######## apb_reg_slave_ctrl ########
apb_reg_slave_ctrl/flops_by_reg.png
Scale: 4 px per um. Other sequential cells in the stronger grey, the rest of the logic in the fainter grey.
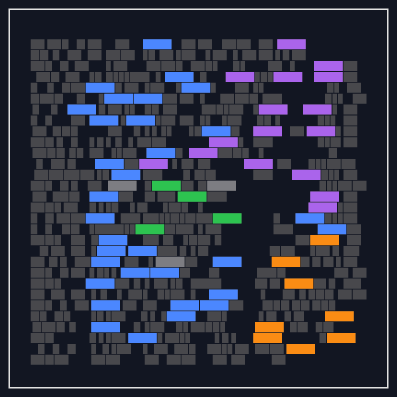

`config.mk`:
```
export PLATFORM = sky130hd
export DESIGN_NAME = apb_reg_slave_ctrl
export DESIGN_NICKNAME = d
export VERILOG_FILES = /design/src/rtl/apb_reg_slave_ctrl.sv
export SDC_FILE = /design/constraint.sdc
export NUM_CORES = 1
export LEC_CHECK = 0
export CAP_MARGIN = 20
export CORE_MARGIN = 5
export CORE_UTILIZATION = 37
export CTS_BUF_LIST = sky130_fd_sc_hd__clkbuf_8
export DETAILED_ROUTE_END_ITERATION = 10
export PLACE_DENSITY = 0.88
export SYNTH_ARGS = -nofsm -noshare
export SYNTH_HDL_FRONTEND = slang
export SYNTH_SLANG_ARGS = --single-unit
```
`constraint.sdc`:
```
create_clock -name PCLK -period 3.3 [get_ports PCLK]
set_input_delay 0.99 -clock PCLK [delete_from_list [all_inputs] [get_ports PCLK]]
set_output_delay 0.99 -clock PCLK [all_outputs]
set_load 0.01 [all_outputs]
```
`src/rtl/apb_reg_slave_ctrl.sv`:
```
// APB slave front-end for a 4-entry register file: setup/access decode, fixed wait
// states, address range/alignment check and a saturating error-response counter.
module apb_reg_slave_ctrl #(
    parameter int DW          = 32,
    parameter int AW          = 16,
    parameter int WAIT_CYCLES = 1,
    parameter int CW          = 8
) (
    input  logic          PCLK,
    input  logic          PRESET,
    input  logic          PSEL,
    input  logic          PENABLE,
    input  logic          PWRITE,
    input  logic [AW-1:0] PADDR,
    input  logic [DW-1:0] PWDATA,
    output logic [DW-1:0] PRDATA,
    output logic          PREADY,
    output logic          PSLVERR,
    output logic          REG_WEN,
    output logic [AW-1:0] REG_ADDR,
    output logic [DW-1:0] REG_WDATA,
    input  logic [DW-1:0] REG_RDATA,
    output logic [CW-1:0] ERR_CNT
);

    typedef enum logic {
        IDLE   = 1'b0,
        ACCESS = 1'b1
    } state_t;

    localparam logic [3:0] WAIT_INIT = 4'(WAIT_CYCLES);

    state_t        state;
    logic [3:0]    wait_cnt;
    logic [AW-1:0] addr_q;
    logic [DW-1:0] wdata_q;
    logic          write_q;
    logic          addr_ok_q;
    logic          addr_ok;
    logic          done;

    // Only word offsets 0x0, 0x4, 0x8 and 0xC map onto the register file.
    assign addr_ok = (PADDR[AW-1:4] == '0) && (PADDR[1:0] == 2'b00);

    // Handshake: the master holds PSEL/PENABLE in ACCESS until PREADY=1; the transfer
    // (data, error, write strobe) takes effect only in that PREADY cycle. A reset in the
    // same cycle wins, so no completion is signalled.
    assign done    = (wait_cnt == 4'd0) && PSEL && PENABLE && !PRESET;
    assign PREADY  = (state == ACCESS) && done;
    assign PSLVERR = PREADY && !addr_ok_q;
    assign REG_WEN = PREADY && write_q && addr_ok_q;
    assign PRDATA  = (PREADY && !write_q && addr_ok_q) ? REG_RDATA : '0;

    assign REG_ADDR  = addr_q;
    assign REG_WDATA = wdata_q;

    always_ff @(posedge PCLK) begin
        if (PRESET) begin
            state     <= IDLE;
            wait_cnt  <= 4'd0;
            addr_q    <= '0;
            wdata_q   <= '0;
            write_q   <= 1'b0;
            addr_ok_q <= 1'b0;
        end else begin
            case (state)
                IDLE: begin
                    if (PSEL && !PENABLE) begin
                        addr_q    <= PADDR;
                        wdata_q   <= PWDATA;
                        write_q   <= PWRITE;
                        addr_ok_q <= addr_ok;
                        wait_cnt  <= WAIT_INIT;
                        state     <= ACCESS;
                    end
                end
                ACCESS: begin
                    // Wait cycles count down even before PENABLE rises.
                    if (!PSEL) begin
                        state <= IDLE;
                    end else if (wait_cnt != 4'd0) begin
                        wait_cnt <= wait_cnt - 4'd1;
                    end else if (PENABLE) begin
                        state <= IDLE;
                    end
                end
                default: state <= IDLE;
            endcase
        end
    end

    always_ff @(posedge PCLK) begin
        if (PRESET) begin
            ERR_CNT <= '0;
        end else if (PSLVERR && (ERR_CNT != {CW{1'b1}})) begin
            ERR_CNT <= ERR_CNT + CW'(1);
        end
    end

endmodule
```
######## enigma_out_buffer_flat ########
File: src/rtl/enigma_out_buffer_if.sv
// Core-to-host port bundle of the enigma output buffer: letter push side, flush,
// the 4-phase req/ack pins toward the host, and the status outputs.
interface enigma_out_buffer_if #(
    parameter int unsigned DEPTH = 4
);
    localparam int unsigned AW = $clog2(DEPTH);

    logic          in_valid;
    logic [4:0]    in_char;
    logic          in_ready;
    logic          flush;
    logic [5:0]    out_data;
    logic          out_valid;
    logic          out_ack;
    logic [AW:0]   count;
    logic          bad_char;

    // Driver side: core and host environment around the buffer.
    modport master (
        output in_valid, in_char, flush, out_ack,
        input  in_ready, out_data, out_valid, count, bad_char
    );

    modport slave (
        input  in_valid, in_char, flush, out_ack,
        output in_ready, out_data, out_valid, count, bad_char
    );
endinterface

File: src/rtl/enigma_out_buffer.sv
// Enigma output buffer: FIFO of enciphered letters presented to an off-chip host via 4-phase
// req/ack. Optional 5-letter grouping with separators is enabled by ENIGMA_GROUP5_EN.
module enigma_out_buffer #(
    parameter int unsigned DEPTH = 4
) (
    input logic                clk,
    input logic                rst_n,
    enigma_out_buffer_if.slave bus
);
    localparam int unsigned AW = $clog2(DEPTH);
    localparam logic [5:0] SepCode = 6'b100000;

    typedef enum logic [1:0] {StIdle, StPresent, StWaitLow} state_e;

    logic [4:0]    mem_q [DEPTH];
    logic [AW-1:0] wr_ptr_q, rd_ptr_q;
    logic [AW:0]   count_q;
    logic          bad_char_q;
    logic          ack_meta_q, ack_s_q;
    state_e        state_q;
    logic          out_valid_q;
    logic [5:0]    out_data_q;

    logic full, empty, push, push_good, load, sep_due, pop;

    assign full      = (count_q == DEPTH[AW:0]);
    assign empty     = (count_q == '0);
    assign bus.in_ready = ~full & ~bus.flush;
    assign push      = bus.in_valid & bus.in_ready;
    assign push_good = push & (bus.in_char <= 5'd25);

    // A flush cycle never loads the output register, so the host sees no stale letter.
    assign load = (state_q == StIdle) & ~empty & ~bus.flush;
    assign pop  = load & ~sep_due;

`ifdef ENIGMA_GROUP5_EN
    logic [2:0] group_q;
    assign sep_due = (group_q == 3'd5);
`else
    assign sep_due = 1'b0;
`endif

    always_ff @(posedge clk or negedge rst_n) begin
        if (!rst_n) begin
            wr_ptr_q   <= '0;
            rd_ptr_q   <= '0;
            count_q    <= '0;
            bad_char_q <= 1'b0;
        end else begin
            if (push && !push_good) begin
                bad_char_q <= 1'b1;
            end
            if (bus.flush) begin
                wr_ptr_q <= '0;
                rd_ptr_q <= '0;
                count_q  <= '0;
            end else begin
                if (push_good) wr_ptr_q <= wr_ptr_q + 1'b1;
                if (pop)       rd_ptr_q <= rd_ptr_q + 1'b1;
                count_q <= count_q + {{AW{1'b0}}, push_good} - {{AW{1'b0}}, pop};
            end
        end
    end

    always_ff @(posedge clk) begin
        if (push_good) begin
            mem_q[wr_ptr_q] <= bus.in_char;
        end
    end

    always_ff @(posedge clk or negedge rst_n) begin
        if (!rst_n) begin
            ack_meta_q <= 1'b0;
            ack_s_q    <= 1'b0;
        end else begin
            ack_meta_q <= bus.out_ack;
            ack_s_q    <= ack_meta_q;
        end
    end

    always_ff @(posedge clk or negedge rst_n) begin
        if (!rst_n) begin
            state_q     <= StIdle;
            out_valid_q <= 1'b0;
            out_data_q  <= '0;
`ifdef ENIGMA_GROUP5_EN
            group_q     <= '0;
`endif
        end else begin
            unique case (state_q)
                StIdle: begin
                    if (load) begin
                        out_valid_q <= 1'b1;
                        state_q     <= StPresent;
                        out_data_q  <= sep_due ? SepCode : {1'b0, mem_q[rd_ptr_q]};
                    end
                end
                StPresent: begin
                    if (ack_s_q) begin
                        out_valid_q <= 1'b0;
                        state_q     <= StWaitLow;
                    end
                end
                StWaitLow: begin
                    if (!ack_s_q) state_q <= StIdle;
                end
                default: begin
                    out_valid_q <= 1'b0;
                    state_q     <= StIdle;
                end
            endcase
`ifdef ENIGMA_GROUP5_EN
            // Counts letters since the last separator; a separator resets it.
            if (bus.flush) begin
                group_q <= '0;
            end else if (load) begin
                group_q <= sep_due ? 3'd0 : group_q + 3'd1;
            end
`endif
        end
    end

    assign bus.out_valid = out_valid_q;
    assign bus.out_data  = out_data_q;
    assign bus.count     = count_q;
    assign bus.bad_char  = bad_char_q;
endmodule

File: src/flat_wrapper.sv
// flat-port wrapper written by rule: the top's interface ports become plain ports
module enigma_out_buffer_flat 
#(
    parameter int unsigned DEPTH = 4
)
  (clk, rst_n, bus_in_valid, bus_in_char, bus_flush, bus_out_ack, bus_in_ready, bus_out_data, bus_out_valid, bus_count, bus_bad_char);
  enigma_out_buffer_if #(.DEPTH(DEPTH)) bus_i ();
  input logic clk;
  input logic rst_n;
  input wire logic [$bits(bus_i.in_valid)-1:0] bus_in_valid;
  input wire logic [$bits(bus_i.in_char)-1:0] bus_in_char;
  input wire logic [$bits(bus_i.flush)-1:0] bus_flush;
  input wire logic [$bits(bus_i.out_ack)-1:0] bus_out_ack;
  output wire logic [$bits(bus_i.in_ready)-1:0] bus_in_ready;
  output wire logic [$bits(bus_i.out_data)-1:0] bus_out_data;
  output wire logic [$bits(bus_i.out_valid)-1:0] bus_out_valid;
  output wire logic [$bits(bus_i.count)-1:0] bus_count;
  output wire logic [$bits(bus_i.bad_char)-1:0] bus_bad_char;
  assign bus_i.in_valid = bus_in_valid;
  assign bus_i.in_char = bus_in_char;
  assign bus_i.flush = bus_flush;
  assign bus_i.out_ack = bus_out_ack;
  assign bus_in_ready = bus_i.in_ready;
  assign bus_out_data = bus_i.out_data;
  assign bus_out_valid = bus_i.out_valid;
  assign bus_count = bus_i.count;
  assign bus_bad_char = bus_i.bad_char;
  enigma_out_buffer #(.DEPTH(DEPTH)) u_core (.clk(clk), .rst_n(rst_n), .bus(bus_i));
endmodule
File: config.mk
export PLATFORM = sky130hd
export DESIGN_NAME = enigma_out_buffer_flat
export DESIGN_NICKNAME = d
export VERILOG_FILES = /design/src/rtl/enigma_out_buffer_if.sv /design/src/rtl/enigma_out_buffer.sv /design/src/flat_wrapper.sv
export SDC_FILE = /design/constraint.sdc
export NUM_CORES = 1
export LEC_CHECK = 0
export CORE_MARGIN = 3
export CORE_UTILIZATION = 55
export DETAILED_ROUTE_END_ITERATION = 8
export PLACE_DENSITY = 0.8
export SETUP_SLACK_MARGIN = 0.05
export SLEW_MARGIN = 20
export SYNTH_ARGS = -nofsm -noshare
export SYNTH_HDL_FRONTEND = slang
export SYNTH_SLANG_ARGS = --single-unit
export TNS_END_PERCENT = 10
File: constraint.sdc
create_clock -name clk -period 5.3 [get_ports clk]
set_clock_uncertainty 0.15 [all_clocks]
set_input_delay 1.59 -clock clk [delete_from_list [all_inputs] [get_ports clk]]
set_output_delay 1.59 -clock clk [all_outputs]
set_load 0.02 [all_outputs]

==> layout pictures side by side <==
Clock nets.
shot_01.png
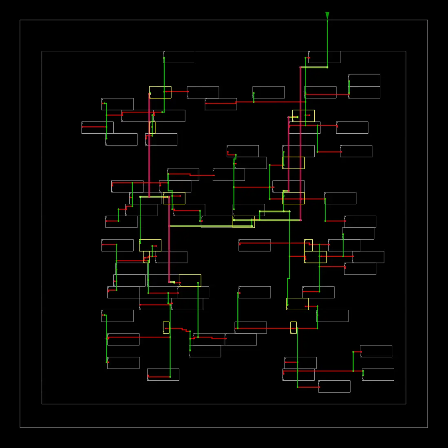
shot_02.png
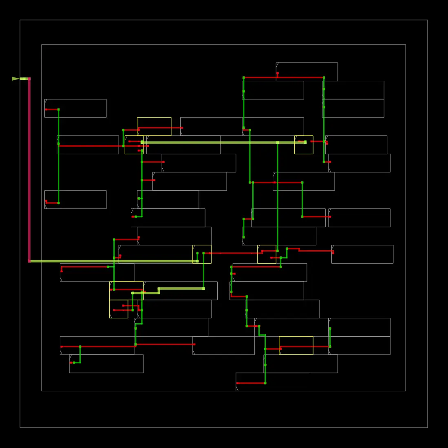
For enigma_out_buffer_flat, see shot_02.png.
For apb_reg_slave_ctrl, see shot_01.png.

apb_reg_slave_ctrl/sizes.png
Scale: 4 px per um.
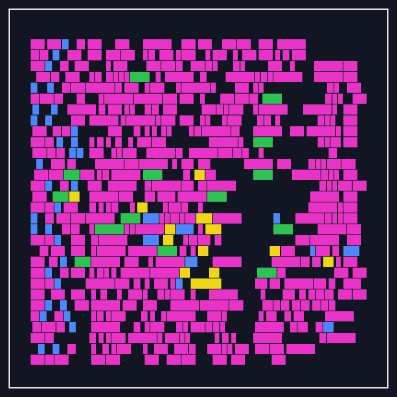
Key: yellow = _3 and _4 cells [cells 13, share 2.5%]; magenta = _0 and _1 cells [cells 448, share 87%]; green = _6 and larger [cells 14, share 2.7%]; blue = _2 cells [cells 41, share 7.9%]
Final Instance Area: 4547 um2
number of non-clock buffers: 189
fin worst setup slack: 0.06651 ns

Notes on apb_reg_slave_ctrl/flops_by_reg.png above:
Key: blue = `REG_WDATA` [sequential cells 32]; orange = `ERR_CNT` [sequential cells 8, where bottom right]; green = `wait_cnt` [sequential cells 4, where middle]; purple = `REG_ADDR` [sequential cells 16]
seq pwr: 0.806 mW
Sequential Area: 1261 um2

==> run summary, apb_reg_slave_ctrl <==
Final Skew: 0.009161 ns
Aoi share: 0.1243
Combinational Power Share: 0.161
Top logic family: simple AND/OR/NAND/NOR gates
CTS Hold Buffers Added: 0
Total power: 1.605 mW
Initial cell density of the core: 0.3823
Crit path launch type: primary input
DRT Pass-1 Iters: 5
Main area contributors: dfxtp_1 (48%), nand2_1 (14%), a21oi_1 (10%), and2_1 (7.9%), clkbuf_1 (3.1%)
Drt drc: 0
Post-cts gate resize count: 82
PortBufs: 175
Synth Instances: 336
TNS Setup: 0 ns
Main synth FF type: dfxtp_1
Run status: complete, no violations
Flop pwr share: 0.502
apb_reg_slave_ctrl: flip-flops by register name, indices dropped and copies added (netlist names):
signal / count
ERR_CNT: 8
REG_WDATA: 32
wait_cnt: 4
REG_ADDR: 16
state: 1
write_q: 1
addr_ok_q: 1
apb_reg_slave_ctrl: path summary, 6_finish.rpt:
check | slack, ns | depth (start not counted) | from | end
worst min register to register | 0.46 | 2 | REG_WDATA[11] | REG_WDATA[11]
worst min-delay path | 0.46 | 2 | REG_WDATA[11] | REG_WDATA[11]
worst max-delay path | 0.07 | 6 | PENABLE | PSLVERR
worst max register to register | 1.06 | 7 | wait_cnt[0] | ERR_CNT[4]
apb_reg_slave_ctrl: layout make-up:
type / count / share of cell area
clock inverters: 5 / 0.004403
well taps: 96 / 0.02642
flip-flops and latches: 63 / 0.2774
clock buffers: 10 / 0.03027
inverters: 6 / 0.004953
multi-input cells: 243 / 0.2793
repair buffers: 189 / 0.3773
apb_reg_slave_ctrl: layer usage:
metal | GRT usage | share of wire
met1 | 0.1870 | 0.34
met2 | 0.3907 | 0.55
met3 | 0.06490 | 0.085
met4 | 0.08905 | 0.023
met5 | 0 | 0
enigma_out_buffer_flat/sizes.png
Scale: 8 px per um.
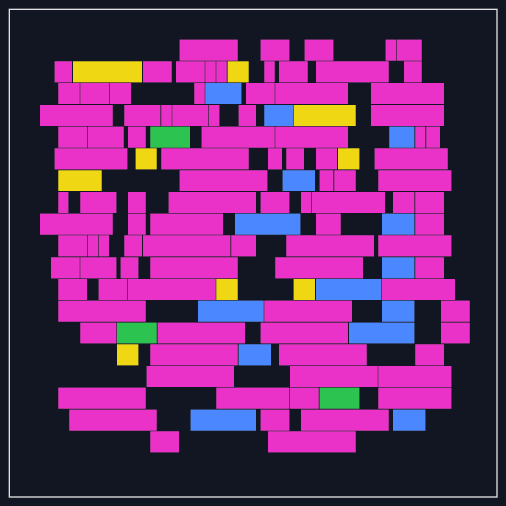
Key: magenta = _0 and _1 cells [cells 99, share 79%]; yellow = _3 and _4 cells [cells 9, share 7.2%]; blue = _2 cells [cells 14, share 11%]; green = _6 and larger [cells 3, share 2.4%]
Area Overhead vs Synth: 17.74%
fin worst setup slack: 0.8205 ns
number of non-clock buffers: 21
Final Instance Area: 1943 um2

enigma_out_buffer_flat/metal_density.png
Scale: 6 px per um. The die is cut into 12 by 12 equal tiles; black is low, pale yellow is high, scaled to the fullest tile. Values are wire area over tile area, all layers added.
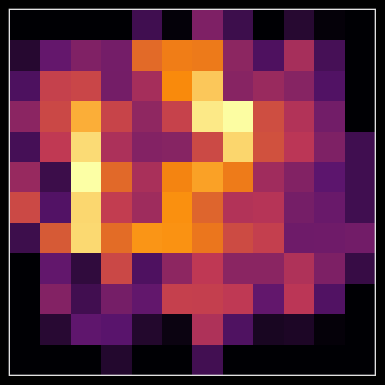
The fullest tile reaches 0.31. The mean over all tiles is 0.11. 19% of the tiles are nearly empty. 29% of the tiles are over half the peak. The densest ninth of the die: middle.
Post-Route WL: 2.539 mm
Vias: 876
GRT Overall Usage: 0.1713
drt wl/cell: 16.28 um

==> run summary, enigma_out_buffer_flat <==
Run status: complete, no violations
Crit path arrival time: 2.74 ns
Internal power: 0.6400 mW
Sw frac: 0.3213
Clock group: 0.175 mW
Crit path kind: in -> out
Main area contributors: edfxtp_1 (36%), dfrtp_1 (27%), mux4_2 (6.8%), ha_1 (4.5%), mux2_2 (4.1%)
First-pass GRT wire length: 4.264 mm
Antenna Nets Post-Route: 0
GRT Residual Overflow: 0
ClkCell Share: 0.04057
Endpoints failing hold: 0
Ant diodes: 0
Max IR drop VDD: 274.3 uV
F_max: 223.2 MHz
CTS HTree Levels: 2
Pwr top: registers
Sequential Area: 1051 um2
Post-synthesis sequential area ratio: 0.6368
Share of layout cells above drive strength 1: 0.2080
Worst min-delay path class: reg -> reg
Synthesized net count: 118
Wire length on met2: 1.387 mm
Grt met3 use: 0.06596
[enigma_out_buffer_flat: registers in the layout (all words and copies together) (netlist names)]
signal                flops
u_core.mem_q             20
u_core.rd_ptr_q           2
u_core.bus.out_valid      1
u_core.wr_ptr_q           2
u_core.bus.count          3
u_core.ack_s_q            1
u_core.bus.bad_char       1
u_core.bus.out_data       5
u_core.state_q            2
u_core.ack_meta_q         1
[enigma_out_buffer_flat: kinds of logic (layout without fill, tap and decap cells)]
family,Yosys count,in the layout,synth area share
AOI/OAI and AO/OA,7,7,0.03108
xor gates and xnor gates,2,2,0.01062
and+or+nand+nor,23,23,0.1061
DFF,38,38,0.6368
adders and majority gates,7,7,0.05762
buffers and inverters,10,34,0.03108
other,1,1,0.002272
muxes,13,13,0.1243
[enigma_out_buffer_flat: final timing paths]
| kind | end |
|---|---|
| min in group asynchronous | u_core.bus.out_data[2] |
| worst min-delay path | u_core.ack_s_q |
| worst min register to register | u_core.ack_s_q |
| max in group asynchronous | u_core.wr_ptr_q[0] |
| worst max-delay path | bus_in_ready |
| worst max register to register | u_core.bus.count[2] |

######## alu_acc_unit ########
alu_acc_unit/metal_density.png
Scale: 6 px per um. The die is cut into 14 by 14 equal tiles; black is low, pale yellow is high, scaled to the fullest tile. Values are wire area over tile area, all layers added.
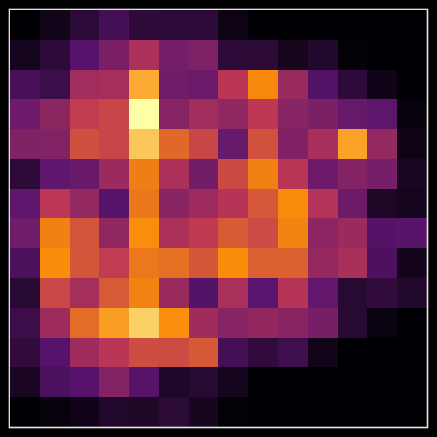

--- src/rtl/alu_acc_pkg.sv ---
// Shared constants for the accumulator ALU: function codes, FSM state encoding
// and multiply iteration counter width.
package alu_acc_pkg;

    localparam int ALU_W = 4;
    localparam int CNT_W = (ALU_W > 1) ? $clog2(ALU_W) : 1;

    localparam logic [2:0] FN_INC   = 3'b000;
    localparam logic [2:0] FN_ADD   = 3'b001;
    localparam logic [2:0] FN_ADDB  = 3'b010;
    localparam logic [2:0] FN_LOGIC = 3'b011;
    localparam logic [2:0] FN_ROR   = 3'b100;
    localparam logic [2:0] FN_CAT   = 3'b101;
    localparam logic [2:0] FN_MUL   = 3'b110;
    localparam logic [2:0] FN_CLR   = 3'b111;

    typedef enum logic [0:0] {
        ST_IDLE = 1'b0,
        ST_MUL  = 1'b1
    } state_t;

endpackage

--- src/rtl/rc_adder_n.sv ---
// Parameterized N-bit ripple-carry adder with carry in and carry out.
module rc_adder_n #(
    parameter int N = 4
) (
    input  logic [N-1:0] a,
    input  logic [N-1:0] b,
    input  logic         cin,
    output logic [N-1:0] sum,
    output logic         cout
);

    logic [N:0] c;

    assign c[0] = cin;

    for (genvar i = 0; i < N; i++) begin : g_bit
        assign sum[i]   = a[i] ^ b[i] ^ c[i];
        assign c[i+1]   = (a[i] & b[i]) | (c[i] & (a[i] ^ b[i]));
    end

    assign cout = c[N];

endmodule

--- src/rtl/alu_acc_unit.sv ---
// Accumulator-style ALU: operand B is fed back from the low nibble of the result
// register; opcode 110 runs a W-cycle shift-add multiply. Optional sticky carry
// output is enabled with `define ALU_ACC_CARRY_EN.
module alu_acc_unit
    import alu_acc_pkg::*;
#(
    parameter int W = ALU_W
) (
    input  logic           clock,
    input  logic           reset,
    input  logic           in_valid,
    output logic           in_ready,
    input  logic [W-1:0]   a,
    input  logic [2:0]     func,
    output logic [2*W-1:0] result,
    output logic           out_valid,
    output logic           busy
`ifdef ALU_ACC_CARRY_EN
    ,
    output logic           carry
`endif
);

    state_t             state;
    state_t             state_nxt;
    logic [CNT_W-1:0]   cnt;
    logic [W-1:0]       mcand;
    logic [W-1:0]       mplier;
    logic [2*W-1:0]     acc;

    logic [W-1:0]       opb;
    logic               accept;
    logic               mul_last;

    logic               add_inc;
    logic [W-1:0]       add_b;
    logic [W-1:0]       add_sum;
    logic               add_cout;

    logic [2*W-1:0]     partial;
    logic [2*W-1:0]     acc_sum;
    logic               mac_cout_unused;

    logic [2*W-1:0]     op_res;

    assign opb      = result[W-1:0];
    assign in_ready = (state == ST_IDLE);
    assign busy     = (state == ST_MUL);
    assign accept   = in_valid && in_ready;
    assign mul_last = (cnt == CNT_W'(W - 1));

    // Increment shares the W-bit adder by forcing B to zero and carry-in to one.
    assign add_inc = (func == FN_INC);
    assign add_b   = add_inc ? '0 : opb;

    rc_adder_n #(.N(W)) u_add (
        .a    (a),
        .b    (add_b),
        .cin  (add_inc),
        .sum  (add_sum),
        .cout (add_cout)
    );

    // The product of two W-bit values always fits in 2W bits, so the
    // accumulator carry-out is never meaningful.
    assign partial = mplier[cnt] ? ({{W{1'b0}}, mcand} << cnt) : '0;

    rc_adder_n #(.N(2*W)) u_mac (
        .a    (acc),
        .b    (partial),
        .cin  (1'b0),
        .sum  (acc_sum),
        .cout (mac_cout_unused)
    );

    always_comb begin
        op_res = '0;
        case (func)
            FN_INC,
            FN_ADD:   op_res = {{(W-1){1'b0}}, add_cout, add_sum};
            FN_ADDB:  op_res = {{W{1'b0}}, a} + {{W{1'b0}}, opb};
            FN_LOGIC: op_res = {a | opb, a ^ opb};
            FN_ROR:   op_res = {{(2*W-1){1'b0}}, |{a, opb}};
            FN_CAT:   op_res = {a, opb};
            default:  op_res = '0;
        endcase
    end

    always_ff @(posedge clock or posedge reset) begin
        if (reset) begin
            state <= ST_IDLE;
        end else begin
            state <= state_nxt;
        end
    end

    always_comb begin
        state_nxt = state;
        case (state)
            ST_IDLE: if (accept && (func == FN_MUL)) state_nxt = ST_MUL;
            ST_MUL:  if (mul_last) state_nxt = ST_IDLE;
            default: state_nxt = ST_IDLE;
        endcase
    end

    always_ff @(posedge clock or posedge reset) begin
        if (reset) begin
            result    <= '0;
            out_valid <= 1'b0;
            cnt       <= '0;
            mcand     <= '0;
            mplier    <= '0;
            acc       <= '0;
        end else begin
            out_valid <= 1'b0;
            case (state)
                ST_IDLE: begin
                    if (accept) begin
                        if (func == FN_MUL) begin
                            mcand  <= a;
                            mplier <= opb;
                            acc    <= '0;
                            cnt    <= '0;
                        end else begin
                            result    <= op_res;
                            out_valid <= 1'b1;
                        end
                    end
                end
                ST_MUL: begin
                    acc <= acc_sum;
                    if (mul_last) begin
                        result    <= acc_sum;
                        out_valid <= 1'b1;
                        cnt       <= '0;
                    end else begin
                        cnt <= cnt + CNT_W'(1);
                    end
                end
                default: ;
            endcase
        end
    end

`ifdef ALU_ACC_CARRY_EN
    // Sticky overflow of the add-type ops; only a clear op or reset drops it.
    always_ff @(posedge clock or posedge reset) begin
        if (reset) begin
            carry <= 1'b0;
        end else if (accept) begin
            if (func == FN_CLR) begin
                carry <= 1'b0;
            end else if (((func == FN_INC) || (func == FN_ADD) || (func == FN_ADDB)) && op_res[W]) begin
                carry <= 1'b1;
            end
        end
    end
`endif

endmodule

--- config.mk ---
export PLATFORM = sky130hd
export DESIGN_NAME = alu_acc_unit
export DESIGN_NICKNAME = d
export VERILOG_FILES = /design/src/rtl/alu_acc_pkg.sv /design/src/rtl/rc_adder_n.sv /design/src/rtl/alu_acc_unit.sv
export SDC_FILE = /design/constraint.sdc
export NUM_CORES = 1
export LEC_CHECK = 0
export ABC_AREA = 1
export CORE_UTILIZATION = 45
export DETAILED_ROUTE_END_ITERATION = 10
export PLACE_DENSITY = 0.71
export SYNTH_ARGS = -nofsm -noshare
export SYNTH_HDL_FRONTEND = slang
export SYNTH_HIERARCHICAL = 1
export SYNTH_SLANG_ARGS = --single-unit
--- constraint.sdc ---
create_clock -name clock -period 4.1 [get_ports clock]
set_clock_uncertainty 0.1 [all_clocks]
set_input_delay 0.615 -clock clock [delete_from_list [all_inputs] [get_ports clock]]
set_output_delay 0.615 -clock clock [all_outputs]
set_load 0.01 [all_outputs]
######## ingress_port_fifo ########
===== src/rtl/ingress_port_fifo_pkg.sv =====
// ingress_port_fifo_pkg: write-FSM state encodings and default sizing shared by all ingress FIFO instances
package ingress_port_fifo_pkg;
  localparam int DATA_WIDTH = 64;
  localparam int FIFO_DEPTH = 64;
  typedef enum logic [1:0] {W_IDLE = 2'd0, W_RECV = 2'd1, W_DROP = 2'd2} w_state_e;
endpackage


===== src/rtl/ingress_buffer_mem.sv =====
// ingress_buffer_mem: depth x width word store, sync write (i_we/i_waddr/i_wdata on clk), async read (i_raddr -> o_rdata)
module ingress_buffer_mem #(
  parameter int width = 66,
  parameter int depth = 64,
  localparam int aw = $clog2(depth)
) (
  input  logic             clk,
  input  logic             i_we,
  input  logic [aw-1:0]    i_waddr,
  input  logic [width-1:0] i_wdata,
  input  logic [aw-1:0]    i_raddr,
  output logic [width-1:0] o_rdata
);
  logic [width-1:0] r_mem [depth];
  always_ff @(posedge clk)
    if (i_we) r_mem[i_waddr] <= i_wdata;
  assign o_rdata = r_mem[i_raddr];
endmodule


===== src/rtl/ingress_port_fifo.sv =====
// ingress_port_fifo: packet FIFO committing whole packets; wr_* packet input, next_data pops, ready/vld/sop/eop/data_out head view, drop pulses per discarded packet
module ingress_port_fifo
  import ingress_port_fifo_pkg::*;
#(
  parameter int data_width = DATA_WIDTH,
  parameter int fifo_depth = FIFO_DEPTH
) (
  input  logic                  clk,
  input  logic                  rst,
  input  logic                  wr_sop,
  input  logic                  wr_eop,
  input  logic                  wr_vld,
  input  logic [data_width-1:0] wr_data,
  input  logic                  next_data,
  output logic                  ready,
  output logic                  sop,
  output logic                  eop,
  output logic                  vld,
  output logic [data_width-1:0] data_out,
  output logic                  drop
);
  localparam int aw = $clog2(fifo_depth);
  typedef logic [aw:0] ptr_t;
  w_state_e r_state, w_state_nx;
  ptr_t r_wr_ptr, r_commit_ptr, r_pkt_start, r_rd_ptr, r_pkt_cnt;
  ptr_t w_wr_ptr_nx, w_commit_ptr_nx, w_pkt_start_nx, w_used, w_base, w_wr_at;
  logic w_full, w_start, w_cont, w_we, w_rej, w_commit, w_pop, w_pop_eop, w_drop, r_drop;
  logic [data_width+1:0] w_rdata;
  assign w_used = r_wr_ptr - r_rd_ptr;
  assign w_full = w_used == ptr_t'(fifo_depth);
  assign w_start = wr_vld & wr_sop;
  assign w_cont = wr_vld & ~wr_sop & (r_state == W_RECV);
  assign w_base = (r_state == W_RECV) ? r_pkt_start : r_wr_ptr;
  assign w_wr_at = w_start ? w_base : r_wr_ptr;
  assign w_we = (w_start | w_cont) & ~w_full;
  assign w_rej = (w_start | w_cont) & w_full;
  assign w_commit = w_we & wr_eop;
  assign w_drop = (w_start & (r_state == W_RECV)) | w_rej;
  assign w_pop = next_data & vld;
  assign w_pop_eop = w_pop & w_rdata[data_width];
  // a rejected word rewinds to the packet start; the next state waits for eop unless this word already ended the packet
  always_comb begin
    w_state_nx = w_we ? (wr_eop ? W_IDLE : W_RECV) :
                 w_rej ? (wr_eop ? W_IDLE : W_DROP) :
                 (wr_vld & wr_eop & (r_state == W_DROP)) ? W_IDLE : r_state;
    w_wr_ptr_nx = w_we ? w_wr_at + 1'b1 : w_rej ? w_base : r_wr_ptr;
    w_pkt_start_nx = (w_start | w_rej) ? w_base : r_pkt_start;
    w_commit_ptr_nx = w_commit ? w_wr_at + 1'b1 : r_commit_ptr;
  end
  always_ff @(posedge clk or posedge rst)
    if (rst) begin
      r_state <= W_IDLE;
      r_wr_ptr <= '0;
      r_commit_ptr <= '0;
      r_pkt_start <= '0;
      r_rd_ptr <= '0;
      r_pkt_cnt <= '0;
      r_drop <= 1'b0;
    end else begin
      r_state <= w_state_nx;
      r_wr_ptr <= w_wr_ptr_nx;
      r_commit_ptr <= w_commit_ptr_nx;
      r_pkt_start <= w_pkt_start_nx;
      r_rd_ptr <= r_rd_ptr + ptr_t'(w_pop);
      r_pkt_cnt <= r_pkt_cnt + ptr_t'(w_commit) - ptr_t'(w_pop_eop);
      r_drop <= w_drop;
    end
  ingress_buffer_mem #(.width(data_width + 2), .depth(fifo_depth)) u_mem (
    .clk    (clk),
    .i_we   (w_we),
    .i_waddr(w_wr_at[aw-1:0]),
    .i_wdata({wr_sop, wr_eop, wr_data}),
    .i_raddr(r_rd_ptr[aw-1:0]),
    .o_rdata(w_rdata)
  );
  // head view is blanked when nothing committed so stale memory never leaks out
  assign vld = r_rd_ptr != r_commit_ptr;
  assign ready = r_pkt_cnt != '0;
  assign {sop, eop, data_out} = vld ? w_rdata : '0;
  assign drop = r_drop;
endmodule

===== config.mk =====
export PLATFORM = sky130hd
export DESIGN_NAME = ingress_port_fifo
export DESIGN_NICKNAME = d
export VERILOG_FILES = /design/src/rtl/ingress_port_fifo_pkg.sv /design/src/rtl/ingress_buffer_mem.sv /design/src/rtl/ingress_port_fifo.sv
export SDC_FILE = /design/constraint.sdc
export NUM_CORES = 2
export LEC_CHECK = 0
export CAP_MARGIN = 20
export CORE_ASPECT_RATIO = 1.4
export CORE_MARGIN = 2
export CORE_UTILIZATION = 40
export CTS_BUF_LIST = sky130_fd_sc_hd__clkbuf_8
export DETAILED_ROUTE_END_ITERATION = 10
export PLACE_DENSITY_LB_ADDON = 0.1
export SLEW_MARGIN = 20
export SYNTH_ARGS = -nofsm -noshare
export SYNTH_HDL_FRONTEND = slang
export SYNTH_MEMORY_MAX_BITS = 65536
export SYNTH_SLANG_ARGS = --single-unit

===== constraint.sdc =====
create_clock -name clk -period 7 [get_ports clk]
set_input_delay 2.1 -clock clk [delete_from_list [all_inputs] [get_ports clk]]
set_output_delay 2.1 -clock clk [all_outputs]
set_load 0.01 [all_outputs]

alu_acc_unit/layer_met3.png
Scale: 6 px per um.
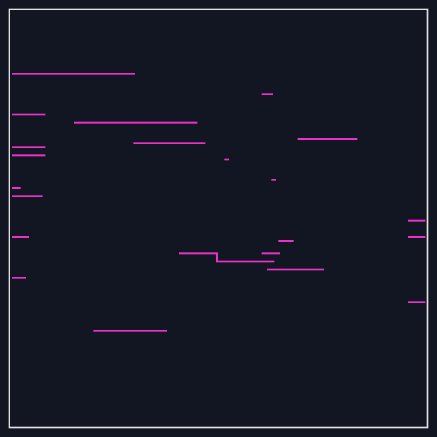
The wires run mostly horizontal. The layer holds 3.1% of the routed length. The layer carries 141 um of wire. The longest straight run is 20.2 um.
grt met3 use: 0.03052
Post-Route WL: 4.551 mm
Vias: 1742

alu_acc_unit/flops_by_reg.png
Scale: 6 px per um. Other sequential cells in the stronger grey, the rest of the logic in the fainter grey.
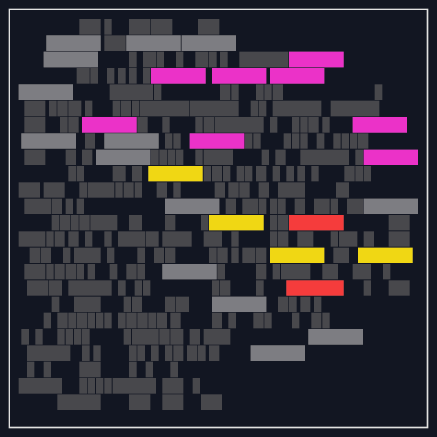
Key: red = `cnt` [sequential cells 2]; magenta = `acc` [sequential cells 8]; yellow = `mplier` [sequential cells 4]
Final Util: 0.5483
Sequential Area: 701.9 um2
seq pwr: 0.533 mW
Seq area share: 0.2940

Notes on alu_acc_unit/metal_density.png above:
The emptiest ninth of the die: bottom right. The densest ninth of the die: middle. 16% of the tiles are nearly empty.
GRT Overall Usage: 0.2145
drt wl/cell: 13.12 um

==> run summary, alu_acc_unit <==
Leakage: 1.252 nW
GRT Residual Overflow: 0
Ant diodes: 0
Run status: complete, no violations
Synth Instances: 271
# clock sinks: 28
Post-layout period usage: 0.9680
CTS HTree Levels: 1
Die extent in y: 69.45 um
Postcts setup bufs: 0
# fillers: 419
Endpoints failing hold: 0
Cell area after synthesis: 2047 um2
R2r setup slk: 0.13 ns
Relative max-transition margin: 0.2830
CTS root buf: clkbuf_8
Crit path arrival time: 4.07 ns
Area Overhead vs Synth: 16.63%
DRT Pass-1 Iters: 4
Fin worst setup slack: 0.1310 ns
Most frequent logic cell in the layout: nand2_1
Tool warnings: 32
Share of layout cells above drive strength 1: 0.09492
Met3 routed WL: 141 um
Worst hold path depth: 2
[alu_acc_unit: how the worst min path moves through the flow]
| stage | from | endpoint | slack [ns] |
|---|---|---|---|
| final | mplier[2] | mplier[2] | 0.40 |
| after global routing | mplier[2] | mplier[2] | 0.45 |
| after CTS | mplier[2] | mplier[2] | 0.39 |
| after detailed placement | mplier[2] | mplier[2] | 0.37 |
| after global placement | mplier[2] | mplier[2] | 0.37 |
| after floorplan | mplier[2] | mplier[2] | 0.35 |
[alu_acc_unit: final cells by class]
type                    instances  area [um2]  share of cell area
flip-flops and latches         28       701.9              0.2940
clock buffers                   3       41.29             0.01730
repair buffers                 26       245.2              0.1027
inverters                      55       206.4             0.08648
well taps                      52       65.06             0.02725
multi-input cells             183        1127              0.4722
[alu_acc_unit: critical path, stage by stage (launching register included)]
cell     delay [ns]
dfrtp_2        0.45
o21ai_2        0.15
nor2_2         0.07
fa_2           0.35
inv_2          0.06
fa_2           0.18
inv_2          0.04
fa_2           0.33
fa_2           0.35
fa_2           0.34
fa_2           0.34
fa_2           0.34
inv_2          0.06
fa_1           0.41
inv_1          0.07
nand2_1        0.06
a31oi_1        0.18
ingress_port_fifo/layer_met3.png
Scale: 1 px per um.
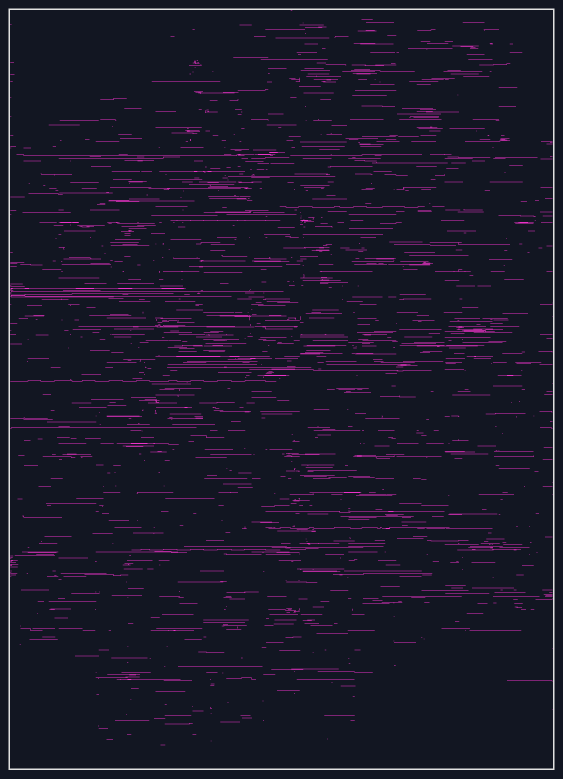
The wires run mostly horizontal. The layer holds 5.3% of the routed length.

==> run summary, ingress_port_fifo <==
CTS root buf: clkbuf_8
WHS Endpoint: r_pkt_cnt[0]
MUX area fraction: 0.1771
TritonCTS buffer count: 664
Placed Instances: 12366
CTS HTree Levels: 6
Boundary Pins: 139
Tapcells: 5440
Critical Path RT: 4.90 ns
Post-Route WL: 497.9 mm
Total power: 71.31 mW
CTS tree: built
Flop Count: 4262
Comb area share: 0.1802
CTS Buffer Depth: 4
Run status: complete, no violations
Synth Area in Adders: 0.001508
Largest area class, layout: sequential cells
Final Instance Area: 187400 um2
Core region area: 405800 um2
Endpoints failing hold: 0
Setup violators final: 0
CP endpoint: data_out[56]
Site row count: 277
Aoi share: 0.01321
Setup WS pre-CTS: 0.9598 ns
[ingress_port_fifo: where the power goes]
| group | switching, mW | total (mW) | internal [mW] | leakage, nW |
|---|---|---|---|---|
| sequential | 0.324 | 29.1 | 28.7 | 38.4 |
| clock | 9.97 | 19.3 | 9.35 | 6.96 |
| combinational | 12.5 | 22.9 | 10.4 | 13.6 |
| total | 22.8 | 71.3 | 48.5 | 59.0 |
[ingress_port_fifo: cells in the mapped netlist (4+ instances only)]
cell type  instances
a211o_1            7
a211oi_1           8
a21oi_1           34
a221o_1            5
a221oi_1           7
a22oi_1          102
a31oi_1            6
a32oi_1           30
and2_1             7
buf_1             17
buf_2            129
buf_4             30
buf_6              6
clkbuf_1         167
dfrtp_1           38
edfxtp_1        4224
ha_1              18
inv_1             23
mux2_2            17
mux2i_1           89
mux4_2          1231
nand2_1          176
nand2b_1           8
nand3_1           19
nand4_1           11
nor2_1           113
nor2b_1            9
nor3_1            23
nor3_2             4
o21ai_0           40
o221ai_1          16
o22ai_1           15
xnor2_1           12
xor2_1            15

## Gallery

Clock nets.
image #1
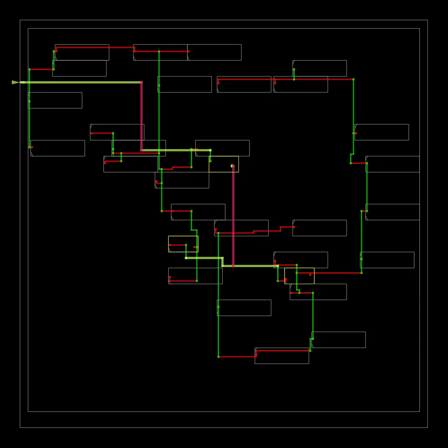
image #2
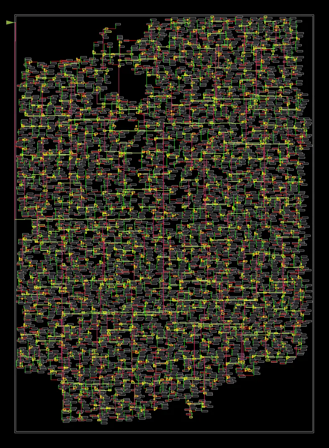
- ingress_port_fifo = image #2
- alu_acc_unit = image #1
The one with the most clock buffers is image #2.
The one with the most sequential cells is image #2.


######## apb_addr_dec_v2_flat ########
apb_addr_dec_v2_flat/clocks.png
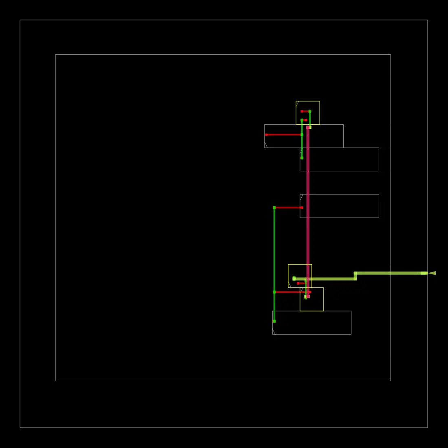

$ cat src/rtl/apb_addr_dec_v2_pkg.sv
// apb_addr_dec_v2_pkg: shared decoder defaults, vmicro16 slave index map and decode-width helper
package apb_addr_dec_v2_pkg;
  localparam int DEF_ADDR_WIDTH = 16;
  localparam int DEF_MSB = 7;
  localparam int DEF_LSB = 4;
  localparam int DEF_ERR_CNT_W = 8;
  typedef enum logic [DEF_MSB-DEF_LSB:0] {
    SLV_BRAM, SLV_GPIO0, SLV_UART0, SLV_TIMR0, SLV_GPIO1, SLV_REGS, SLV_GPIO2, SLV_WDOG
  } slave_e;
  function automatic int mask_range(input int msb, input int lsb);
    return 2 ** (msb - lsb + 1);
  endfunction
endpackage

$ cat src/rtl/apb_addr_dec_v2_if.sv
// apb_addr_dec_v2_if: master address/handshake in, slave selects, latched index and error count out
interface apb_addr_dec_v2_if
  import apb_addr_dec_v2_pkg::*;
#(
  parameter int ADDR_WIDTH = DEF_ADDR_WIDTH,
  parameter int MSB = DEF_MSB,
  parameter int LSB = DEF_LSB,
  parameter int ERR_CNT_W = DEF_ERR_CNT_W
);
  localparam int MASK_RANGE = mask_range(MSB, LSB);
  logic [ADDR_WIDTH-1:0] addr;
  logic psel_in;
  logic penable_in;
  logic err_clr;
  logic [MASK_RANGE-1:0] pselx;
  logic [MSB-LSB:0] sel_idx;
  logic [MSB-LSB:0] sel_q;
  logic dec_err;
  logic [ERR_CNT_W-1:0] err_cnt;
  modport master (output addr, psel_in, penable_in, err_clr, input pselx, sel_idx, sel_q, dec_err, err_cnt);
  modport slave (input addr, psel_in, penable_in, err_clr, output pselx, sel_idx, sel_q, dec_err, err_cnt);
endinterface

$ cat src/rtl/apb_addr_dec_v2_sat_cnt.sv
// apb_addr_dec_v2_sat_cnt: saturating counter, clear beats increment; ports clk, reset (async low), clr, inc, cnt
module apb_addr_dec_v2_sat_cnt #(
  parameter int W = 8
) (
  input  logic         clk,
  input  logic         reset,
  input  logic         clr,
  input  logic         inc,
  output logic [W-1:0] cnt
);
  logic [W-1:0] cnt_q, cnt_d;
  always_comb cnt_d = clr ? '0 : (inc && !(&cnt_q)) ? cnt_q + W'(1) : cnt_q;
  always_ff @(posedge clk or negedge reset)
    if (!reset) cnt_q <= '0;
    else cnt_q <= cnt_d;
  assign cnt = cnt_q;
endmodule

$ cat src/rtl/apb_addr_dec_v2.sv
// apb_addr_dec_v2: one-hot APB slave select from addr[MSB:LSB] plus setup-latched index and, with APB_ADDR_DEC_ERR_CNT_EN, a saturating decode-error count; ports clk, reset (async low), bus (slave modport)
module apb_addr_dec_v2
  import apb_addr_dec_v2_pkg::*;
#(
  parameter int MSB = DEF_MSB,
  parameter int LSB = DEF_LSB,
  parameter int N_SLAVES = mask_range(MSB, LSB)
) (
  input  logic                  clk,
  input  logic                  reset,
  apb_addr_dec_v2_if.slave      bus
);
  localparam int SW = MSB - LSB + 1;
  localparam int MASK_RANGE = mask_range(MSB, LSB);
  logic [SW-1:0] field;
  logic [MASK_RANGE-1:0] psel;
  logic [SW-1:0] sel_q, sel_d;
  logic setup;
  assign field = bus.addr[MSB:LSB];
  for (genvar p = 0; p < MASK_RANGE; p++) begin : g_dec
    if (p < N_SLAVES) begin : g_pop
      assign psel[p] = field == SW'(p);
    end else begin : g_unpop
      assign psel[p] = 1'b0;
    end
  end
  assign bus.pselx = psel;
  assign bus.sel_idx = field;
  assign bus.dec_err = {1'b0, field} >= (SW + 1)'(N_SLAVES);
  assign setup = bus.psel_in & ~bus.penable_in;
  always_comb sel_d = setup ? field : sel_q;
  always_ff @(posedge clk or negedge reset)
    if (!reset) sel_q <= '0;
    else sel_q <= sel_d;
  assign bus.sel_q = sel_q;
`ifdef APB_ADDR_DEC_ERR_CNT_EN
  apb_addr_dec_v2_sat_cnt #(.W($bits(bus.err_cnt))) u_err_cnt (
    .clk(clk),
    .reset(reset),
    .clr(bus.err_clr),
    .inc(setup & bus.dec_err),
    .cnt(bus.err_cnt)
  );
`else
  assign bus.err_cnt = '0;
`endif
endmodule

$ cat src/flat_wrapper.sv
// flat-port wrapper written by rule: the top's interface ports become plain ports
module apb_addr_dec_v2_flat import apb_addr_dec_v2_pkg::*;
#(
  parameter int MSB = DEF_MSB,
  parameter int LSB = DEF_LSB,
  parameter int N_SLAVES = mask_range(MSB, LSB)
)
  (clk, reset, bus_addr, bus_psel_in, bus_penable_in, bus_err_clr, bus_pselx, bus_sel_idx, bus_sel_q, bus_dec_err, bus_err_cnt);
  apb_addr_dec_v2_if #(.MSB(MSB), .LSB(LSB)) bus_i ();
  input  logic clk;
  input  logic reset;
  input wire logic [$bits(bus_i.addr)-1:0] bus_addr;
  input wire logic [$bits(bus_i.psel_in)-1:0] bus_psel_in;
  input wire logic [$bits(bus_i.penable_in)-1:0] bus_penable_in;
  input wire logic [$bits(bus_i.err_clr)-1:0] bus_err_clr;
  output wire logic [$bits(bus_i.pselx)-1:0] bus_pselx;
  output wire logic [$bits(bus_i.sel_idx)-1:0] bus_sel_idx;
  output wire logic [$bits(bus_i.sel_q)-1:0] bus_sel_q;
  output wire logic [$bits(bus_i.dec_err)-1:0] bus_dec_err;
  output wire logic [$bits(bus_i.err_cnt)-1:0] bus_err_cnt;
  assign bus_i.addr = bus_addr;
  assign bus_i.psel_in = bus_psel_in;
  assign bus_i.penable_in = bus_penable_in;
  assign bus_i.err_clr = bus_err_clr;
  assign bus_pselx = bus_i.pselx;
  assign bus_sel_idx = bus_i.sel_idx;
  assign bus_sel_q = bus_i.sel_q;
  assign bus_dec_err = bus_i.dec_err;
  assign bus_err_cnt = bus_i.err_cnt;
  apb_addr_dec_v2 #(.MSB(MSB), .LSB(LSB), .N_SLAVES(N_SLAVES)) u_core (.clk(clk), .reset(reset), .bus(bus_i));
endmodule
$ cat config.mk
export PLATFORM = sky130hd
export DESIGN_NAME = apb_addr_dec_v2_flat
export DESIGN_NICKNAME = d
export VERILOG_FILES = /design/src/rtl/apb_addr_dec_v2_pkg.sv /design/src/rtl/apb_addr_dec_v2_if.sv /design/src/rtl/apb_addr_dec_v2_sat_cnt.sv /design/src/rtl/apb_addr_dec_v2.sv /design/src/flat_wrapper.sv
export SDC_FILE = /design/constraint.sdc
export NUM_CORES = 1
export LEC_CHECK = 0
export ABC_AREA = 0
export CAP_MARGIN = 10
export CORE_MARGIN = 4
export CORE_UTILIZATION = 24
export CTS_BUF_LIST = sky130_fd_sc_hd__clkbuf_4 sky130_fd_sc_hd__clkbuf_8
export CTS_CLUSTER_SIZE = 20
export DETAILED_ROUTE_END_ITERATION = 8
export PLACE_DENSITY = 0.82
export SETUP_SLACK_MARGIN = 0.4
export SLEW_MARGIN = 20
export SYNTH_ARGS = -nofsm -noshare
export SYNTH_HDL_FRONTEND = slang
export SYNTH_SLANG_ARGS = --single-unit
$ cat constraint.sdc
create_clock -name clk -period 1 [get_ports clk]
set_input_delay 0.2 -clock clk [delete_from_list [all_inputs] [get_ports clk]]
set_output_delay 0.2 -clock clk [all_outputs]
set_load 0.01 [all_outputs]
######## servo_pwm_gen ########
## src/rtl/drive_pkg.sv

```systemverilog
// drive_pkg: shared drive-path types and default timing constants for the wheel PWM channels.
package drive_pkg;

    localparam int DEF_CNT_W     = 21;
    localparam int DEF_NEUTRAL_W = 150000;
    localparam int DEF_FWD_W     = 200000;
    localparam int DEF_REV_W     = 100000;

    typedef enum logic [1:0] {
        STOP = 2'd0,
        FWD  = 2'd1,
        REV  = 2'd2,
        HOLD = 2'd3
    } motor_cmd_t;

    typedef enum logic [1:0] {
        WAIT_SYNC = 2'd0,
        PULSE     = 2'd1,
        REST      = 2'd2
    } pwm_state_t;

endpackage

```

## src/rtl/cmd_slot.sv

```systemverilog
// cmd_slot: single-entry valid/ready holding register; the entry is released by the apply strobe.
module cmd_slot #(
    parameter int W = 2
) (
    input  logic         clk,
    input  logic         reset_n,
    input  logic [W-1:0] in_data,
    input  logic         in_valid,
    output logic         in_ready,
    input  logic         apply,
    output logic         out_valid,
    output logic [W-1:0] out_data
);

    logic         full_d, full_q;
    logic [W-1:0] data_d, data_q;
    logic         accept;

    // An accept only happens while empty, so it wins over a simultaneous apply.
    always_comb begin
        accept = in_valid && !full_q;
        full_d = accept ? 1'b1 : (apply ? 1'b0 : full_q);
        data_d = accept ? in_data : data_q;
    end

    always_ff @(posedge clk or negedge reset_n) begin
        if (!reset_n) begin
            full_q <= 1'b0;
            data_q <= '0;
        end else begin
            full_q <= full_d;
            data_q <= data_d;
        end
    end

    assign in_ready  = !full_q;
    assign out_valid = full_q;
    assign out_data  = data_q;

endmodule

```

## src/rtl/servo_pwm_gen.sv

```systemverilog
// servo_pwm_gen: one servo PWM channel synced to the free-running timebase; commands switch only at period boundaries.
module servo_pwm_gen import drive_pkg::*; #(
    parameter int CNT_W     = DEF_CNT_W,
    parameter int NEUTRAL_W = DEF_NEUTRAL_W,
    parameter int FWD_W     = DEF_FWD_W,
    parameter int REV_W     = DEF_REV_W,
    parameter bit INVERT    = 1'b0
) (
    input  logic             clk,
    input  logic             reset_n,
    input  logic [CNT_W-1:0] count,
    input  logic [1:0]       cmd,
    input  logic             cmd_valid,
    output logic             cmd_ready,
    output logic             pwm,
    output logic             period_start,
    output logic [1:0]       active_cmd
);

    localparam logic [CNT_W-1:0] NEU_C = CNT_W'(NEUTRAL_W);
    localparam logic [CNT_W-1:0] FWD_C = INVERT ? CNT_W'(REV_W) : CNT_W'(FWD_W);
    localparam logic [CNT_W-1:0] REV_C = INVERT ? CNT_W'(FWD_W) : CNT_W'(REV_W);

    pwm_state_t       state_d, state_q;
    motor_cmd_t       active_d, active_q;
    logic             pwm_d, pwm_q;
    logic             ps_d, ps_q;
    logic             boundary;
    logic             pend_valid;
    logic [1:0]       pend_data;
    logic [CNT_W-1:0] width;

    cmd_slot #(.W(2)) u_slot (
        .clk      (clk),
        .reset_n  (reset_n),
        .in_data  (cmd),
        .in_valid (cmd_valid),
        .in_ready (cmd_ready),
        .apply    (boundary),
        .out_valid(pend_valid),
        .out_data (pend_data)
    );

    // The width for a new period comes from the command being applied at that boundary.
    always_comb begin
        boundary = count == '0;
        active_d = (boundary && pend_valid) ? motor_cmd_t'(pend_data) : active_q;
        width    = (active_d == STOP) ? NEU_C :
                   (active_d == FWD)  ? FWD_C :
                   (active_d == REV)  ? REV_C : '0;
        state_d  = boundary ? ((width == '0) ? REST : PULSE) :
                   (state_q == PULSE && count >= width) ? REST : state_q;
        pwm_d    = state_d == PULSE;
        ps_d     = boundary;
    end

    always_ff @(posedge clk or negedge reset_n) begin
        if (!reset_n) begin
            state_q  <= WAIT_SYNC;
            active_q <= STOP;
            pwm_q    <= 1'b0;
            ps_q     <= 1'b0;
        end else begin
            state_q  <= state_d;
            active_q <= active_d;
            pwm_q    <= pwm_d;
            ps_q     <= ps_d;
        end
    end

    assign pwm          = pwm_q;
    assign period_start = ps_q;
    assign active_cmd   = active_q;

endmodule

```

## config.mk

```make
export PLATFORM = sky130hd
export DESIGN_NAME = servo_pwm_gen
export DESIGN_NICKNAME = d
export VERILOG_FILES = /design/src/rtl/drive_pkg.sv /design/src/rtl/cmd_slot.sv /design/src/rtl/servo_pwm_gen.sv
export SDC_FILE = /design/constraint.sdc
export NUM_CORES = 1
export LEC_CHECK = 0
export CORE_MARGIN = 4
export CORE_UTILIZATION = 43
export CTS_CLUSTER_SIZE = 28
export DETAILED_ROUTE_END_ITERATION = 7
export GPL_TIMING_DRIVEN = 0
export PLACE_DENSITY = 0.79
export SLEW_MARGIN = 10
export SYNTH_ARGS = -nofsm -noshare
export SYNTH_HDL_FRONTEND = slang
export SYNTH_HIERARCHICAL = 1
export SYNTH_SLANG_ARGS = --single-unit
```

## constraint.sdc

```tcl
create_clock -name clk -period 3.6 [get_ports clk]
set_input_delay 1.08 -clock clk [delete_from_list [all_inputs] [get_ports clk]]
set_output_delay 1.08 -clock clk [all_outputs]
set_load 0.03 [all_outputs]
```


==> gallery <==
Met3 routing.
Scale: 10 px per um.
Plate I
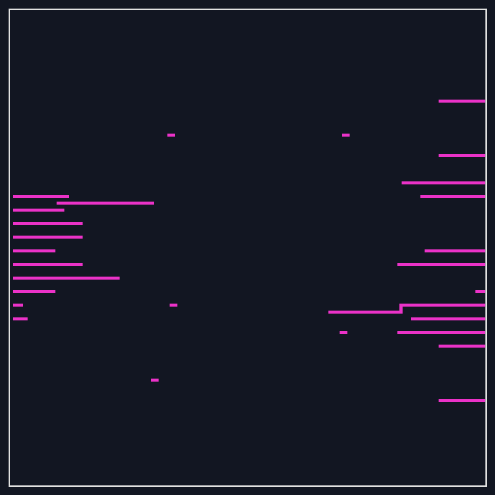
Plate II
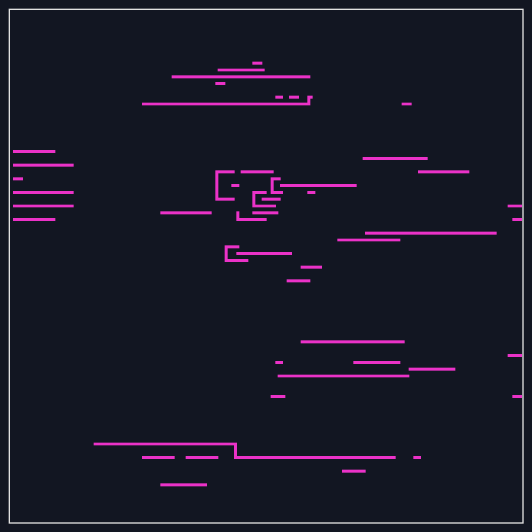
The one with the largest die is Plate II.
| picture | from |
|---|---|
| Plate II | servo_pwm_gen |
| Plate I | apb_addr_dec_v2_flat |

apb_addr_dec_v2_flat/metal_density.png
Scale: 8 px per um. The die is cut into 10 by 10 equal tiles; black is low, pale yellow is high, scaled to the fullest tile. Values are wire area over tile area, all layers added.
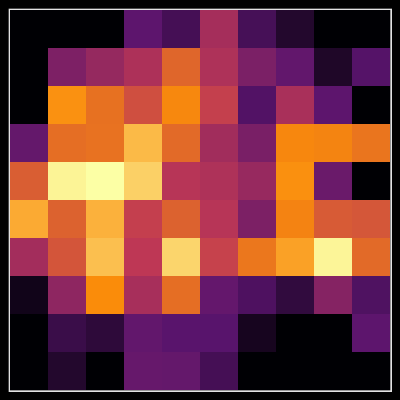
36% of the tiles are over half the peak. 18% of the tiles are nearly empty. The mean over all tiles is 0.11. The densest ninth of the die: left middle. The emptiest ninth of the die: bottom right. The fullest tile reaches 0.29.

About apb_addr_dec_v2_flat/clocks.png:
clock latency on the worst-skew pair: 0.24 ns
# clock sinks: 4

==> run summary, apb_addr_dec_v2_flat <==
Run status: finished, violations left
Failing checks: negative setup slack
Synthesis Warnings: 0
Initial antenna violation count: 0
Worst min-delay path class: in -> async
Cell type with the largest total area: dfrtp_1
Fin worst setup slack: -0.1316 ns
Yosys cell types: 13
Largest area class, layout: buffers
Boundary Pins: 54
Setup violators final: 14
Area Overhead vs Synth: 202.3%
EDFF count, synth: 0
Tool warnings: 42
Top logic family: simple AND/OR/NAND/NOR gates
Clock buffers: 3
Aoi share: 0
Total die size: 2261 um2
Biggest regs: u_core.bus.sel_q x4
Number of non-clock buffers: 60
==> apb_addr_dec_v2_flat: where the power goes <==
| part | internal, mW | switching (mW) | total (mW) |
|---|---|---|---|
| clock network | 0.134 | 0.0647 | 0.199 |
| registers | 0.187 | 0.0151 | 0.202 |
| logic | 0.278 | 0.203 | 0.482 |
==> apb_addr_dec_v2_flat: metal layers <==
| metal | global-route usage | vias to the layer above | share of wire |
|---|---|---|---|
| met5 | 0 | - | 0 |
| met4 | 0.08065 | 0 | 0.035 |
| met3 | 0.02256 | 6 | 0.090 |
| met2 | 0.2781 | 28 | 0.57 |
| met1 | 0.1464 | 237 | 0.30 |
| li1 | - | 246 | - |
==> apb_addr_dec_v2_flat: stage by stage <==
step           setup slack (ns)    util  instance area [um2]  hold slack [ns]  power (mW)
2_1_floorplan            0.2306       -                588.1         -0.09559      0.3924
3_3_place_gp            -0.8875  0.6336                943.4           0.4066      0.6042
6_report                -0.1316  0.7622                 1135           0.1689      0.8827
4_1_cts                 -0.1867  0.7008                 1044           0.1715      0.8435
3_5_place_dp            -0.9254  0.6336                943.4           0.4171      0.6154
5_1_grt                 -0.1791  0.7622                 1135           0.1889      0.9275
servo_pwm_gen/metal_density.png
Scale: 8 px per um. The die is cut into 10 by 10 equal tiles; black is low, pale yellow is high, scaled to the fullest tile. Values are wire area over tile area, all layers added.
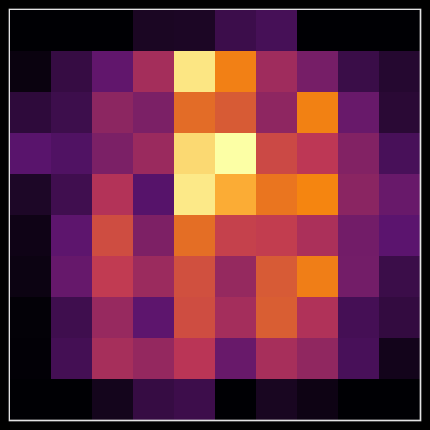
The densest ninth of the die: middle. 22% of the tiles are over half the peak. 13% of the tiles are nearly empty. The mean over all tiles is 0.24. The fullest tile reaches 0.75.

==> run summary, servo_pwm_gen <==
Setup violators final: 3
Area Overhead vs Synth: 87.38%
Run status: finished, violations left
Fin worst setup slack: -0.4223 ns
Ant diodes: 0
ClkCell Share: 0.01746
Sequential Area: 225.2 um2
First DRT Iteration DRCs: 31
Clock group: 0.0833 mW
CTS Hold Buffers Added: 0
Clock share of power: 0.322
Tool warnings: 31
Sw power: 0.07566 mW
Crit path kind: in -> reg
Boundary Pins: 31
Seq pwr: 0.104 mW
CP endpoint: state_q[1]
Failing checks: negative setup slack
Crit path buf inv count: 14
Critical path cell sequence: dlygate4sd2_1, nor4_4, nand2_2, buf_4, buf_4, buf_4, buf_4, buf_4, buf_4, buf_4, buf_4, buf_4, buf_4, buf_4, buf_4, buf_4, or3_4, o21a_1, a31o_1
Aoi share: 0.1511
GR peak layer: met2
CP top delay family: buffers and inverters
-- servo_pwm_gen: synthesized netlist by cell type --
cell type,count,share of area
a211oi_1,1,0.0093
nor2_1,3,0.014
a22oi_1,1,0.0093
buf_4,1,0.0093
nand3_1,2,0.012
o21ai_0,2,0.012
a21oi_1,4,0.025
and2_1,1,0.0078
o311ai_2,1,0.020
dfrtp_1,9,0.28
and3_1,1,0.0078
nor3_1,3,0.019
or4_1,1,0.0093
nor2b_4,1,0.017
a21o_1,1,0.0093
nand4_1,2,0.016
a21o_2,1,0.011
o21bai_1,1,0.0093
nor4_1,3,0.023
a31o_1,1,0.011
mux2_2,4,0.056
o31ai_1,1,0.0093
mux2i_1,2,0.025
a31oi_1,2,0.016
nor4_4,1,0.026
nand2_1,5,0.023
ha_1,15,0.23
o21a_1,1,0.0093
mux2_4,2,0.037
inv_1,5,0.023
or3_1,1,0.0078
-- servo_pwm_gen: worst reg2reg max path: cells and delay by family, from the launching register on --
kind,cells,cell delay (ns)
fa+ha+maj,2,0.54
simple gates,1,0.26
buf+inv,1,0.06
mux,1,0.27
compound gates,5,1.07
flops,1,0.42

######## fetch_ctrl ########
$ cat config.mk
export PLATFORM = sky130hd
export DESIGN_NAME = fetch_ctrl
export DESIGN_NICKNAME = d
export VERILOG_FILES = /design/src/rtl/fetch_pkg.sv /design/src/rtl/fetch_fifo.sv /design/src/rtl/fetch_ctrl.sv
export SDC_FILE = /design/constraint.sdc
export NUM_CORES = 1
export LEC_CHECK = 0
export ABC_AREA = 1
export CAP_MARGIN = 20
export CORE_MARGIN = 10
export CORE_UTILIZATION = 59
export CTS_CLUSTER_DIAMETER = 150
export CTS_CLUSTER_SIZE = 14
export DETAILED_ROUTE_END_ITERATION = 10
export HOLD_SLACK_MARGIN = 0.12
export PLACE_DENSITY_LB_ADDON = 0.2
export SYNTH_ARGS = -nofsm -noshare
export SYNTH_HDL_FRONTEND = slang
export SYNTH_SLANG_ARGS = --single-unit
$ cat constraint.sdc
create_clock -name clk -period 22 [get_ports clk]
set_input_delay 6.6 -clock clk [delete_from_list [all_inputs] [get_ports clk]]
set_output_delay 6.6 -clock clk [all_outputs]
set_load 0.05 [all_outputs]
$ cat src/rtl/fetch_pkg.sv
`default_nettype none
// ============================================================================
//  Module      : fetch_pkg
//  Description : Shared types and constants for the instruction-fetch
//                controller (state encoding, FIFO entry layout, defaults).
//  Revision    : 1.0 - initial release
// ============================================================================
package fetch_pkg;

    // Size of one instruction word in bytes; the fetch PC advances by this.
    localparam int unsigned c_INSTR_BYTES = 4;

    // Default widths for the package-level FIFO entry type.
    localparam int unsigned c_DEFAULT_AW = 32;
    localparam int unsigned c_DEFAULT_DW = 32;

    // Default first fetch address after reset.
    localparam logic [31:0] c_DEFAULT_RESET_PC = 32'h0000_0000;

    // Fetch controller states, explicitly 2 bits wide.
    typedef enum logic [1:0] {
        ST_IDLE    = 2'd0,
        ST_FETCH   = 2'd1,
        ST_DISCARD = 2'd2,
        ST_HALT    = 2'd3
    } fetch_state_t;

    // One buffered instruction together with the address it came from.
    typedef struct packed {
        logic [c_DEFAULT_DW-1:0] instr;
        logic [c_DEFAULT_AW-1:0] pc;
    } fifo_entry_t;

endpackage
`default_nettype wire

$ cat src/rtl/fetch_fifo.sv
`default_nettype none
// ============================================================================
//  Module      : fetch_fifo
//  Description : Small synchronous FIFO for fetched instructions. Flush
//                wins over push and pop; push when full and pop when empty
//                are ignored. Head entry is presented combinationally.
//  Revision    : 1.0 - initial release
// ============================================================================
module fetch_fifo
    import fetch_pkg::*;
#(
    parameter int unsigned DEPTH   = 2,
    parameter type         ENTRY_T = fifo_entry_t
) (
    input  logic                   clk,
    input  logic                   rst,
    input  logic                   push,
    input  logic                   pop,
    input  logic                   flush,
    input  ENTRY_T                 wr_data,
    output ENTRY_T                 rd_data,
    output logic [$clog2(DEPTH):0] count,
    output logic                   full,
    output logic                   empty
);

    localparam int unsigned c_PTR_W = $clog2(DEPTH);
    localparam logic [c_PTR_W:0] c_FULL_CNT = (c_PTR_W + 1)'(DEPTH);

    ENTRY_T             r_mem [DEPTH];
    logic [c_PTR_W-1:0] r_wr_ptr;
    logic [c_PTR_W-1:0] r_rd_ptr;
    logic [c_PTR_W:0]   r_count;
    logic               w_do_push;
    logic               w_do_pop;

    assign full      = (r_count == c_FULL_CNT);
    assign empty     = (r_count == '0);
    assign count     = r_count;
    assign rd_data   = r_mem[r_rd_ptr];
    assign w_do_push = push && !full && !flush;
    assign w_do_pop  = pop && !empty && !flush;

    // Storage write: only on an accepted push.
    always_ff @(posedge clk or posedge rst) begin
        if (rst) begin
            for (int i = 0; i < int'(DEPTH); i++) begin
                r_mem[i] <= '0;
            end
        end else if (w_do_push) begin
            r_mem[r_wr_ptr] <= wr_data;
        end
    end

    // Pointer and occupancy bookkeeping; DEPTH is a power of two so the
    // pointers wrap naturally.
    always_ff @(posedge clk or posedge rst) begin
        if (rst) begin
            r_wr_ptr <= '0;
            r_rd_ptr <= '0;
            r_count  <= '0;
        end else if (flush) begin
            r_wr_ptr <= '0;
            r_rd_ptr <= '0;
            r_count  <= '0;
        end else begin
            if (w_do_push) begin
                r_wr_ptr <= r_wr_ptr + 1'b1;
            end
            if (w_do_pop) begin
                r_rd_ptr <= r_rd_ptr + 1'b1;
            end
            if (w_do_push && !w_do_pop) begin
                r_count <= r_count + 1'b1;
            end else if (w_do_pop && !w_do_push) begin
                r_count <= r_count - 1'b1;
            end
        end
    end

endmodule
`default_nettype wire

$ cat src/rtl/fetch_ctrl.sv
`default_nettype none
// ============================================================================
//  Module      : fetch_ctrl
//  Description : Instruction-fetch controller. Owns the fetch PC, issues
//                word requests to instruction memory, buffers returned
//                words with their PCs toward decode, and handles redirects
//                and slow memory acknowledgement.
//                Optional macro FETCH_ALIGN_CHECK_EN adds a 'misaligned'
//                output and a HALT state entered on unaligned redirects.
//  Revision    : 1.0 - initial release
// ============================================================================
module fetch_ctrl
    import fetch_pkg::*;
#(
    parameter int unsigned              ADDRESS_WIDTH = 32,
    parameter int unsigned              DATA_WIDTH    = 32,
    parameter logic [ADDRESS_WIDTH-1:0] RESET_PC      = ADDRESS_WIDTH'(c_DEFAULT_RESET_PC),
    parameter int unsigned              FIFO_DEPTH    = 2
) (
    input  logic                     clk,
    input  logic                     rst,
    output logic                     mem_req,
    output logic [ADDRESS_WIDTH-1:0] mem_addr,
    input  logic                     mem_ack,
    input  logic [DATA_WIDTH-1:0]    mem_rdata,
    output logic                     instr_valid,
    input  logic                     instr_ready,
    output logic [DATA_WIDTH-1:0]    instr,
    output logic [ADDRESS_WIDTH-1:0] instr_pc,
`ifdef FETCH_ALIGN_CHECK_EN
    output logic                     misaligned,
`endif
    input  logic                     redirect,
    input  logic [ADDRESS_WIDTH-1:0] redirect_pc
);

    localparam int unsigned             c_CNT_W     = $clog2(FIFO_DEPTH) + 1;
    localparam logic [c_CNT_W-1:0]      c_DEPTH_CNT = c_CNT_W'(FIFO_DEPTH);
    localparam logic [ADDRESS_WIDTH-1:0] c_PC_STEP  = ADDRESS_WIDTH'(c_INSTR_BYTES);

    typedef struct packed {
        logic [DATA_WIDTH-1:0]    instr;
        logic [ADDRESS_WIDTH-1:0] pc;
    } entry_t;

    fetch_state_t               r_state;
    logic [ADDRESS_WIDTH-1:0]   r_fetch_pc;
    logic [ADDRESS_WIDTH-1:0]   r_pend_addr;
    logic [DATA_WIDTH-1:0]      r_last_instr;
    logic [ADDRESS_WIDTH-1:0]   r_last_pc;

    logic                       w_mem_req;
    logic                       w_push;
    logic                       w_pop;
    logic                       w_empty;
    logic                       w_full_unused;
    logic [c_CNT_W-1:0]         w_count;
    logic [ADDRESS_WIDTH-1:0]   w_redirect_target;
    logic [ADDRESS_WIDTH-1:0]   w_pc_next;
    entry_t                     w_wr_entry;
    entry_t                     w_head;

    // Redirect targets are forced onto a word boundary.
    assign w_redirect_target = {redirect_pc[ADDRESS_WIDTH-1:2], 2'b00};
    assign w_pc_next         = r_fetch_pc + c_PC_STEP;

`ifdef FETCH_ALIGN_CHECK_EN
    logic r_misaligned;
    assign misaligned = r_misaligned;
`else
    logic w_unused_low_bits;
    assign w_unused_low_bits = ^redirect_pc[1:0];
`endif

    // Request generation uses only the registered occupancy, so decode's
    // ready never reaches mem_req combinationally.
    always_comb begin
        w_mem_req = 1'b0;
        case (r_state)
            ST_FETCH:   w_mem_req = (w_count < c_DEPTH_CNT);
            ST_DISCARD: w_mem_req = 1'b1;
            default:    w_mem_req = 1'b0;
        endcase
    end

    // While discarding, the stale request address stays on the bus even
    // though the fetch PC already holds the redirect target.
    assign mem_req  = w_mem_req;
    assign mem_addr = (r_state == ST_DISCARD) ? r_pend_addr : r_fetch_pc;

    // A redirect drops both the same-cycle ack data and the same-cycle pop.
    assign w_push = (r_state == ST_FETCH) && w_mem_req && mem_ack && !redirect;
    assign w_pop  = instr_valid && instr_ready && !redirect;

    // Assemble the entry written on a successful handshake.
    always_comb begin
        w_wr_entry       = '0;
        w_wr_entry.instr = mem_rdata;
        w_wr_entry.pc    = r_fetch_pc;
    end

    fetch_fifo #(
        .DEPTH   (FIFO_DEPTH),
        .ENTRY_T (entry_t)
    ) u_fifo (
        .clk     (clk),
        .rst     (rst),
        .push    (w_push),
        .pop     (w_pop),
        .flush   (redirect),
        .wr_data (w_wr_entry),
        .rd_data (w_head),
        .count   (w_count),
        .full    (w_full_unused),
        .empty   (w_empty)
    );

    // State, fetch PC and stale-request address; redirect overrides all.
    always_ff @(posedge clk or posedge rst) begin
        if (rst) begin
            r_state     <= ST_IDLE;
            r_fetch_pc  <= RESET_PC;
            r_pend_addr <= RESET_PC;
        end else if (redirect) begin
            r_fetch_pc <= w_redirect_target;
`ifdef FETCH_ALIGN_CHECK_EN
            if (redirect_pc[1:0] != 2'b00) begin
                r_state <= ST_HALT;
            end else
`endif
            if (w_mem_req && !mem_ack) begin
                r_state     <= ST_DISCARD;
                r_pend_addr <= mem_addr;
            end else begin
                r_state <= ST_FETCH;
            end
        end else begin
            case (r_state)
                ST_IDLE: begin
                    r_state <= ST_FETCH;
                end
                ST_FETCH: begin
                    if (w_push) begin
                        r_fetch_pc <= w_pc_next;
                    end
                end
                ST_DISCARD: begin
                    if (mem_ack) begin
                        r_state <= ST_FETCH;
                    end
                end
                default: begin
                    r_state <= r_state;
                end
            endcase
        end
    end

`ifdef FETCH_ALIGN_CHECK_EN
    // Sticky misalignment flag, cleared only by an aligned redirect.
    always_ff @(posedge clk or posedge rst) begin
        if (rst) begin
            r_misaligned <= 1'b0;
        end else if (redirect) begin
            r_misaligned <= (redirect_pc[1:0] != 2'b00);
        end
    end
`endif

    // Remember the last presented head so outputs hold while empty.
    always_ff @(posedge clk or posedge rst) begin
        if (rst) begin
            r_last_instr <= '0;
            r_last_pc    <= '0;
        end else if (!w_empty) begin
            r_last_instr <= w_head.instr;
            r_last_pc    <= w_head.pc;
        end
    end

    assign instr_valid = !w_empty;
    assign instr       = w_empty ? r_last_instr : w_head.instr;
    assign instr_pc    = w_empty ? r_last_pc    : w_head.pc;

endmodule
`default_nettype wire
######## traffic_conflict_monitor ########
File: config.mk
export PLATFORM = sky130hd
export DESIGN_NAME = traffic_conflict_monitor
export DESIGN_NICKNAME = d
export VERILOG_FILES = /design/src/rtl/traffic_conflict_monitor.sv
export SDC_FILE = /design/constraint.sdc
export NUM_CORES = 1
export LEC_CHECK = 0
export ABC_AREA = 1
export CORE_MARGIN = 8
export CORE_UTILIZATION = 45
export DETAILED_ROUTE_END_ITERATION = 10
export GPL_TIMING_DRIVEN = 0
export PLACE_DENSITY = 0.59
export SYNTH_ARGS = -nofsm -noshare
export SYNTH_HDL_FRONTEND = slang
export SYNTH_SLANG_ARGS = --single-unit
export TNS_END_PERCENT = 1
File: constraint.sdc
create_clock -name clk -period 2.28 [get_ports clk]
set_input_delay 0.456 -clock clk [delete_from_list [all_inputs] [get_ports clk]]
set_output_delay 0.456 -clock clk [all_outputs]
set_load 0.005 [all_outputs]
File: src/rtl/traffic_conflict_monitor.sv
// traffic_conflict_monitor: registers controller lamps to the drivers, watches
// for conflicting right-of-way, illegal encodings and bad yellow sequencing,
// and on a fault latches a code and flashes red on both streets until cleared.

// Per-street sequence checker: previous valid sample and yellow dwell counter.
module tcm_street #(
  parameter logic [7:0] MIN_YELLOW = 8'd30
) (
  input  logic       clk,
  input  logic       reset_n,
  input  logic       en,        // checks active (MONITOR)
  input  logic       clr,       // fault exit: back to reset history
  input  logic [2:0] lights,
  output logic       valid,
  output logic       skip,
  output logic       short_y
);
  logic [2:0] hist;
  logic [7:0] ycnt;

  // Legal encodings and sequence violations against the last valid sample
  always_comb begin
    valid   = (lights == 3'b100) || (lights == 3'b010) || (lights == 3'b001);
    skip    = valid && (hist == 3'b001) && (lights == 3'b100);
    short_y = (hist == 3'b010) && (lights == 3'b100) && (ycnt < MIN_YELLOW);
  end

  // History only follows valid samples; yellow counter clears on anything but yellow
  always_ff @(posedge clk or negedge reset_n) begin
    if (!reset_n) begin
      hist <= 3'b100;
      ycnt <= 8'd0;
    end else if (clr) begin
      hist <= 3'b100;
      ycnt <= 8'd0;
    end else if (en) begin
      if (lights == 3'b010) ycnt <= (ycnt == 8'hff) ? ycnt : ycnt + 8'd1;
      else                  ycnt <= 8'd0;
      if (valid) hist <= lights;
    end
  end
endmodule

module traffic_conflict_monitor #(
  parameter logic [7:0] FILTER_CYCLES = 8'd2,
  parameter logic [7:0] MIN_YELLOW    = 8'd30,
  parameter logic [7:0] FLASH_HALF    = 8'd50
) (
  input  logic       clk,
  input  logic       reset_n,
  input  logic [2:0] main_lights,
  input  logic [2:0] side_lights,
  input  logic       fault_clear,
  output logic [2:0] main_out,
  output logic [2:0] side_out,
  output logic       fault,
  output logic [2:0] fault_code
);
  typedef enum logic {MONITOR = 1'b0, FLASH = 1'b1} state_t;

  localparam logic [7:0] FMAX = (FILTER_CYCLES == 8'd0) ? 8'd1 : FILTER_CYCLES;

  state_t          state, state_next;
  logic [1:0][2:0] lights;     // [1] main, [0] side
  logic [1:0]      valid, skip, short_y;
  logic            conflict, hazard, haz_latch, latch, exit_flash;
  logic [7:0]      filt, filt_inc, fcnt;
  logic            phase;
  logic [2:0]      code_win;

  assign lights = {main_lights, side_lights};

  for (genvar g = 0; g < 2; g++) begin : g_street
    tcm_street #(.MIN_YELLOW(MIN_YELLOW)) u_street (
      .clk     (clk),
      .reset_n (reset_n),
      .en      (state == MONITOR),
      .clr     (exit_flash),
      .lights  (lights[g]),
      .valid   (valid[g]),
      .skip    (skip[g]),
      .short_y (short_y[g])
    );
  end

  // Hazard detection, filter threshold and winning fault code
  always_comb begin
    conflict   = (|main_lights[1:0]) && (|side_lights[1:0]);
    hazard     = conflict || !(&valid);
    filt_inc   = (filt == 8'hff) ? filt : filt + 8'd1;
    haz_latch  = hazard && (filt_inc >= FMAX);
    latch      = haz_latch || (|skip) || (|short_y);
    exit_flash = (state == FLASH) && fault_clear && !hazard;
    if (conflict)       code_win = 3'd1;
    else if (!(&valid)) code_win = 3'd2;
    else if (|skip)     code_win = 3'd3;
    else                code_win = 3'd4;
  end

  // Next-state: latch into FLASH, leave on a clean clear request
  always_comb begin
    state_next = state;
    case (state)
      MONITOR: if (latch)      state_next = FLASH;
      FLASH:   if (exit_flash) state_next = MONITOR;
      default:                 state_next = MONITOR;
    endcase
  end

  // State register
  always_ff @(posedge clk or negedge reset_n) begin
    if (!reset_n) state <= MONITOR;
    else          state <= state_next;
  end

  assign fault = (state == FLASH);

  // Filter counter, fault code, flash timing and registered lamp drive
  always_ff @(posedge clk or negedge reset_n) begin
    if (!reset_n) begin
      filt       <= 8'd0;
      fcnt       <= 8'd0;
      phase      <= 1'b1;
      fault_code <= 3'd0;
      main_out   <= 3'b100;
      side_out   <= 3'b100;
    end else if (state == MONITOR) begin
      filt <= hazard ? filt_inc : 8'd0;
      if (latch) begin
        fault_code <= code_win;
        phase      <= 1'b1;
        fcnt       <= 8'd0;
        main_out   <= 3'b100;
        side_out   <= 3'b100;
      end else if (hazard) begin
        // never pass a suspect pair through to the lamps
        main_out <= 3'b100;
        side_out <= 3'b100;
      end else begin
        main_out <= main_lights;
        side_out <= side_lights;
      end
    end else if (exit_flash) begin
      filt       <= 8'd0;
      fcnt       <= 8'd0;
      phase      <= 1'b1;
      fault_code <= 3'd0;
      main_out   <= 3'b100;
      side_out   <= 3'b100;
    end else if (fcnt == FLASH_HALF - 8'd1) begin
      fcnt     <= 8'd0;
      phase    <= ~phase;
      main_out <= {~phase, 2'b00};
      side_out <= {~phase, 2'b00};
    end else begin
      fcnt     <= fcnt + 8'd1;
      main_out <= {phase, 2'b00};
      side_out <= {phase, 2'b00};
    end
  end
endmodule

######## cs_arb ########
$ cat src/rtl/cs_arb.sv
// Two-requester round-robin front end for a shared checksum engine.
// One job in flight: capture, launch, wait for the result or a timeout, then respond to the owner.
module cs_arb #(
   parameter int WIDTH_DATA   = 128,
   parameter int WIDTH_RESULT = 8,
   parameter int TIMEOUT      = 64
) (
   input  logic                    clk,
   input  logic                    rst_n,
   input  logic [1:0]              req_valid,
   input  logic [WIDTH_DATA-1:0]   req_data0,
   input  logic [WIDTH_DATA-1:0]   req_data1,
   output logic [1:0]              gnt,
   output logic [1:0]              resp_valid,
   output logic [WIDTH_RESULT-1:0] resp_result,
   output logic                    resp_err,
   output logic                    busy,
   output logic                    eng_in_valid,
   output logic [WIDTH_DATA-1:0]   eng_data,
   input  logic                    eng_out_valid,
   input  logic [WIDTH_RESULT-1:0] eng_result
);

   typedef enum logic [1:0] {IDLE, WAIT, RESP} state_t;

   localparam logic [7:0] CNT_LAST = 8'(TIMEOUT - 1);

   state_t     state;
   logic [7:0] cnt;
   logic       owner;
   logic       last;
   logic       pick;

   // On a tie the requester that did not win last time goes first.
   always_comb begin
      pick = 1'b0;
      case (req_valid)
         2'b10:   pick = 1'b1;
         2'b11:   pick = ~last;
         default: pick = 1'b0;
      endcase
   end

   always_ff @(posedge clk) begin
      if (!rst_n) begin
         state        <= IDLE;
         cnt          <= 8'd0;
         owner        <= 1'b0;
         last         <= 1'b1;
         gnt          <= 2'b00;
         resp_valid   <= 2'b00;
         resp_result  <= '0;
         resp_err     <= 1'b0;
         busy         <= 1'b0;
         eng_in_valid <= 1'b0;
         eng_data     <= '0;
      end else begin
         gnt          <= 2'b00;
         resp_valid   <= 2'b00;
         resp_result  <= '0;
         resp_err     <= 1'b0;
         eng_in_valid <= 1'b0;
         eng_data     <= '0;
         case (state)
            IDLE: begin
               if (|req_valid) begin
                  owner        <= pick;
                  last         <= pick;
                  gnt          <= pick ? 2'b10 : 2'b01;
                  eng_in_valid <= 1'b1;
                  eng_data     <= pick ? req_data1 : req_data0;
                  cnt          <= 8'd0;
                  busy         <= 1'b1;
                  state        <= WAIT;
               end
            end
            WAIT: begin
               // A result arriving on the timeout edge still counts as a good result.
               if (eng_out_valid) begin
                  resp_valid  <= owner ? 2'b10 : 2'b01;
                  resp_result <= eng_result;
                  state       <= RESP;
               end else if (cnt == CNT_LAST) begin
                  resp_valid <= owner ? 2'b10 : 2'b01;
                  resp_err   <= 1'b1;
                  state      <= RESP;
               end else begin
                  cnt <= cnt + 8'd1;
               end
            end
            RESP: begin
               cnt   <= 8'd0;
               busy  <= 1'b0;
               state <= IDLE;
            end
            default: begin
               busy  <= 1'b0;
               state <= IDLE;
            end
         endcase
      end
   end

endmodule

$ cat config.mk
export PLATFORM = sky130hd
export DESIGN_NAME = cs_arb
export DESIGN_NICKNAME = d
export VERILOG_FILES = /design/src/rtl/cs_arb.sv
export SDC_FILE = /design/constraint.sdc
export NUM_CORES = 1
export LEC_CHECK = 0
export CORE_AREA = 5 5 158 160
export DETAILED_ROUTE_END_ITERATION = 6
export DIE_AREA = 0 0 163 165
export GPL_ROUTABILITY_DRIVEN = 0
export HOLD_SLACK_MARGIN = 0.08
export MAX_ROUTING_LAYER = met4
export PLACE_DENSITY = 0.57
export SYNTH_ARGS = -nofsm -noshare
export SYNTH_HDL_FRONTEND = slang
export SYNTH_SLANG_ARGS = --single-unit
$ cat constraint.sdc
create_clock -name clk -period 4.95 [get_ports clk]
set_clock_uncertainty 0.2 [all_clocks]
set_input_delay 0.99 -clock clk [delete_from_list [all_inputs] [get_ports clk]]
set_output_delay 0.99 -clock clk [all_outputs]
set_load 0.005 [all_outputs]
######## rr_mux_arbiter ########
==> config.mk <==
export PLATFORM = sky130hd
export DESIGN_NAME = rr_mux_arbiter
export DESIGN_NICKNAME = d
export VERILOG_FILES = /design/src/rtl/rr_mux_arbiter.sv
export SDC_FILE = /design/constraint.sdc
export NUM_CORES = 1
export LEC_CHECK = 0
export CORE_AREA = 2 2 39 41
export CTS_CLUSTER_DIAMETER = 100
export DETAILED_ROUTE_END_ITERATION = 12
export DIE_AREA = 0 0 41 43
export PLACE_DENSITY = 0.39
export RECOVER_POWER = 50
export SKIP_CTS_REPAIR_TIMING = 1
export SLEW_MARGIN = 10
export SYNTH_ARGS = -nofsm -noshare
export SYNTH_HDL_FRONTEND = slang
export SYNTH_SLANG_ARGS = --single-unit
export TNS_END_PERCENT = 20
==> constraint.sdc <==
create_clock -name i_clk -period 2.61 [get_ports i_clk]
set_clock_uncertainty 0.05 [all_clocks]
set_input_delay 0.3915 -clock i_clk [delete_from_list [all_inputs] [get_ports i_clk]]
set_output_delay 0.3915 -clock i_clk [all_outputs]
set_load 0.05 [all_outputs]
==> src/rtl/rr_mux_arbiter.sv <==
// -----------------------------------------------------------------------------
// rr_mux_arbiter
//
// Round-robin arbiter that shares one N-bit output channel among R = 2^M
// requesters. Each cycle the first requesting input found by scanning from
// the rotating priority pointer is granted. Its word is taken from the packed
// data bus and registered into a single-entry output stage with a
// valid/ready handshake.
//
// Parameters:
//   N  bits per requester word and per output word (default 1)
//   M  selector width; number of requesters R = 2^M (default 1)
//
// Ports:
//   i_clk        rising-edge clock
//   i_reset      synchronous, active-high reset
//   i_req[R]     per-requester request; bit i means word i on i_d is valid
//   i_d[R*N]     packed data; requester i occupies i_d[i*N +: N]
//   o_ack[R]     one-hot combinational accept; bit i means word i taken now
//   o_y[N]       registered output word
//   o_valid      o_y holds an unconsumed word
//   i_ready      downstream accepts o_y this cycle when o_valid is high
//   i_lock       (only with RR_ARB_LOCK_EN) keep the winner at top priority
//   o_grant_idx  registered index of the requester whose word is in o_y
//
// Optional feature: define RR_ARB_LOCK_EN to add i_lock. A load with
// i_lock=1 leaves the winner as the highest-priority requester so it can
// complete a multi-word burst. Without the macro the pointer always moves to
// winner+1.
// -----------------------------------------------------------------------------
module rr_mux_arbiter #(
    parameter int N = 1,
    parameter int M = 1
) (
    input  logic                    i_clk,
    input  logic                    i_reset,
    input  logic [(1<<M)-1:0]       i_req,
    input  logic [(1<<M)*N-1:0]     i_d,
    output logic [(1<<M)-1:0]       o_ack,
    output logic [N-1:0]            o_y,
    output logic                    o_valid,
    input  logic                    i_ready,
`ifdef RR_ARB_LOCK_EN
    input  logic                    i_lock,
`endif
    output logic [M-1:0]            o_grant_idx
);

    localparam int R = 1 << M;

    typedef enum logic {
        ST_EMPTY = 1'b0,
        ST_FULL  = 1'b1
    } state_t;

    state_t         r_state;
    state_t         w_state_next;
    logic [M-1:0]   r_ptr;
    logic [N-1:0]   r_y;
    logic [M-1:0]   r_grant_idx;

    logic [R-1:0]   w_rot_req;
    logic [N-1:0]   w_word [R];
    logic [M-1:0]   w_offset;
    logic [M-1:0]   w_winner;
    logic [M-1:0]   w_ptr_next;
    logic           w_any_req;
    logic           w_load;

    // w_rot_req[k] is the request of the requester k places after the
    // pointer, so priority becomes a plain lowest-index-first search. The
    // M-bit add wraps modulo R for free.
    genvar gi;
    generate
        for (gi = 0; gi < R; gi++) begin : g_lane
            assign w_rot_req[gi] = i_req[r_ptr + M'(gi)];
            assign w_word[gi]    = i_d[gi*N +: N];
        end
    endgenerate

    // Lowest set bit of the rotated request vector. Scanning downwards lets
    // the last assignment (smallest offset) win without a found flag.
    always_comb begin
        w_offset = '0;
        for (int k = R - 1; k >= 0; k--) begin
            if (w_rot_req[k]) begin
                w_offset = M'(k);
            end
        end
    end

    assign w_winner  = r_ptr + w_offset;
    assign w_any_req = |i_req;

    // Reset is folded in so no requester sees an accept for a word that the
    // reset is about to throw away.
    assign w_load = ((r_state == ST_EMPTY) || i_ready) && w_any_req && !i_reset;

`ifdef RR_ARB_LOCK_EN
    assign w_ptr_next = i_lock ? w_winner : (w_winner + M'(1));
`else
    assign w_ptr_next = w_winner + M'(1);
`endif

    // Output-stage next state and the one-hot accept.
    always_comb begin
        w_state_next = r_state;
        o_ack        = '0;
        if (w_load) begin
            o_ack[w_winner] = 1'b1;
        end
        case (r_state)
            ST_EMPTY: begin
                if (w_load) begin
                    w_state_next = ST_FULL;
                end
            end
            ST_FULL: begin
                // A load while full is the back-to-back case and stays FULL.
                if (i_ready && !w_load) begin
                    w_state_next = ST_EMPTY;
                end
            end
            default: w_state_next = ST_EMPTY;
        endcase
    end

    always_ff @(posedge i_clk) begin
        if (i_reset) begin
            r_state     <= ST_EMPTY;
            r_ptr       <= '0;
            r_y         <= '0;
            r_grant_idx <= '0;
        end else begin
            r_state <= w_state_next;
            if (w_load) begin
                r_y         <= w_word[w_winner];
                r_grant_idx <= w_winner;
                r_ptr       <= w_ptr_next;
            end
        end
    end

    assign o_y         = r_y;
    assign o_valid     = (r_state == ST_FULL);
    assign o_grant_idx = r_grant_idx;

endmodule

rr_mux_arbiter/sizes.png
Scale: 12 px per um.
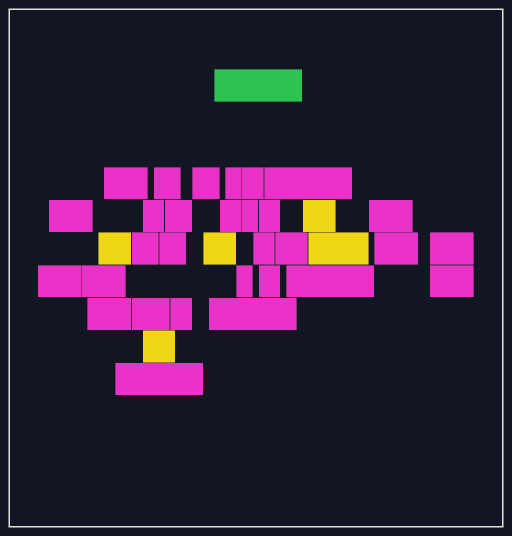
Key: yellow = _3 and _4 cells [cells 5, share 14%]; magenta = _0 and _1 cells [cells 30, share 83%]; green = _6 and larger [cells 1, share 2.8%]

rr_mux_arbiter/clk_routes.png
Scale: 8 px per um.
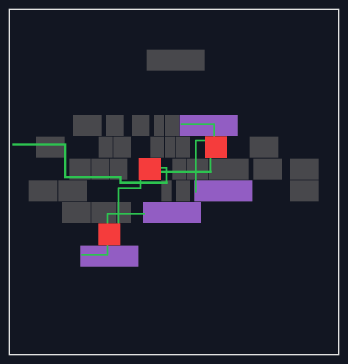
Key: red = clock drivers [count 3]; green = clock wires [length 82.4 um]; purple = flip-flops [count 4]
Position of the flops: middle. There are 4 routed clock nets.

==> run summary, rr_mux_arbiter <==
TritonCTS buffer count: 3
Crit path launch type: primary input
Setup WS pre-CTS: 0.6567 ns
Met3 routed WL: 80 um
Worst min-delay path class: reg -> reg
Area Overhead vs Synth: 81.70%
Run status: complete, no violations
CP top delay family: buffers and inverters
Cell area after synthesis: 191.4 um2
Critical Path Sink Type: primary output
Final Util: 0.2514
Via density: 4.250
RSZ-0062 raised after global routing: no
CTS HTree Levels: 1
F_max: 489.5 MHz
Boundary Pins: 12
Leakage: 0.1398 nW
Syn avg cell area: 8.702 um2
Largest net degree at the start of global routing: 8
Tool warnings: 26
Worst reg2reg path endpoint: o_y
CTS Buffer Depth: 2
Post-synthesis sequential area ratio: 0.4183
Final Instance Area: 347.8 um2
CTS tree: built
rr_mux_arbiter: cells in the mapped netlist:
cell      number  share of area
and3_1         1          0.033
nand2b_1       1          0.033
inv_1          1          0.020
a31oi_1        1          0.033
dfxtp_1        4           0.42
a311oi_1       1          0.046
nand2b_4       1          0.072
a21oi_2        1          0.046
nor2_1         2          0.039
nand3_1        1          0.026
o21ai_0        2          0.052
and2b_1        1          0.039
a21oi_1        3          0.078
nand4_1        2          0.065
rr_mux_arbiter: final cells by class:
cell class | count | share of cell area
clock buffers | 3 | 0.06475
inverters | 1 | 0.01079
repair buffers | 11 | 0.3381
flip-flops and latches | 4 | 0.2302
multi-input cells | 17 | 0.2986
well taps | 16 | 0.05755
rr_mux_arbiter: power breakdown:
part,leakage [nW],switching (mW),internal (mW)
combinational,0.0927,0.0306,0.0236
sequential,0.0332,0.00354,0.0662
clock,0.0138,0.0249,0.0514
rr_mux_arbiter: tightest hold or removal path: stages (launching register included):
cell	delay (ns)
dfxtp_1	0.30
o21ai_0	0.06
a21oi_1	0.06
rr_mux_arbiter: cell families after synthesis:
logic type / Yosys count / synth area share
compound gates: 8 / 0.2549
buf+inv: 1 / 0.01959
flops: 4 / 0.4183
simple gates: 9 / 0.3072
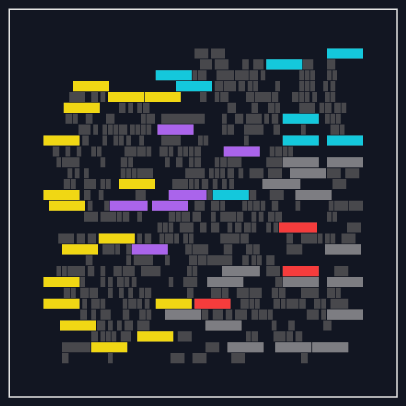
traffic_conflict_monitor/flops_by_reg.png
Scale: 4 px per um. Other sequential cells in the stronger grey, the rest of the logic in the fainter grey.
Key: cyan = `filt` [sequential cells 8]; red = `main_out` [sequential cells 3]; purple = `g_street.u_street.hist` [sequential cells 6, where middle]; yellow = `g_street.u_street.ycnt` [sequential cells 16]
Seq area share: 0.3695
Final Util: 0.5283
Sequential Area: 1232 um2
seq pwr: 1.29 mW

==> run summary, traffic_conflict_monitor <==
Run status: complete, no violations
GRT Overall Usage: 0.1486
Fin worst setup slack: 0.1682 ns
HPWL after DPL: 4.779 mm
Post-cts gate resize count: 0
CP Max Fanout: 10
Syn avg cell area: 7.893 um2
CTS HTree Levels: 2
Final Skew: 0.005580 ns
Crit path from: main_lights[2]
Tmin final: 2.112 ns
Synth Instances: 370
Vias: 2421
Setup violators final: 0
Area leader share: 0.3770
Post-synthesis sequential area ratio: 0.4220
Final Instance Area: 3336 um2
Tool warnings: 27
CTS root buf: clkbuf_8
Max_cap viols: 0
Sw power: 0.9914 mW
Layout Cells excl Fill: 475
Main area contributors: dfrtp_1 (38%), nand2_1 (11%), nand3_1 (6.0%), inv_1 (5.5%), dfstp_2 (4.5%)
Internal power: 1.842 mW
Post-Route WL: 6.428 mm
Core region area: 6314 um2
Critical path cell sequence: clkdlybuf4s50_1, inv_2, nand3_2, nand3_2, nand2_2, nor2_4, nand3_4, nand2_4, buf_6, nand2_2, nand2_1, o21ai_0
-- traffic_conflict_monitor: cells by family (layout without fill, tap and decap cells) --
group                      after synthesis  after routing  share of synthesized area
AOI/OAI and AO/OA                       48             48                    0.09340
xor gates and xnor gates                12             12                    0.03599
buffers and inverters                   53             81                    0.08012
adders and majority gates                5              5                    0.02142
and+or+nand+nor                        203            203                     0.3470
DFF                                     49             49                     0.4220
-- traffic_conflict_monitor: per-layer routing --
metal	routed length [um]	GRT usage
met2	2909	0.2345
met1	3217	0.2040
met4	41	0.03405
met3	259	0.03014
met5	0	0
-- traffic_conflict_monitor: state kept, by name (all words and copies together), names as in the netlist --
register                cells
g_street.u_street.ycnt     16
fcnt                        8
filt                        8
g_street.u_street.hist      6
fault_code                  3
main_out                    3
side_out                    3
fault                       1
phase                       1
-- traffic_conflict_monitor: cell type report --
class / count / area [um2]
Fill cell: 629 / 2978
Multi-Input combinational cell: 268 / 1454
Sequential cell: 49 / 1232
Timing Repair Buffer: 20 / 202.7
Inverter: 46 / 175.2
Tap cell: 77 / 96.34
Clock buffer: 7 / 86.33
Buffer: 7 / 58.81
Clock inverter: 1 / 30.03
cs_arb/metal_density.png
Scale: 2 px per um. The die is cut into 33 by 33 equal tiles; black is low, pale yellow is high, scaled to the fullest tile. Values are wire area over tile area, all layers added.
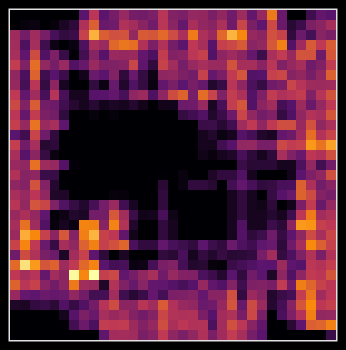
The emptiest ninth of the die: middle. 16% of the tiles are over half the peak. The densest ninth of the die: top right. The mean over all tiles is 0.12.
Post-Route WL: 20.24 mm
GRT Overall Usage: 0.1435

cs_arb/clocks.png
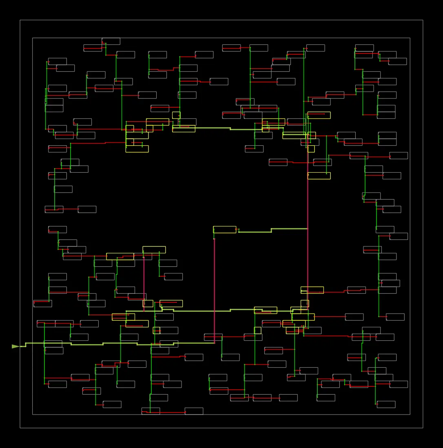
clock buffers: 18
Flop Count: 155
TritonCTS buffer count: 17

==> run summary, cs_arb <==
Run status: complete, no violations
CTS root buf: clkbuf_16
Flop pwr share: 0.427
Relative max-transition margin: 0.4662
Post-cts gate resize count: 0
Sw frac: 0.2366
Pwr top: registers
EDFF count, synth: 0
WHS Endpoint: resp_valid[0]
Combinational power: 0.548 mW
Clock share of power: 0.402
CP endpoint: eng_data[51]
Seq pwr: 1.36 mW
Internal power: 2.437 mW
Yosys reg bits: 155
Wire length on met2: 9.980 mm
Critical path cell sequence: clkdlybuf4s50_1, nand2_1, a211oi_4, buf_4, a22o_1
Ant diodes: 1
CP Max Fanout: 69
Multi-In Gates: 195
Least-Margin Pin Slew: 0.8007 ns
cs_arb: synth_stat cells (2+ instances only):
master and n:
a21o_1 3, a21oi_1 3, a22o_1 129, and2_1 3, and3_1 12, buf_2 16
buf_6 10, clkbuf_1 3, dfxtp_1 155, nand2_1 4, nand3_1 5, nor2_1 3
nor2b_1 2, nor3_1 5, o21a_1 2, o21ai_0 4, o22a_1 2, o31ai_1 2
cs_arb: critical path, delay by kind of cell:
family                 cells  cell delay [ns]
buffers and inverters      2             1.23
AOI/OAI and AO/OA          2             0.50
and+or+nand+nor            1             0.20
cs_arb: stage by stage:
stage	utilization	worst slack [ns]	instance area (um2)	std cells
3_5_place_dp	0.3966	1.699	9225	1085
5_1_grt	0.4213	1.981	9801	1117
2_1_floorplan	-	2.767	4878	381
3_3_place_gp	0.3966	1.728	9225	1085
4_1_cts	0.4212	2.134	9798	1116
6_report	0.4213	2.106	9801	1117
cs_arb: sequential cells by signal, summed over array words and instances (netlist names):
register / cells
gnt: 2
cnt: 8
eng_in_valid: 1
owner: 1
state: 2
busy: 1
resp_result: 8
eng_data: 128
resp_valid: 2
resp_err: 1
last: 1
fetch_ctrl/flops_by_reg.png
Scale: 2 px per um. Other sequential cells in the stronger grey, the rest of the logic in the fainter grey.
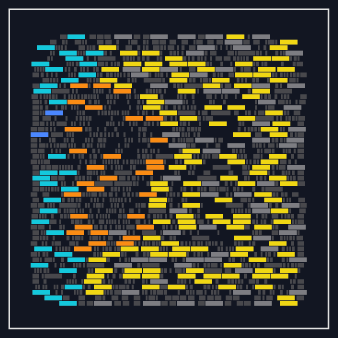
Key: cyan = `r_pend_addr` [sequential cells 32, where a column on the left]; blue = `r_state` [sequential cells 2]; orange = `r_fetch_pc` [sequential cells 30]; yellow = `u_fifo.r_mem` [sequential cells 124]
Another 68 sequential cells are not coloured.
Final Util: 0.7304
Seq area share: 0.4659
Sequential Area: 6407 um2
seq pwr: 0.771 mW

==> run summary, fetch_ctrl <==
CP endpoint: instr_pc[16]
Flop pwr share: 0.312
Critical Path Sink Type: primary output
Non-clock buffering overhead: 0.1294
GPL Wtd Cong: 0.9294
Synth cell count leaders: nand2_1 (450), dfrtp_1 (256), a21oi_1 (132)
Main synth FF type: dfrtp_1
Boundary Pins: 167
Run status: complete, no violations
CTS Buffer Depth: 3
Post-synthesis sequential area ratio: 0.5628
Vias in the first global route: 9452
Drt wl/cell: 16.83 um
Post-layout period usage: 0.4482
Initial antenna violation count: 1
First DRT Iteration DRCs: 911
Pwr Density: 179.6 nW/um2
Internal power: 1.256 mW
Post-synthesis simple-gate area fraction: 0.2195
Initial cell density of the core: 0.6045
Final Skew: 0.01274 ns
# fillers: 1432
Inverters: 95
EDFF count, synth: 0
Endpoints failing hold: 0
Reg2reg path depth: 11
Crit path from: u_fifo.count[0]
Flop Count: 256
Cell with the most instances after synthesis: nand2_1
Yosys cell types: 33
==> fetch_ctrl: state kept, by name, indices dropped and copies added (netlist names) <==
signal	flops
r_pend_addr	32
u_fifo.count	2
u_fifo.r_wr_ptr	1
r_fetch_pc	30
u_fifo.r_mem	124
r_last_pc	32
r_state	2
r_last_instr	32
u_fifo.r_rd_ptr	1
==> fetch_ctrl: metrics by stage <==
step,hold slack (ns),utilization,instance area [um2],cells
after floorplan,0.4417,-,11380,1398
after global placement,0.4525,0.6961,13110,1757
after global routing,0.4878,0.7304,13750,1784
final,0.4706,0.7304,13750,1784
after CTS,0.4719,0.7274,13700,1782
after detailed placement,0.4580,0.6961,13110,1757
==> fetch_ctrl: routing by layer <==
layer  vias to the layer above  track usage  share of wire
met5                         -            0        0.00037
met4                         2      0.05265          0.019
met3                        48      0.04131          0.065
met2                       354       0.3709           0.47
met1                      4713       0.3175           0.45
li1                       4719            -              -
==> fetch_ctrl: power groups by stage <==
stage                     clock (mW)  sequential (mW)  combinational (mW)
after floorplan                    0            0.751               0.939
after global placement             0            0.767                1.33
after detailed placement           0            0.774                1.35
after CTS                      0.355            0.767                1.36
after global routing           0.370            0.791                1.45
final                          0.349            0.771                1.35

==> gallery <==
Met3 routing.
picture 1
Scale: 3 px per um.
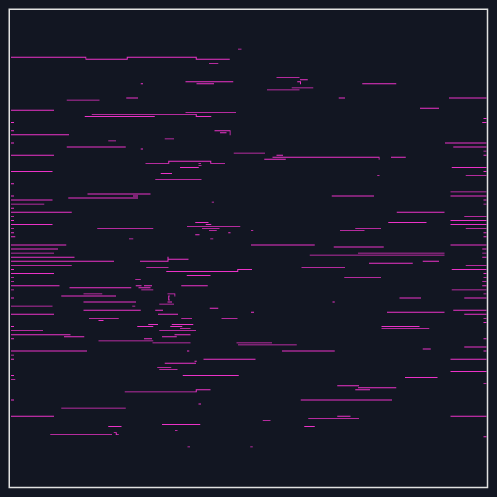
picture 2
Scale: 12 px per um.
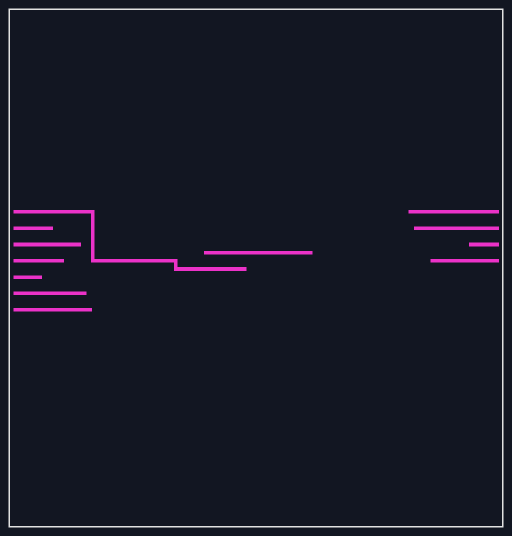
picture 3
Scale: 4 px per um.
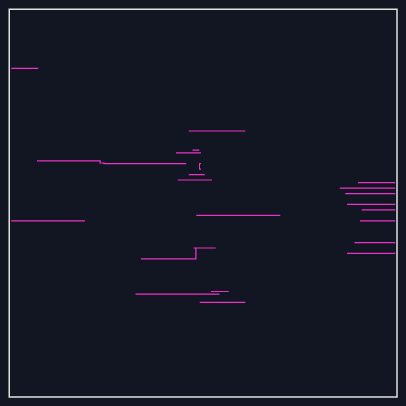
picture 4
Scale: 3 px per um.
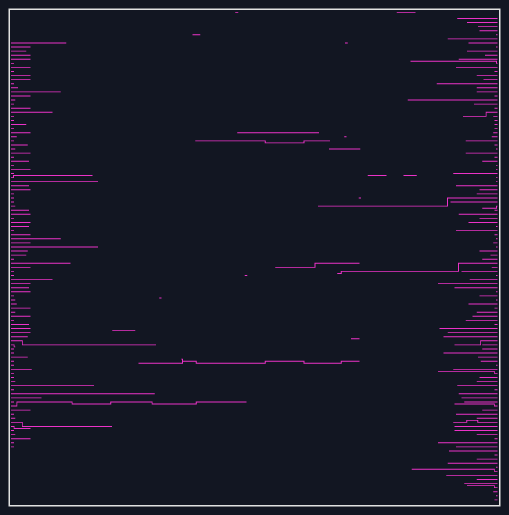
- smallest die: picture 2
- picture 3 = traffic_conflict_monitor
- picture 1 = fetch_ctrl
- picture 4 = cs_arb
- picture 2 = rr_mux_arbiter

Key to picture 4:
The wires run mostly horizontal. The longest straight run is 47.6 um. 226 nets have wire on it. The layer holds 9.7% of the routed length. The layer carries 1970 um of wire.


######## complement_serial ########
`src/rtl/complement_pkg.sv`:
```
// Shared encodings and elaboration helpers for the serial complement unit.
package complement_pkg;

    localparam logic [1:0] MODE_PASS = 2'b00;
    localparam logic [1:0] MODE_ONES = 2'b01;
    localparam logic [1:0] MODE_NEG  = 2'b10;
    localparam logic [1:0] MODE_ABS  = 2'b11;

    typedef enum logic [1:0] {
        ST_IDLE = 2'b00,
        ST_RUN  = 2'b01,
        ST_DONE = 2'b10
    } state_t;

    function automatic int calc_nslice(input int width, input int slice);
        return width / slice;
    endfunction

    // Slice counter width; a single-slice build still needs a 1-bit counter.
    function automatic int calc_cnt_width(input int nslice);
        return (nslice > 1) ? $clog2(nslice) : 1;
    endfunction

endpackage

```
`src/rtl/complement_slice.sv`:
```
// One SLICE-bit step: conditional invert of the operand slice plus carry-in.
module complement_slice #(
    parameter int SLICE = 4
) (
    input  logic [SLICE-1:0] op_i,
    input  logic             invert_i,
    input  logic             cin_i,
    output logic [SLICE-1:0] sum_o,
    output logic             cout_o
);

    logic [SLICE-1:0] opnd_s;

    assign opnd_s          = invert_i ? ~op_i : op_i;
    assign {cout_o, sum_o} = {1'b0, opnd_s} + {{SLICE{1'b0}}, cin_i};

endmodule

```
`src/rtl/complement_serial.sv`:
```
// Multi-cycle pass / ones' complement / negate / abs unit, LSB slice first,
// with a registered carry between slices and a start/busy/done handshake.
module complement_serial
    import complement_pkg::*;
#(
    parameter int WIDTH = 16,
    parameter int SLICE = 4
) (
    input  logic             complement_clk,
    input  logic             complement_rst_n,
    input  logic             complement_start,
    input  logic [1:0]       complement_mode,
    input  logic [WIDTH-1:0] complement_input,
    output logic             complement_busy,
    output logic             complement_done,
    output logic [WIDTH-1:0] complement_output,
    output logic             complement_carry,
    output logic             complement_zero,
    output logic             complement_overflow
);

    localparam int NSLICE = calc_nslice(WIDTH, SLICE);
    localparam int CW     = calc_cnt_width(NSLICE);
    localparam logic [CW-1:0]    LAST_CNT = CW'(NSLICE - 1);
    localparam logic [WIDTH-1:0] MOST_NEG = {1'b1, {(WIDTH-1){1'b0}}};

    if ((WIDTH % SLICE) != 0) begin : g_width_check
        $error("complement_serial: WIDTH must be a multiple of SLICE");
    end

    state_t           state_q, state_d;
    logic [CW-1:0]    cnt_q, cnt_d;
    logic [WIDTH-1:0] opnd_q, opnd_d;
    logic [WIDTH-1:0] work_q, work_d;
    logic             cin_q, cin_d;
    logic             invert_q, invert_d;
    logic             neg_q, neg_d;
    logic             ovf_pend_q, ovf_pend_d;
    logic [WIDTH-1:0] out_q, out_d;
    logic             carry_q, carry_d;
    logic             zero_q, zero_d;
    logic             ovf_q, ovf_d;
    logic             busy_q, busy_d;
    logic             done_q, done_d;

    logic             load_s;
    logic             eff_neg_s;
    logic             eff_inv_s;
    logic [SLICE-1:0]       slice_sum_s;
    logic                   slice_cout_s;
    logic [WIDTH+SLICE-1:0] shift_cat_s;
    logic [WIDTH-1:0]       work_shift_s;

    complement_slice #(.SLICE(SLICE)) u_slice (
        .op_i     (opnd_q[SLICE-1:0]),
        .invert_i (invert_q),
        .cin_i    (cin_q),
        .sum_o    (slice_sum_s),
        .cout_o   (slice_cout_s)
    );

    // Abs is resolved to negate or pass from the operand sign at latch time.
    assign eff_neg_s    = (complement_mode == MODE_NEG) ||
                          ((complement_mode == MODE_ABS) && complement_input[WIDTH-1]);
    assign eff_inv_s    = eff_neg_s || (complement_mode == MODE_ONES);
    assign shift_cat_s  = {slice_sum_s, work_q};
    assign work_shift_s = shift_cat_s[WIDTH+SLICE-1:SLICE];

    // Next-state, datapath and result/flag update logic.
    always_comb begin
        state_d    = state_q;
        cnt_d      = cnt_q;
        opnd_d     = opnd_q;
        work_d     = work_q;
        cin_d      = cin_q;
        invert_d   = invert_q;
        neg_d      = neg_q;
        ovf_pend_d = ovf_pend_q;
        out_d      = out_q;
        carry_d    = carry_q;
        zero_d     = zero_q;
        ovf_d      = ovf_q;
        load_s     = 1'b0;
        case (state_q)
            ST_IDLE, ST_DONE: begin
                if (complement_start) begin
                    load_s  = 1'b1;
                    state_d = ST_RUN;
                end else begin
                    state_d = ST_IDLE;
                end
            end
            ST_RUN: begin
                work_d = work_shift_s;
                opnd_d = opnd_q >> SLICE;
                cin_d  = slice_cout_s;
                cnt_d  = cnt_q + CW'(1);
                if (cnt_q == LAST_CNT) begin
                    state_d = ST_DONE;
                    out_d   = work_shift_s;
                    carry_d = neg_q & slice_cout_s;
                    zero_d  = (work_shift_s == {WIDTH{1'b0}});
                    ovf_d   = ovf_pend_q;
                end else begin
                    state_d = ST_RUN;
                end
            end
            default: begin
                state_d = ST_IDLE;
            end
        endcase
        if (load_s) begin
            opnd_d     = complement_input;
            work_d     = {WIDTH{1'b0}};
            cnt_d      = {CW{1'b0}};
            invert_d   = eff_inv_s;
            neg_d      = eff_neg_s;
            cin_d      = eff_neg_s;
            ovf_pend_d = eff_neg_s && (complement_input == MOST_NEG);
        end else begin
            ovf_pend_d = ovf_pend_d;
        end
        busy_d = (state_d == ST_RUN);
        done_d = (state_d == ST_DONE);
    end

    // State and datapath registers with synchronous active-low reset.
    always_ff @(posedge complement_clk) begin
        if (!complement_rst_n) begin
            state_q    <= ST_IDLE;
            cnt_q      <= {CW{1'b0}};
            opnd_q     <= {WIDTH{1'b0}};
            work_q     <= {WIDTH{1'b0}};
            cin_q      <= 1'b0;
            invert_q   <= 1'b0;
            neg_q      <= 1'b0;
            ovf_pend_q <= 1'b0;
            out_q      <= {WIDTH{1'b0}};
            carry_q    <= 1'b0;
            zero_q     <= 1'b0;
            ovf_q      <= 1'b0;
            busy_q     <= 1'b0;
            done_q     <= 1'b0;
        end else begin
            state_q    <= state_d;
            cnt_q      <= cnt_d;
            opnd_q     <= opnd_d;
            work_q     <= work_d;
            cin_q      <= cin_d;
            invert_q   <= invert_d;
            neg_q      <= neg_d;
            ovf_pend_q <= ovf_pend_d;
            out_q      <= out_d;
            carry_q    <= carry_d;
            zero_q     <= zero_d;
            ovf_q      <= ovf_d;
            busy_q     <= busy_d;
            done_q     <= done_d;
        end
    end

    assign complement_busy     = busy_q;
    assign complement_done     = done_q;
    assign complement_output   = out_q;
    assign complement_carry    = carry_q;
    assign complement_zero     = zero_q;
    assign complement_overflow = ovf_q;

endmodule

```
`config.mk`:
```
export PLATFORM = sky130hd
export DESIGN_NAME = complement_serial
export DESIGN_NICKNAME = d
export VERILOG_FILES = /design/src/rtl/complement_pkg.sv /design/src/rtl/complement_slice.sv /design/src/rtl/complement_serial.sv
export SDC_FILE = /design/constraint.sdc
export NUM_CORES = 1
export LEC_CHECK = 0
export ABC_AREA = 1
export CAP_MARGIN = 20
export CORE_ASPECT_RATIO = 0.75
export CORE_MARGIN = 5
export CORE_UTILIZATION = 51
export CTS_CLUSTER_DIAMETER = 100
export CTS_CLUSTER_SIZE = 8
export DETAILED_ROUTE_END_ITERATION = 12
export HOLD_SLACK_MARGIN = 0.06
export PLACE_DENSITY = 0.83
export SYNTH_ARGS = -nofsm -noshare
export SYNTH_HDL_FRONTEND = slang
export SYNTH_SLANG_ARGS = --single-unit
export TNS_END_PERCENT = 10
```
`constraint.sdc`:
```
create_clock -name complement_clk -period 2.25 [get_ports complement_clk]
set_clock_uncertainty 0.2 [all_clocks]
set_input_delay 0.45 -clock complement_clk [delete_from_list [all_inputs] [get_ports complement_clk]]
set_output_delay 0.45 -clock complement_clk [all_outputs]
set_load 0.02 [all_outputs]
```
######## branch_compare_unit ########
## config.mk

```make
export PLATFORM = sky130hd
export DESIGN_NAME = branch_compare_unit
export DESIGN_NICKNAME = d
export VERILOG_FILES = /design/src/rtl/branch_compare_unit.sv
export SDC_FILE = /design/constraint.sdc
export NUM_CORES = 1
export LEC_CHECK = 0
export ABC_AREA = 0
export CORE_ASPECT_RATIO = 1.2
export CORE_UTILIZATION = 37
export CTS_BUF_LIST = sky130_fd_sc_hd__clkbuf_16
export DETAILED_ROUTE_END_ITERATION = 10
export PLACE_DENSITY = 0.87
export SLEW_MARGIN = 20
export SYNTH_ARGS = -nofsm -noshare
export SYNTH_HDL_FRONTEND = slang
export SYNTH_SLANG_ARGS = --single-unit
```

## constraint.sdc

```tcl
create_clock -name clk -period 3.05 [get_ports clk]
set_clock_uncertainty 0.2 [all_clocks]
set_input_delay 0.915 -clock clk [delete_from_list [all_inputs] [get_ports clk]]
set_output_delay 0.915 -clock clk [all_outputs]
set_load 0.005 [all_outputs]
```

## src/rtl/branch_compare_unit.sv

```systemverilog
// Registered MIPS branch-condition evaluator; optional saturating stats under BRANCH_CMP_STATS_EN.
// Latency: 1 cycle, with no combinational path from inputs to outputs.
// Backpressure: stall holds every output; flush zeroes them and overrides stall.
module branch_compare_unit #(
    parameter int WIDTH     = 32,
    parameter int CNT_WIDTH = 16
) (
    input  logic                 clk,
    input  logic                 reset,
    input  logic                 in_valid,
    input  logic [2:0]           op,
    input  logic [WIDTH-1:0]     data1,
    input  logic [WIDTH-1:0]     data2,
    input  logic                 stall,
    input  logic                 flush,
    output logic                 out_valid,
    output logic [2:0]           out_op,
    output logic                 isEqual,
    output logic                 isLess,
`ifdef BRANCH_CMP_STATS_EN
    input  logic                 cnt_clear,
    output logic [CNT_WIDTH-1:0] branch_count,
    output logic [CNT_WIDTH-1:0] taken_count,
`endif
    output logic                 taken
);

    localparam logic [2:0] OP_BEQ  = 3'd0;
    localparam logic [2:0] OP_BNE  = 3'd1;
    localparam logic [2:0] OP_BLEZ = 3'd2;
    localparam logic [2:0] OP_BGTZ = 3'd3;
    localparam logic [2:0] OP_BLTZ = 3'd4;
    localparam logic [2:0] OP_BGEZ = 3'd5;
    localparam logic [2:0] OP_BLTU = 3'd6;
    localparam logic [2:0] OP_BGEU = 3'd7;

    logic eq;
    logic lt_s;
    logic lt_u;
    logic d1_neg;
    logic d1_zero;
    logic cond;
    logic capture;

    always_comb begin
        eq      = (data1 == data2);
        lt_s    = ($signed(data1) < $signed(data2));
        lt_u    = (data1 < data2);
        d1_neg  = data1[WIDTH-1];
        d1_zero = (data1 == '0);
        cond    = 1'b0;
        case (op)
            OP_BEQ:  cond = eq;
            OP_BNE:  cond = !eq;
            OP_BLEZ: cond = d1_neg || d1_zero;
            OP_BGTZ: cond = !d1_neg && !d1_zero;
            OP_BLTZ: cond = d1_neg;
            OP_BGEZ: cond = !d1_neg;
            OP_BLTU: cond = lt_u;
            OP_BGEU: cond = !lt_u;
            default: cond = 1'b0;
        endcase
    end

    assign capture = !flush && !stall;

    always_ff @(posedge clk) begin
        if (reset || flush) begin
            out_valid <= 1'b0;
            out_op    <= 3'd0;
            isEqual   <= 1'b0;
            isLess    <= 1'b0;
            taken     <= 1'b0;
        end else if (!stall) begin
            // Flags are qualified so an idle slot never looks like a taken branch.
            out_valid <= in_valid;
            out_op    <= op;
            isEqual   <= in_valid && eq;
            isLess    <= in_valid && lt_s;
            taken     <= in_valid && cond;
        end
    end

`ifdef BRANCH_CMP_STATS_EN
    always_ff @(posedge clk) begin
        if (reset || cnt_clear) begin
            branch_count <= '0;
            taken_count  <= '0;
        end else if (capture && in_valid) begin
            if (branch_count != '1) branch_count <= branch_count + 1'b1;
            if (cond && (taken_count != '1)) taken_count <= taken_count + 1'b1;
        end
    end
`else
    logic unused_capture;
    assign unused_capture = capture;
`endif

endmodule

```

complement_serial/sizes.png
Scale: 6 px per um.
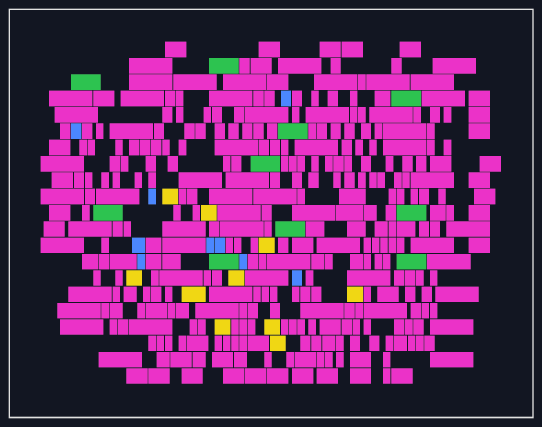
Key: blue = _2 cells [cells 9, share 2.5%]; green = _6 and larger [cells 10, share 2.8%]; yellow = _3 and _4 cells [cells 10, share 2.8%]; magenta = _0 and _1 cells [cells 326, share 92%]
number of non-clock buffers: 50
Area Overhead vs Synth: 28.98%
fin worst setup slack: 0.2717 ns

==> run summary, complement_serial <==
CTS root buf: clkbuf_8
Most frequent logic cell in the layout: nand2_1
Area fraction in xor and xnor cells: 0.007713
CP Max Fanout: 2
Critical path cell sequence: clkdlybuf4s50_1
Relative max-transition margin: 0.7822
Hold_sp: opnd_q[13]
EDFF count, synth: 0
Syn avg cell area: 7.520 um2
Slew Limit Fails: 0
DRT Pass-1 Iters: 4
Die extent in y: 67.79 um
RSZ-0062 raised after global routing: no
First-pass GRT wire length: 9.246 mm
Synth Area in Adders: 0.01653
Highest Signal Layer: met4
Crit path depth: 1
Synth cell count leaders: nand2_1 (72), dfxtp_1 (57), a21oi_1 (41)
Worst min-delay path class: reg -> reg
Crit path arrival time: 1.33 ns
GPL Wtd Cong: 0.9013
Combinational Power Share: 0.131
Run status: complete, no violations
Final #Nets: 375
Initial antenna violation count: 0
-- complement_serial: final cells by class --
cell class,count,area (um2)
Clock buffer,11,141.4
Sequential cell,57,1141
Fill cell,364,1459
Multi-Input combinational cell,197,942.2
Inverter,36,135.1
Timing Repair Buffer,50,478.0
Tap cell,57,71.32
Clock inverter,4,20.02
-- complement_serial: power groups by stage --
stage	clock, mW	sequential (mW)	combinational [mW]
finish	0.787	1.09	0.282
global route	0.856	1.09	0.319
CTS	0.802	1.08	0.281
detailed placement	0	1.11	0.278
global placement	0	1.10	0.270
floorplan	0	1.10	0.178
-- complement_serial: registers in the layout, summed over array words and instances (netlist names) --
signal	cells
cin_q	1
cnt_q	2
complement_busy	1
complement_carry	1
complement_done	1
complement_output	16
complement_overflow	1
complement_zero	1
invert_q	1
neg_q	1
opnd_q	16
ovf_pend_q	1
state_q	2
work_q	12
-- complement_serial: kinds of logic after synthesis --
| group | count (synthesis) |
|---|---|
| buf+inv | 48 |
| xor+xnor | 2 |
| fa+ha+maj | 3 |
| flops | 57 |
| compound gates | 79 |
| simple gates | 113 |
branch_compare_unit/sizes.png
Scale: 8 px per um.
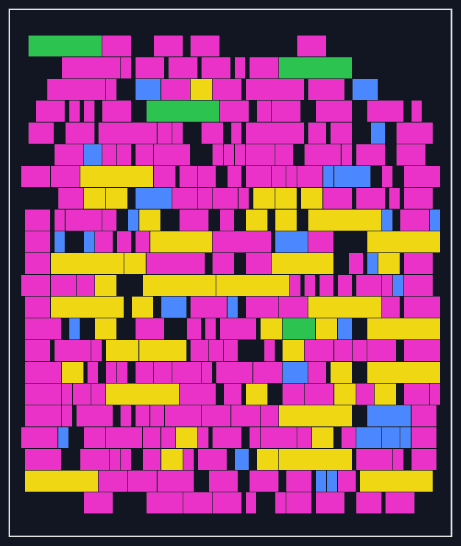
Key: yellow = _3 and _4 cells [cells 45, share 16%]; blue = _2 cells [cells 28, share 10%]; green = _6 and larger [cells 4, share 1.5%]; magenta = _0 and _1 cells [cells 197, share 72%]

==> run summary, branch_compare_unit <==
Flop Count: 7
Crit path arrival time: 2.90 ns
Internal power: 0.4261 mW
GPL Wtd Cong: 0.7575
Main area contributors: ha_1 (32%), dfxtp_1 (11%), inv_1 (9.9%), a21oi_1 (6.4%), nand4_1 (5.0%)
Post-DP Area: 2205 um2
Layout Cells excl Fill: 310
Crit path depth: 9
Biggest register: out_op
Wire length on met2: 2.418 mm
Total power: 0.6000 mW
Crit path from: data1[7]
Max reg flops: 3
Run status: complete, no violations
M2 GR Usage: 0.4864
Reg2reg start: taken
Flop pwr share: 0.160
TNS Setup: 0 ns
Highest Signal Layer: met4
WHS: 0.2748 ns
Seq area share: 0.05434
==> branch_compare_unit: synth_stat cells, drive strengths merged <==
cell    instances
inv            33
ha             32
a21oi          16
nand2          12
nand4          10
nor4           10
nor2            8
dfxtp           7
nand3           6
o21ai           6
mux2i           3
a211oi          2
nor2b           2
xnor2           2
a21boi          1
a21o            1
a221o           1
and2b           1
and4            1
buf             1
clkbuf          1
mux2            1
nand2b          1
nor3            1
o211ai          1
o22ai           1
o311ai          1
o31a            1
or2             1
or2b            1
or3             1
or4             1
==> branch_compare_unit: cells by family (layout without fill, tap and decap cells) <==
group / Yosys count / after routing / share of synthesized area
XOR/XNOR: 2 / 2 / 0.01400
adder cells (fa/ha/maj): 32 / 32 / 0.3200
AND/OR/NAND/NOR: 56 / 56 / 0.2620
flip-flops: 7 / 7 / 0.1120
multiplexers: 4 / 4 / 0.03300
buffers and inverters: 35 / 142 / 0.1110
AND-OR/OR-AND: 31 / 31 / 0.1480
==> branch_compare_unit: repair_timing <==
action | in CTS | in global routing
hold buffers | 0 | 0
buffers inserted | 3 | 5
pin swaps | 7 | 11
gates resized | 60 | 43
cloned | 0 | 0
setup endpoints to repair | 2 | 2

==> layout pictures side by side <==
Wire density map.
panel A
Scale: 6 px per um. The die is cut into 11 by 13 equal tiles; black is low, pale yellow is high, scaled to the fullest tile. Values are wire area over tile area, all layers added.
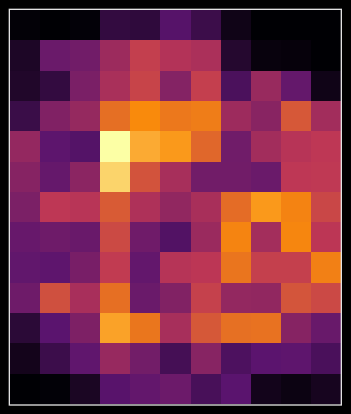
panel B
Scale: 4 px per um. The die is cut into 17 by 14 equal tiles; black is low, pale yellow is high, scaled to the fullest tile. Values are wire area over tile area, all layers added.
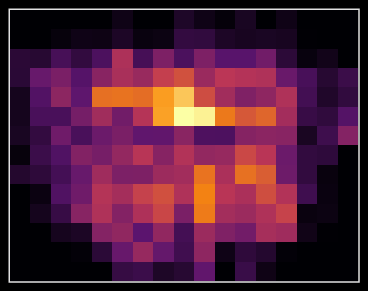
| picture | from |
|---|---|
| panel B | complement_serial |
| panel A | branch_compare_unit |

Key to panel A:
The emptiest ninth of the die: top right. The fullest tile reaches 0.53. 28% of the tiles are over half the peak.



==> notes/layouts.md <==
Pictures saved along the way, in no particular order.

Register map, names as in the netlist.
(a)
Scale: 2 px per um. Other sequential cells in the stronger grey, the rest of the logic in the fainter grey.
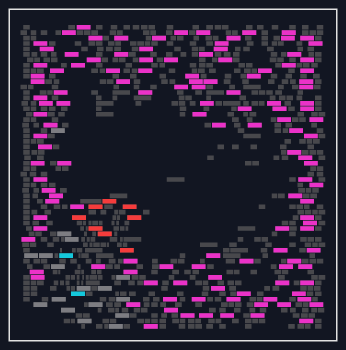
(b)
Scale: 1 px per um. Other sequential cells in the stronger grey, the rest of the logic in the fainter grey.
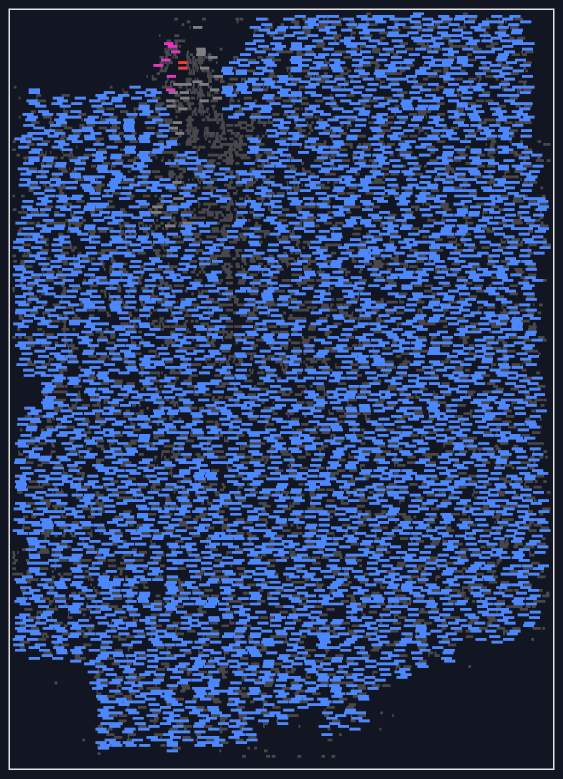
(c)
Scale: 4 px per um. Other sequential cells in the stronger grey, the rest of the logic in the fainter grey.
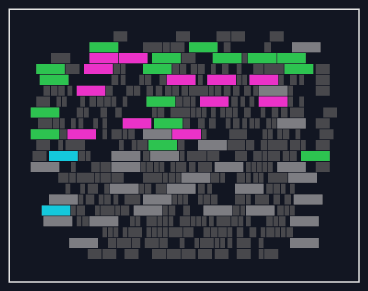
(d)
Scale: 6 px per um. Other sequential cells in the stronger grey, the rest of the logic in the fainter grey.
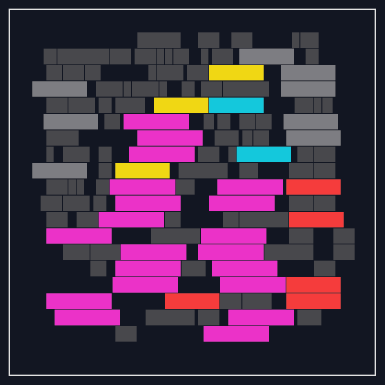
(a) is cs_arb.
(b) is ingress_port_fifo.
(c) is complement_serial.
(d) is enigma_out_buffer_flat.

Key to (b):
Key: blue = `u_mem.r_mem` [sequential cells 4224, where widely spread]; red = `r_state` [sequential cells 2]; magenta = `r_pkt_cnt` [sequential cells 7]
Another 29 sequential cells are not coloured.


## Gallery

Met3 routing.
panel A
Scale: 6 px per um.
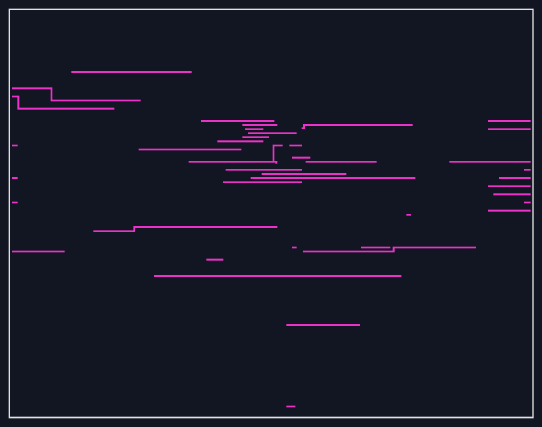
panel B
Scale: 4 px per um.
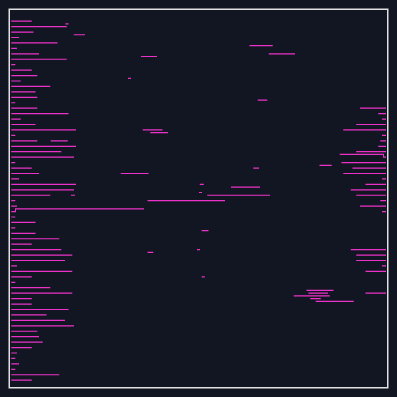
panel C
Scale: 8 px per um.
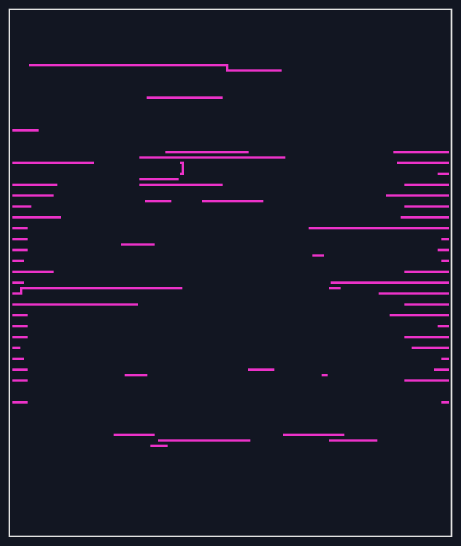
panel D
Scale: 8 px per um.
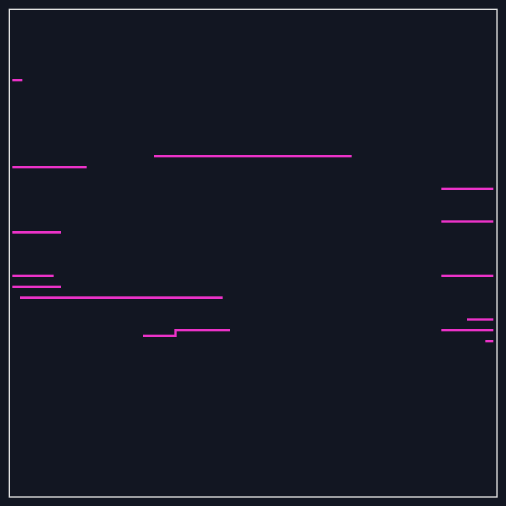
The one with the largest die is panel B.
- apb_reg_slave_ctrl = panel B
- branch_compare_unit = panel C
- enigma_out_buffer_flat = panel D
- complement_serial = panel A

Key to panel C:
60 nets have wire on it. The wires run mostly horizontal.

No activity file was given, so power comes from the tool's default toggle rates.
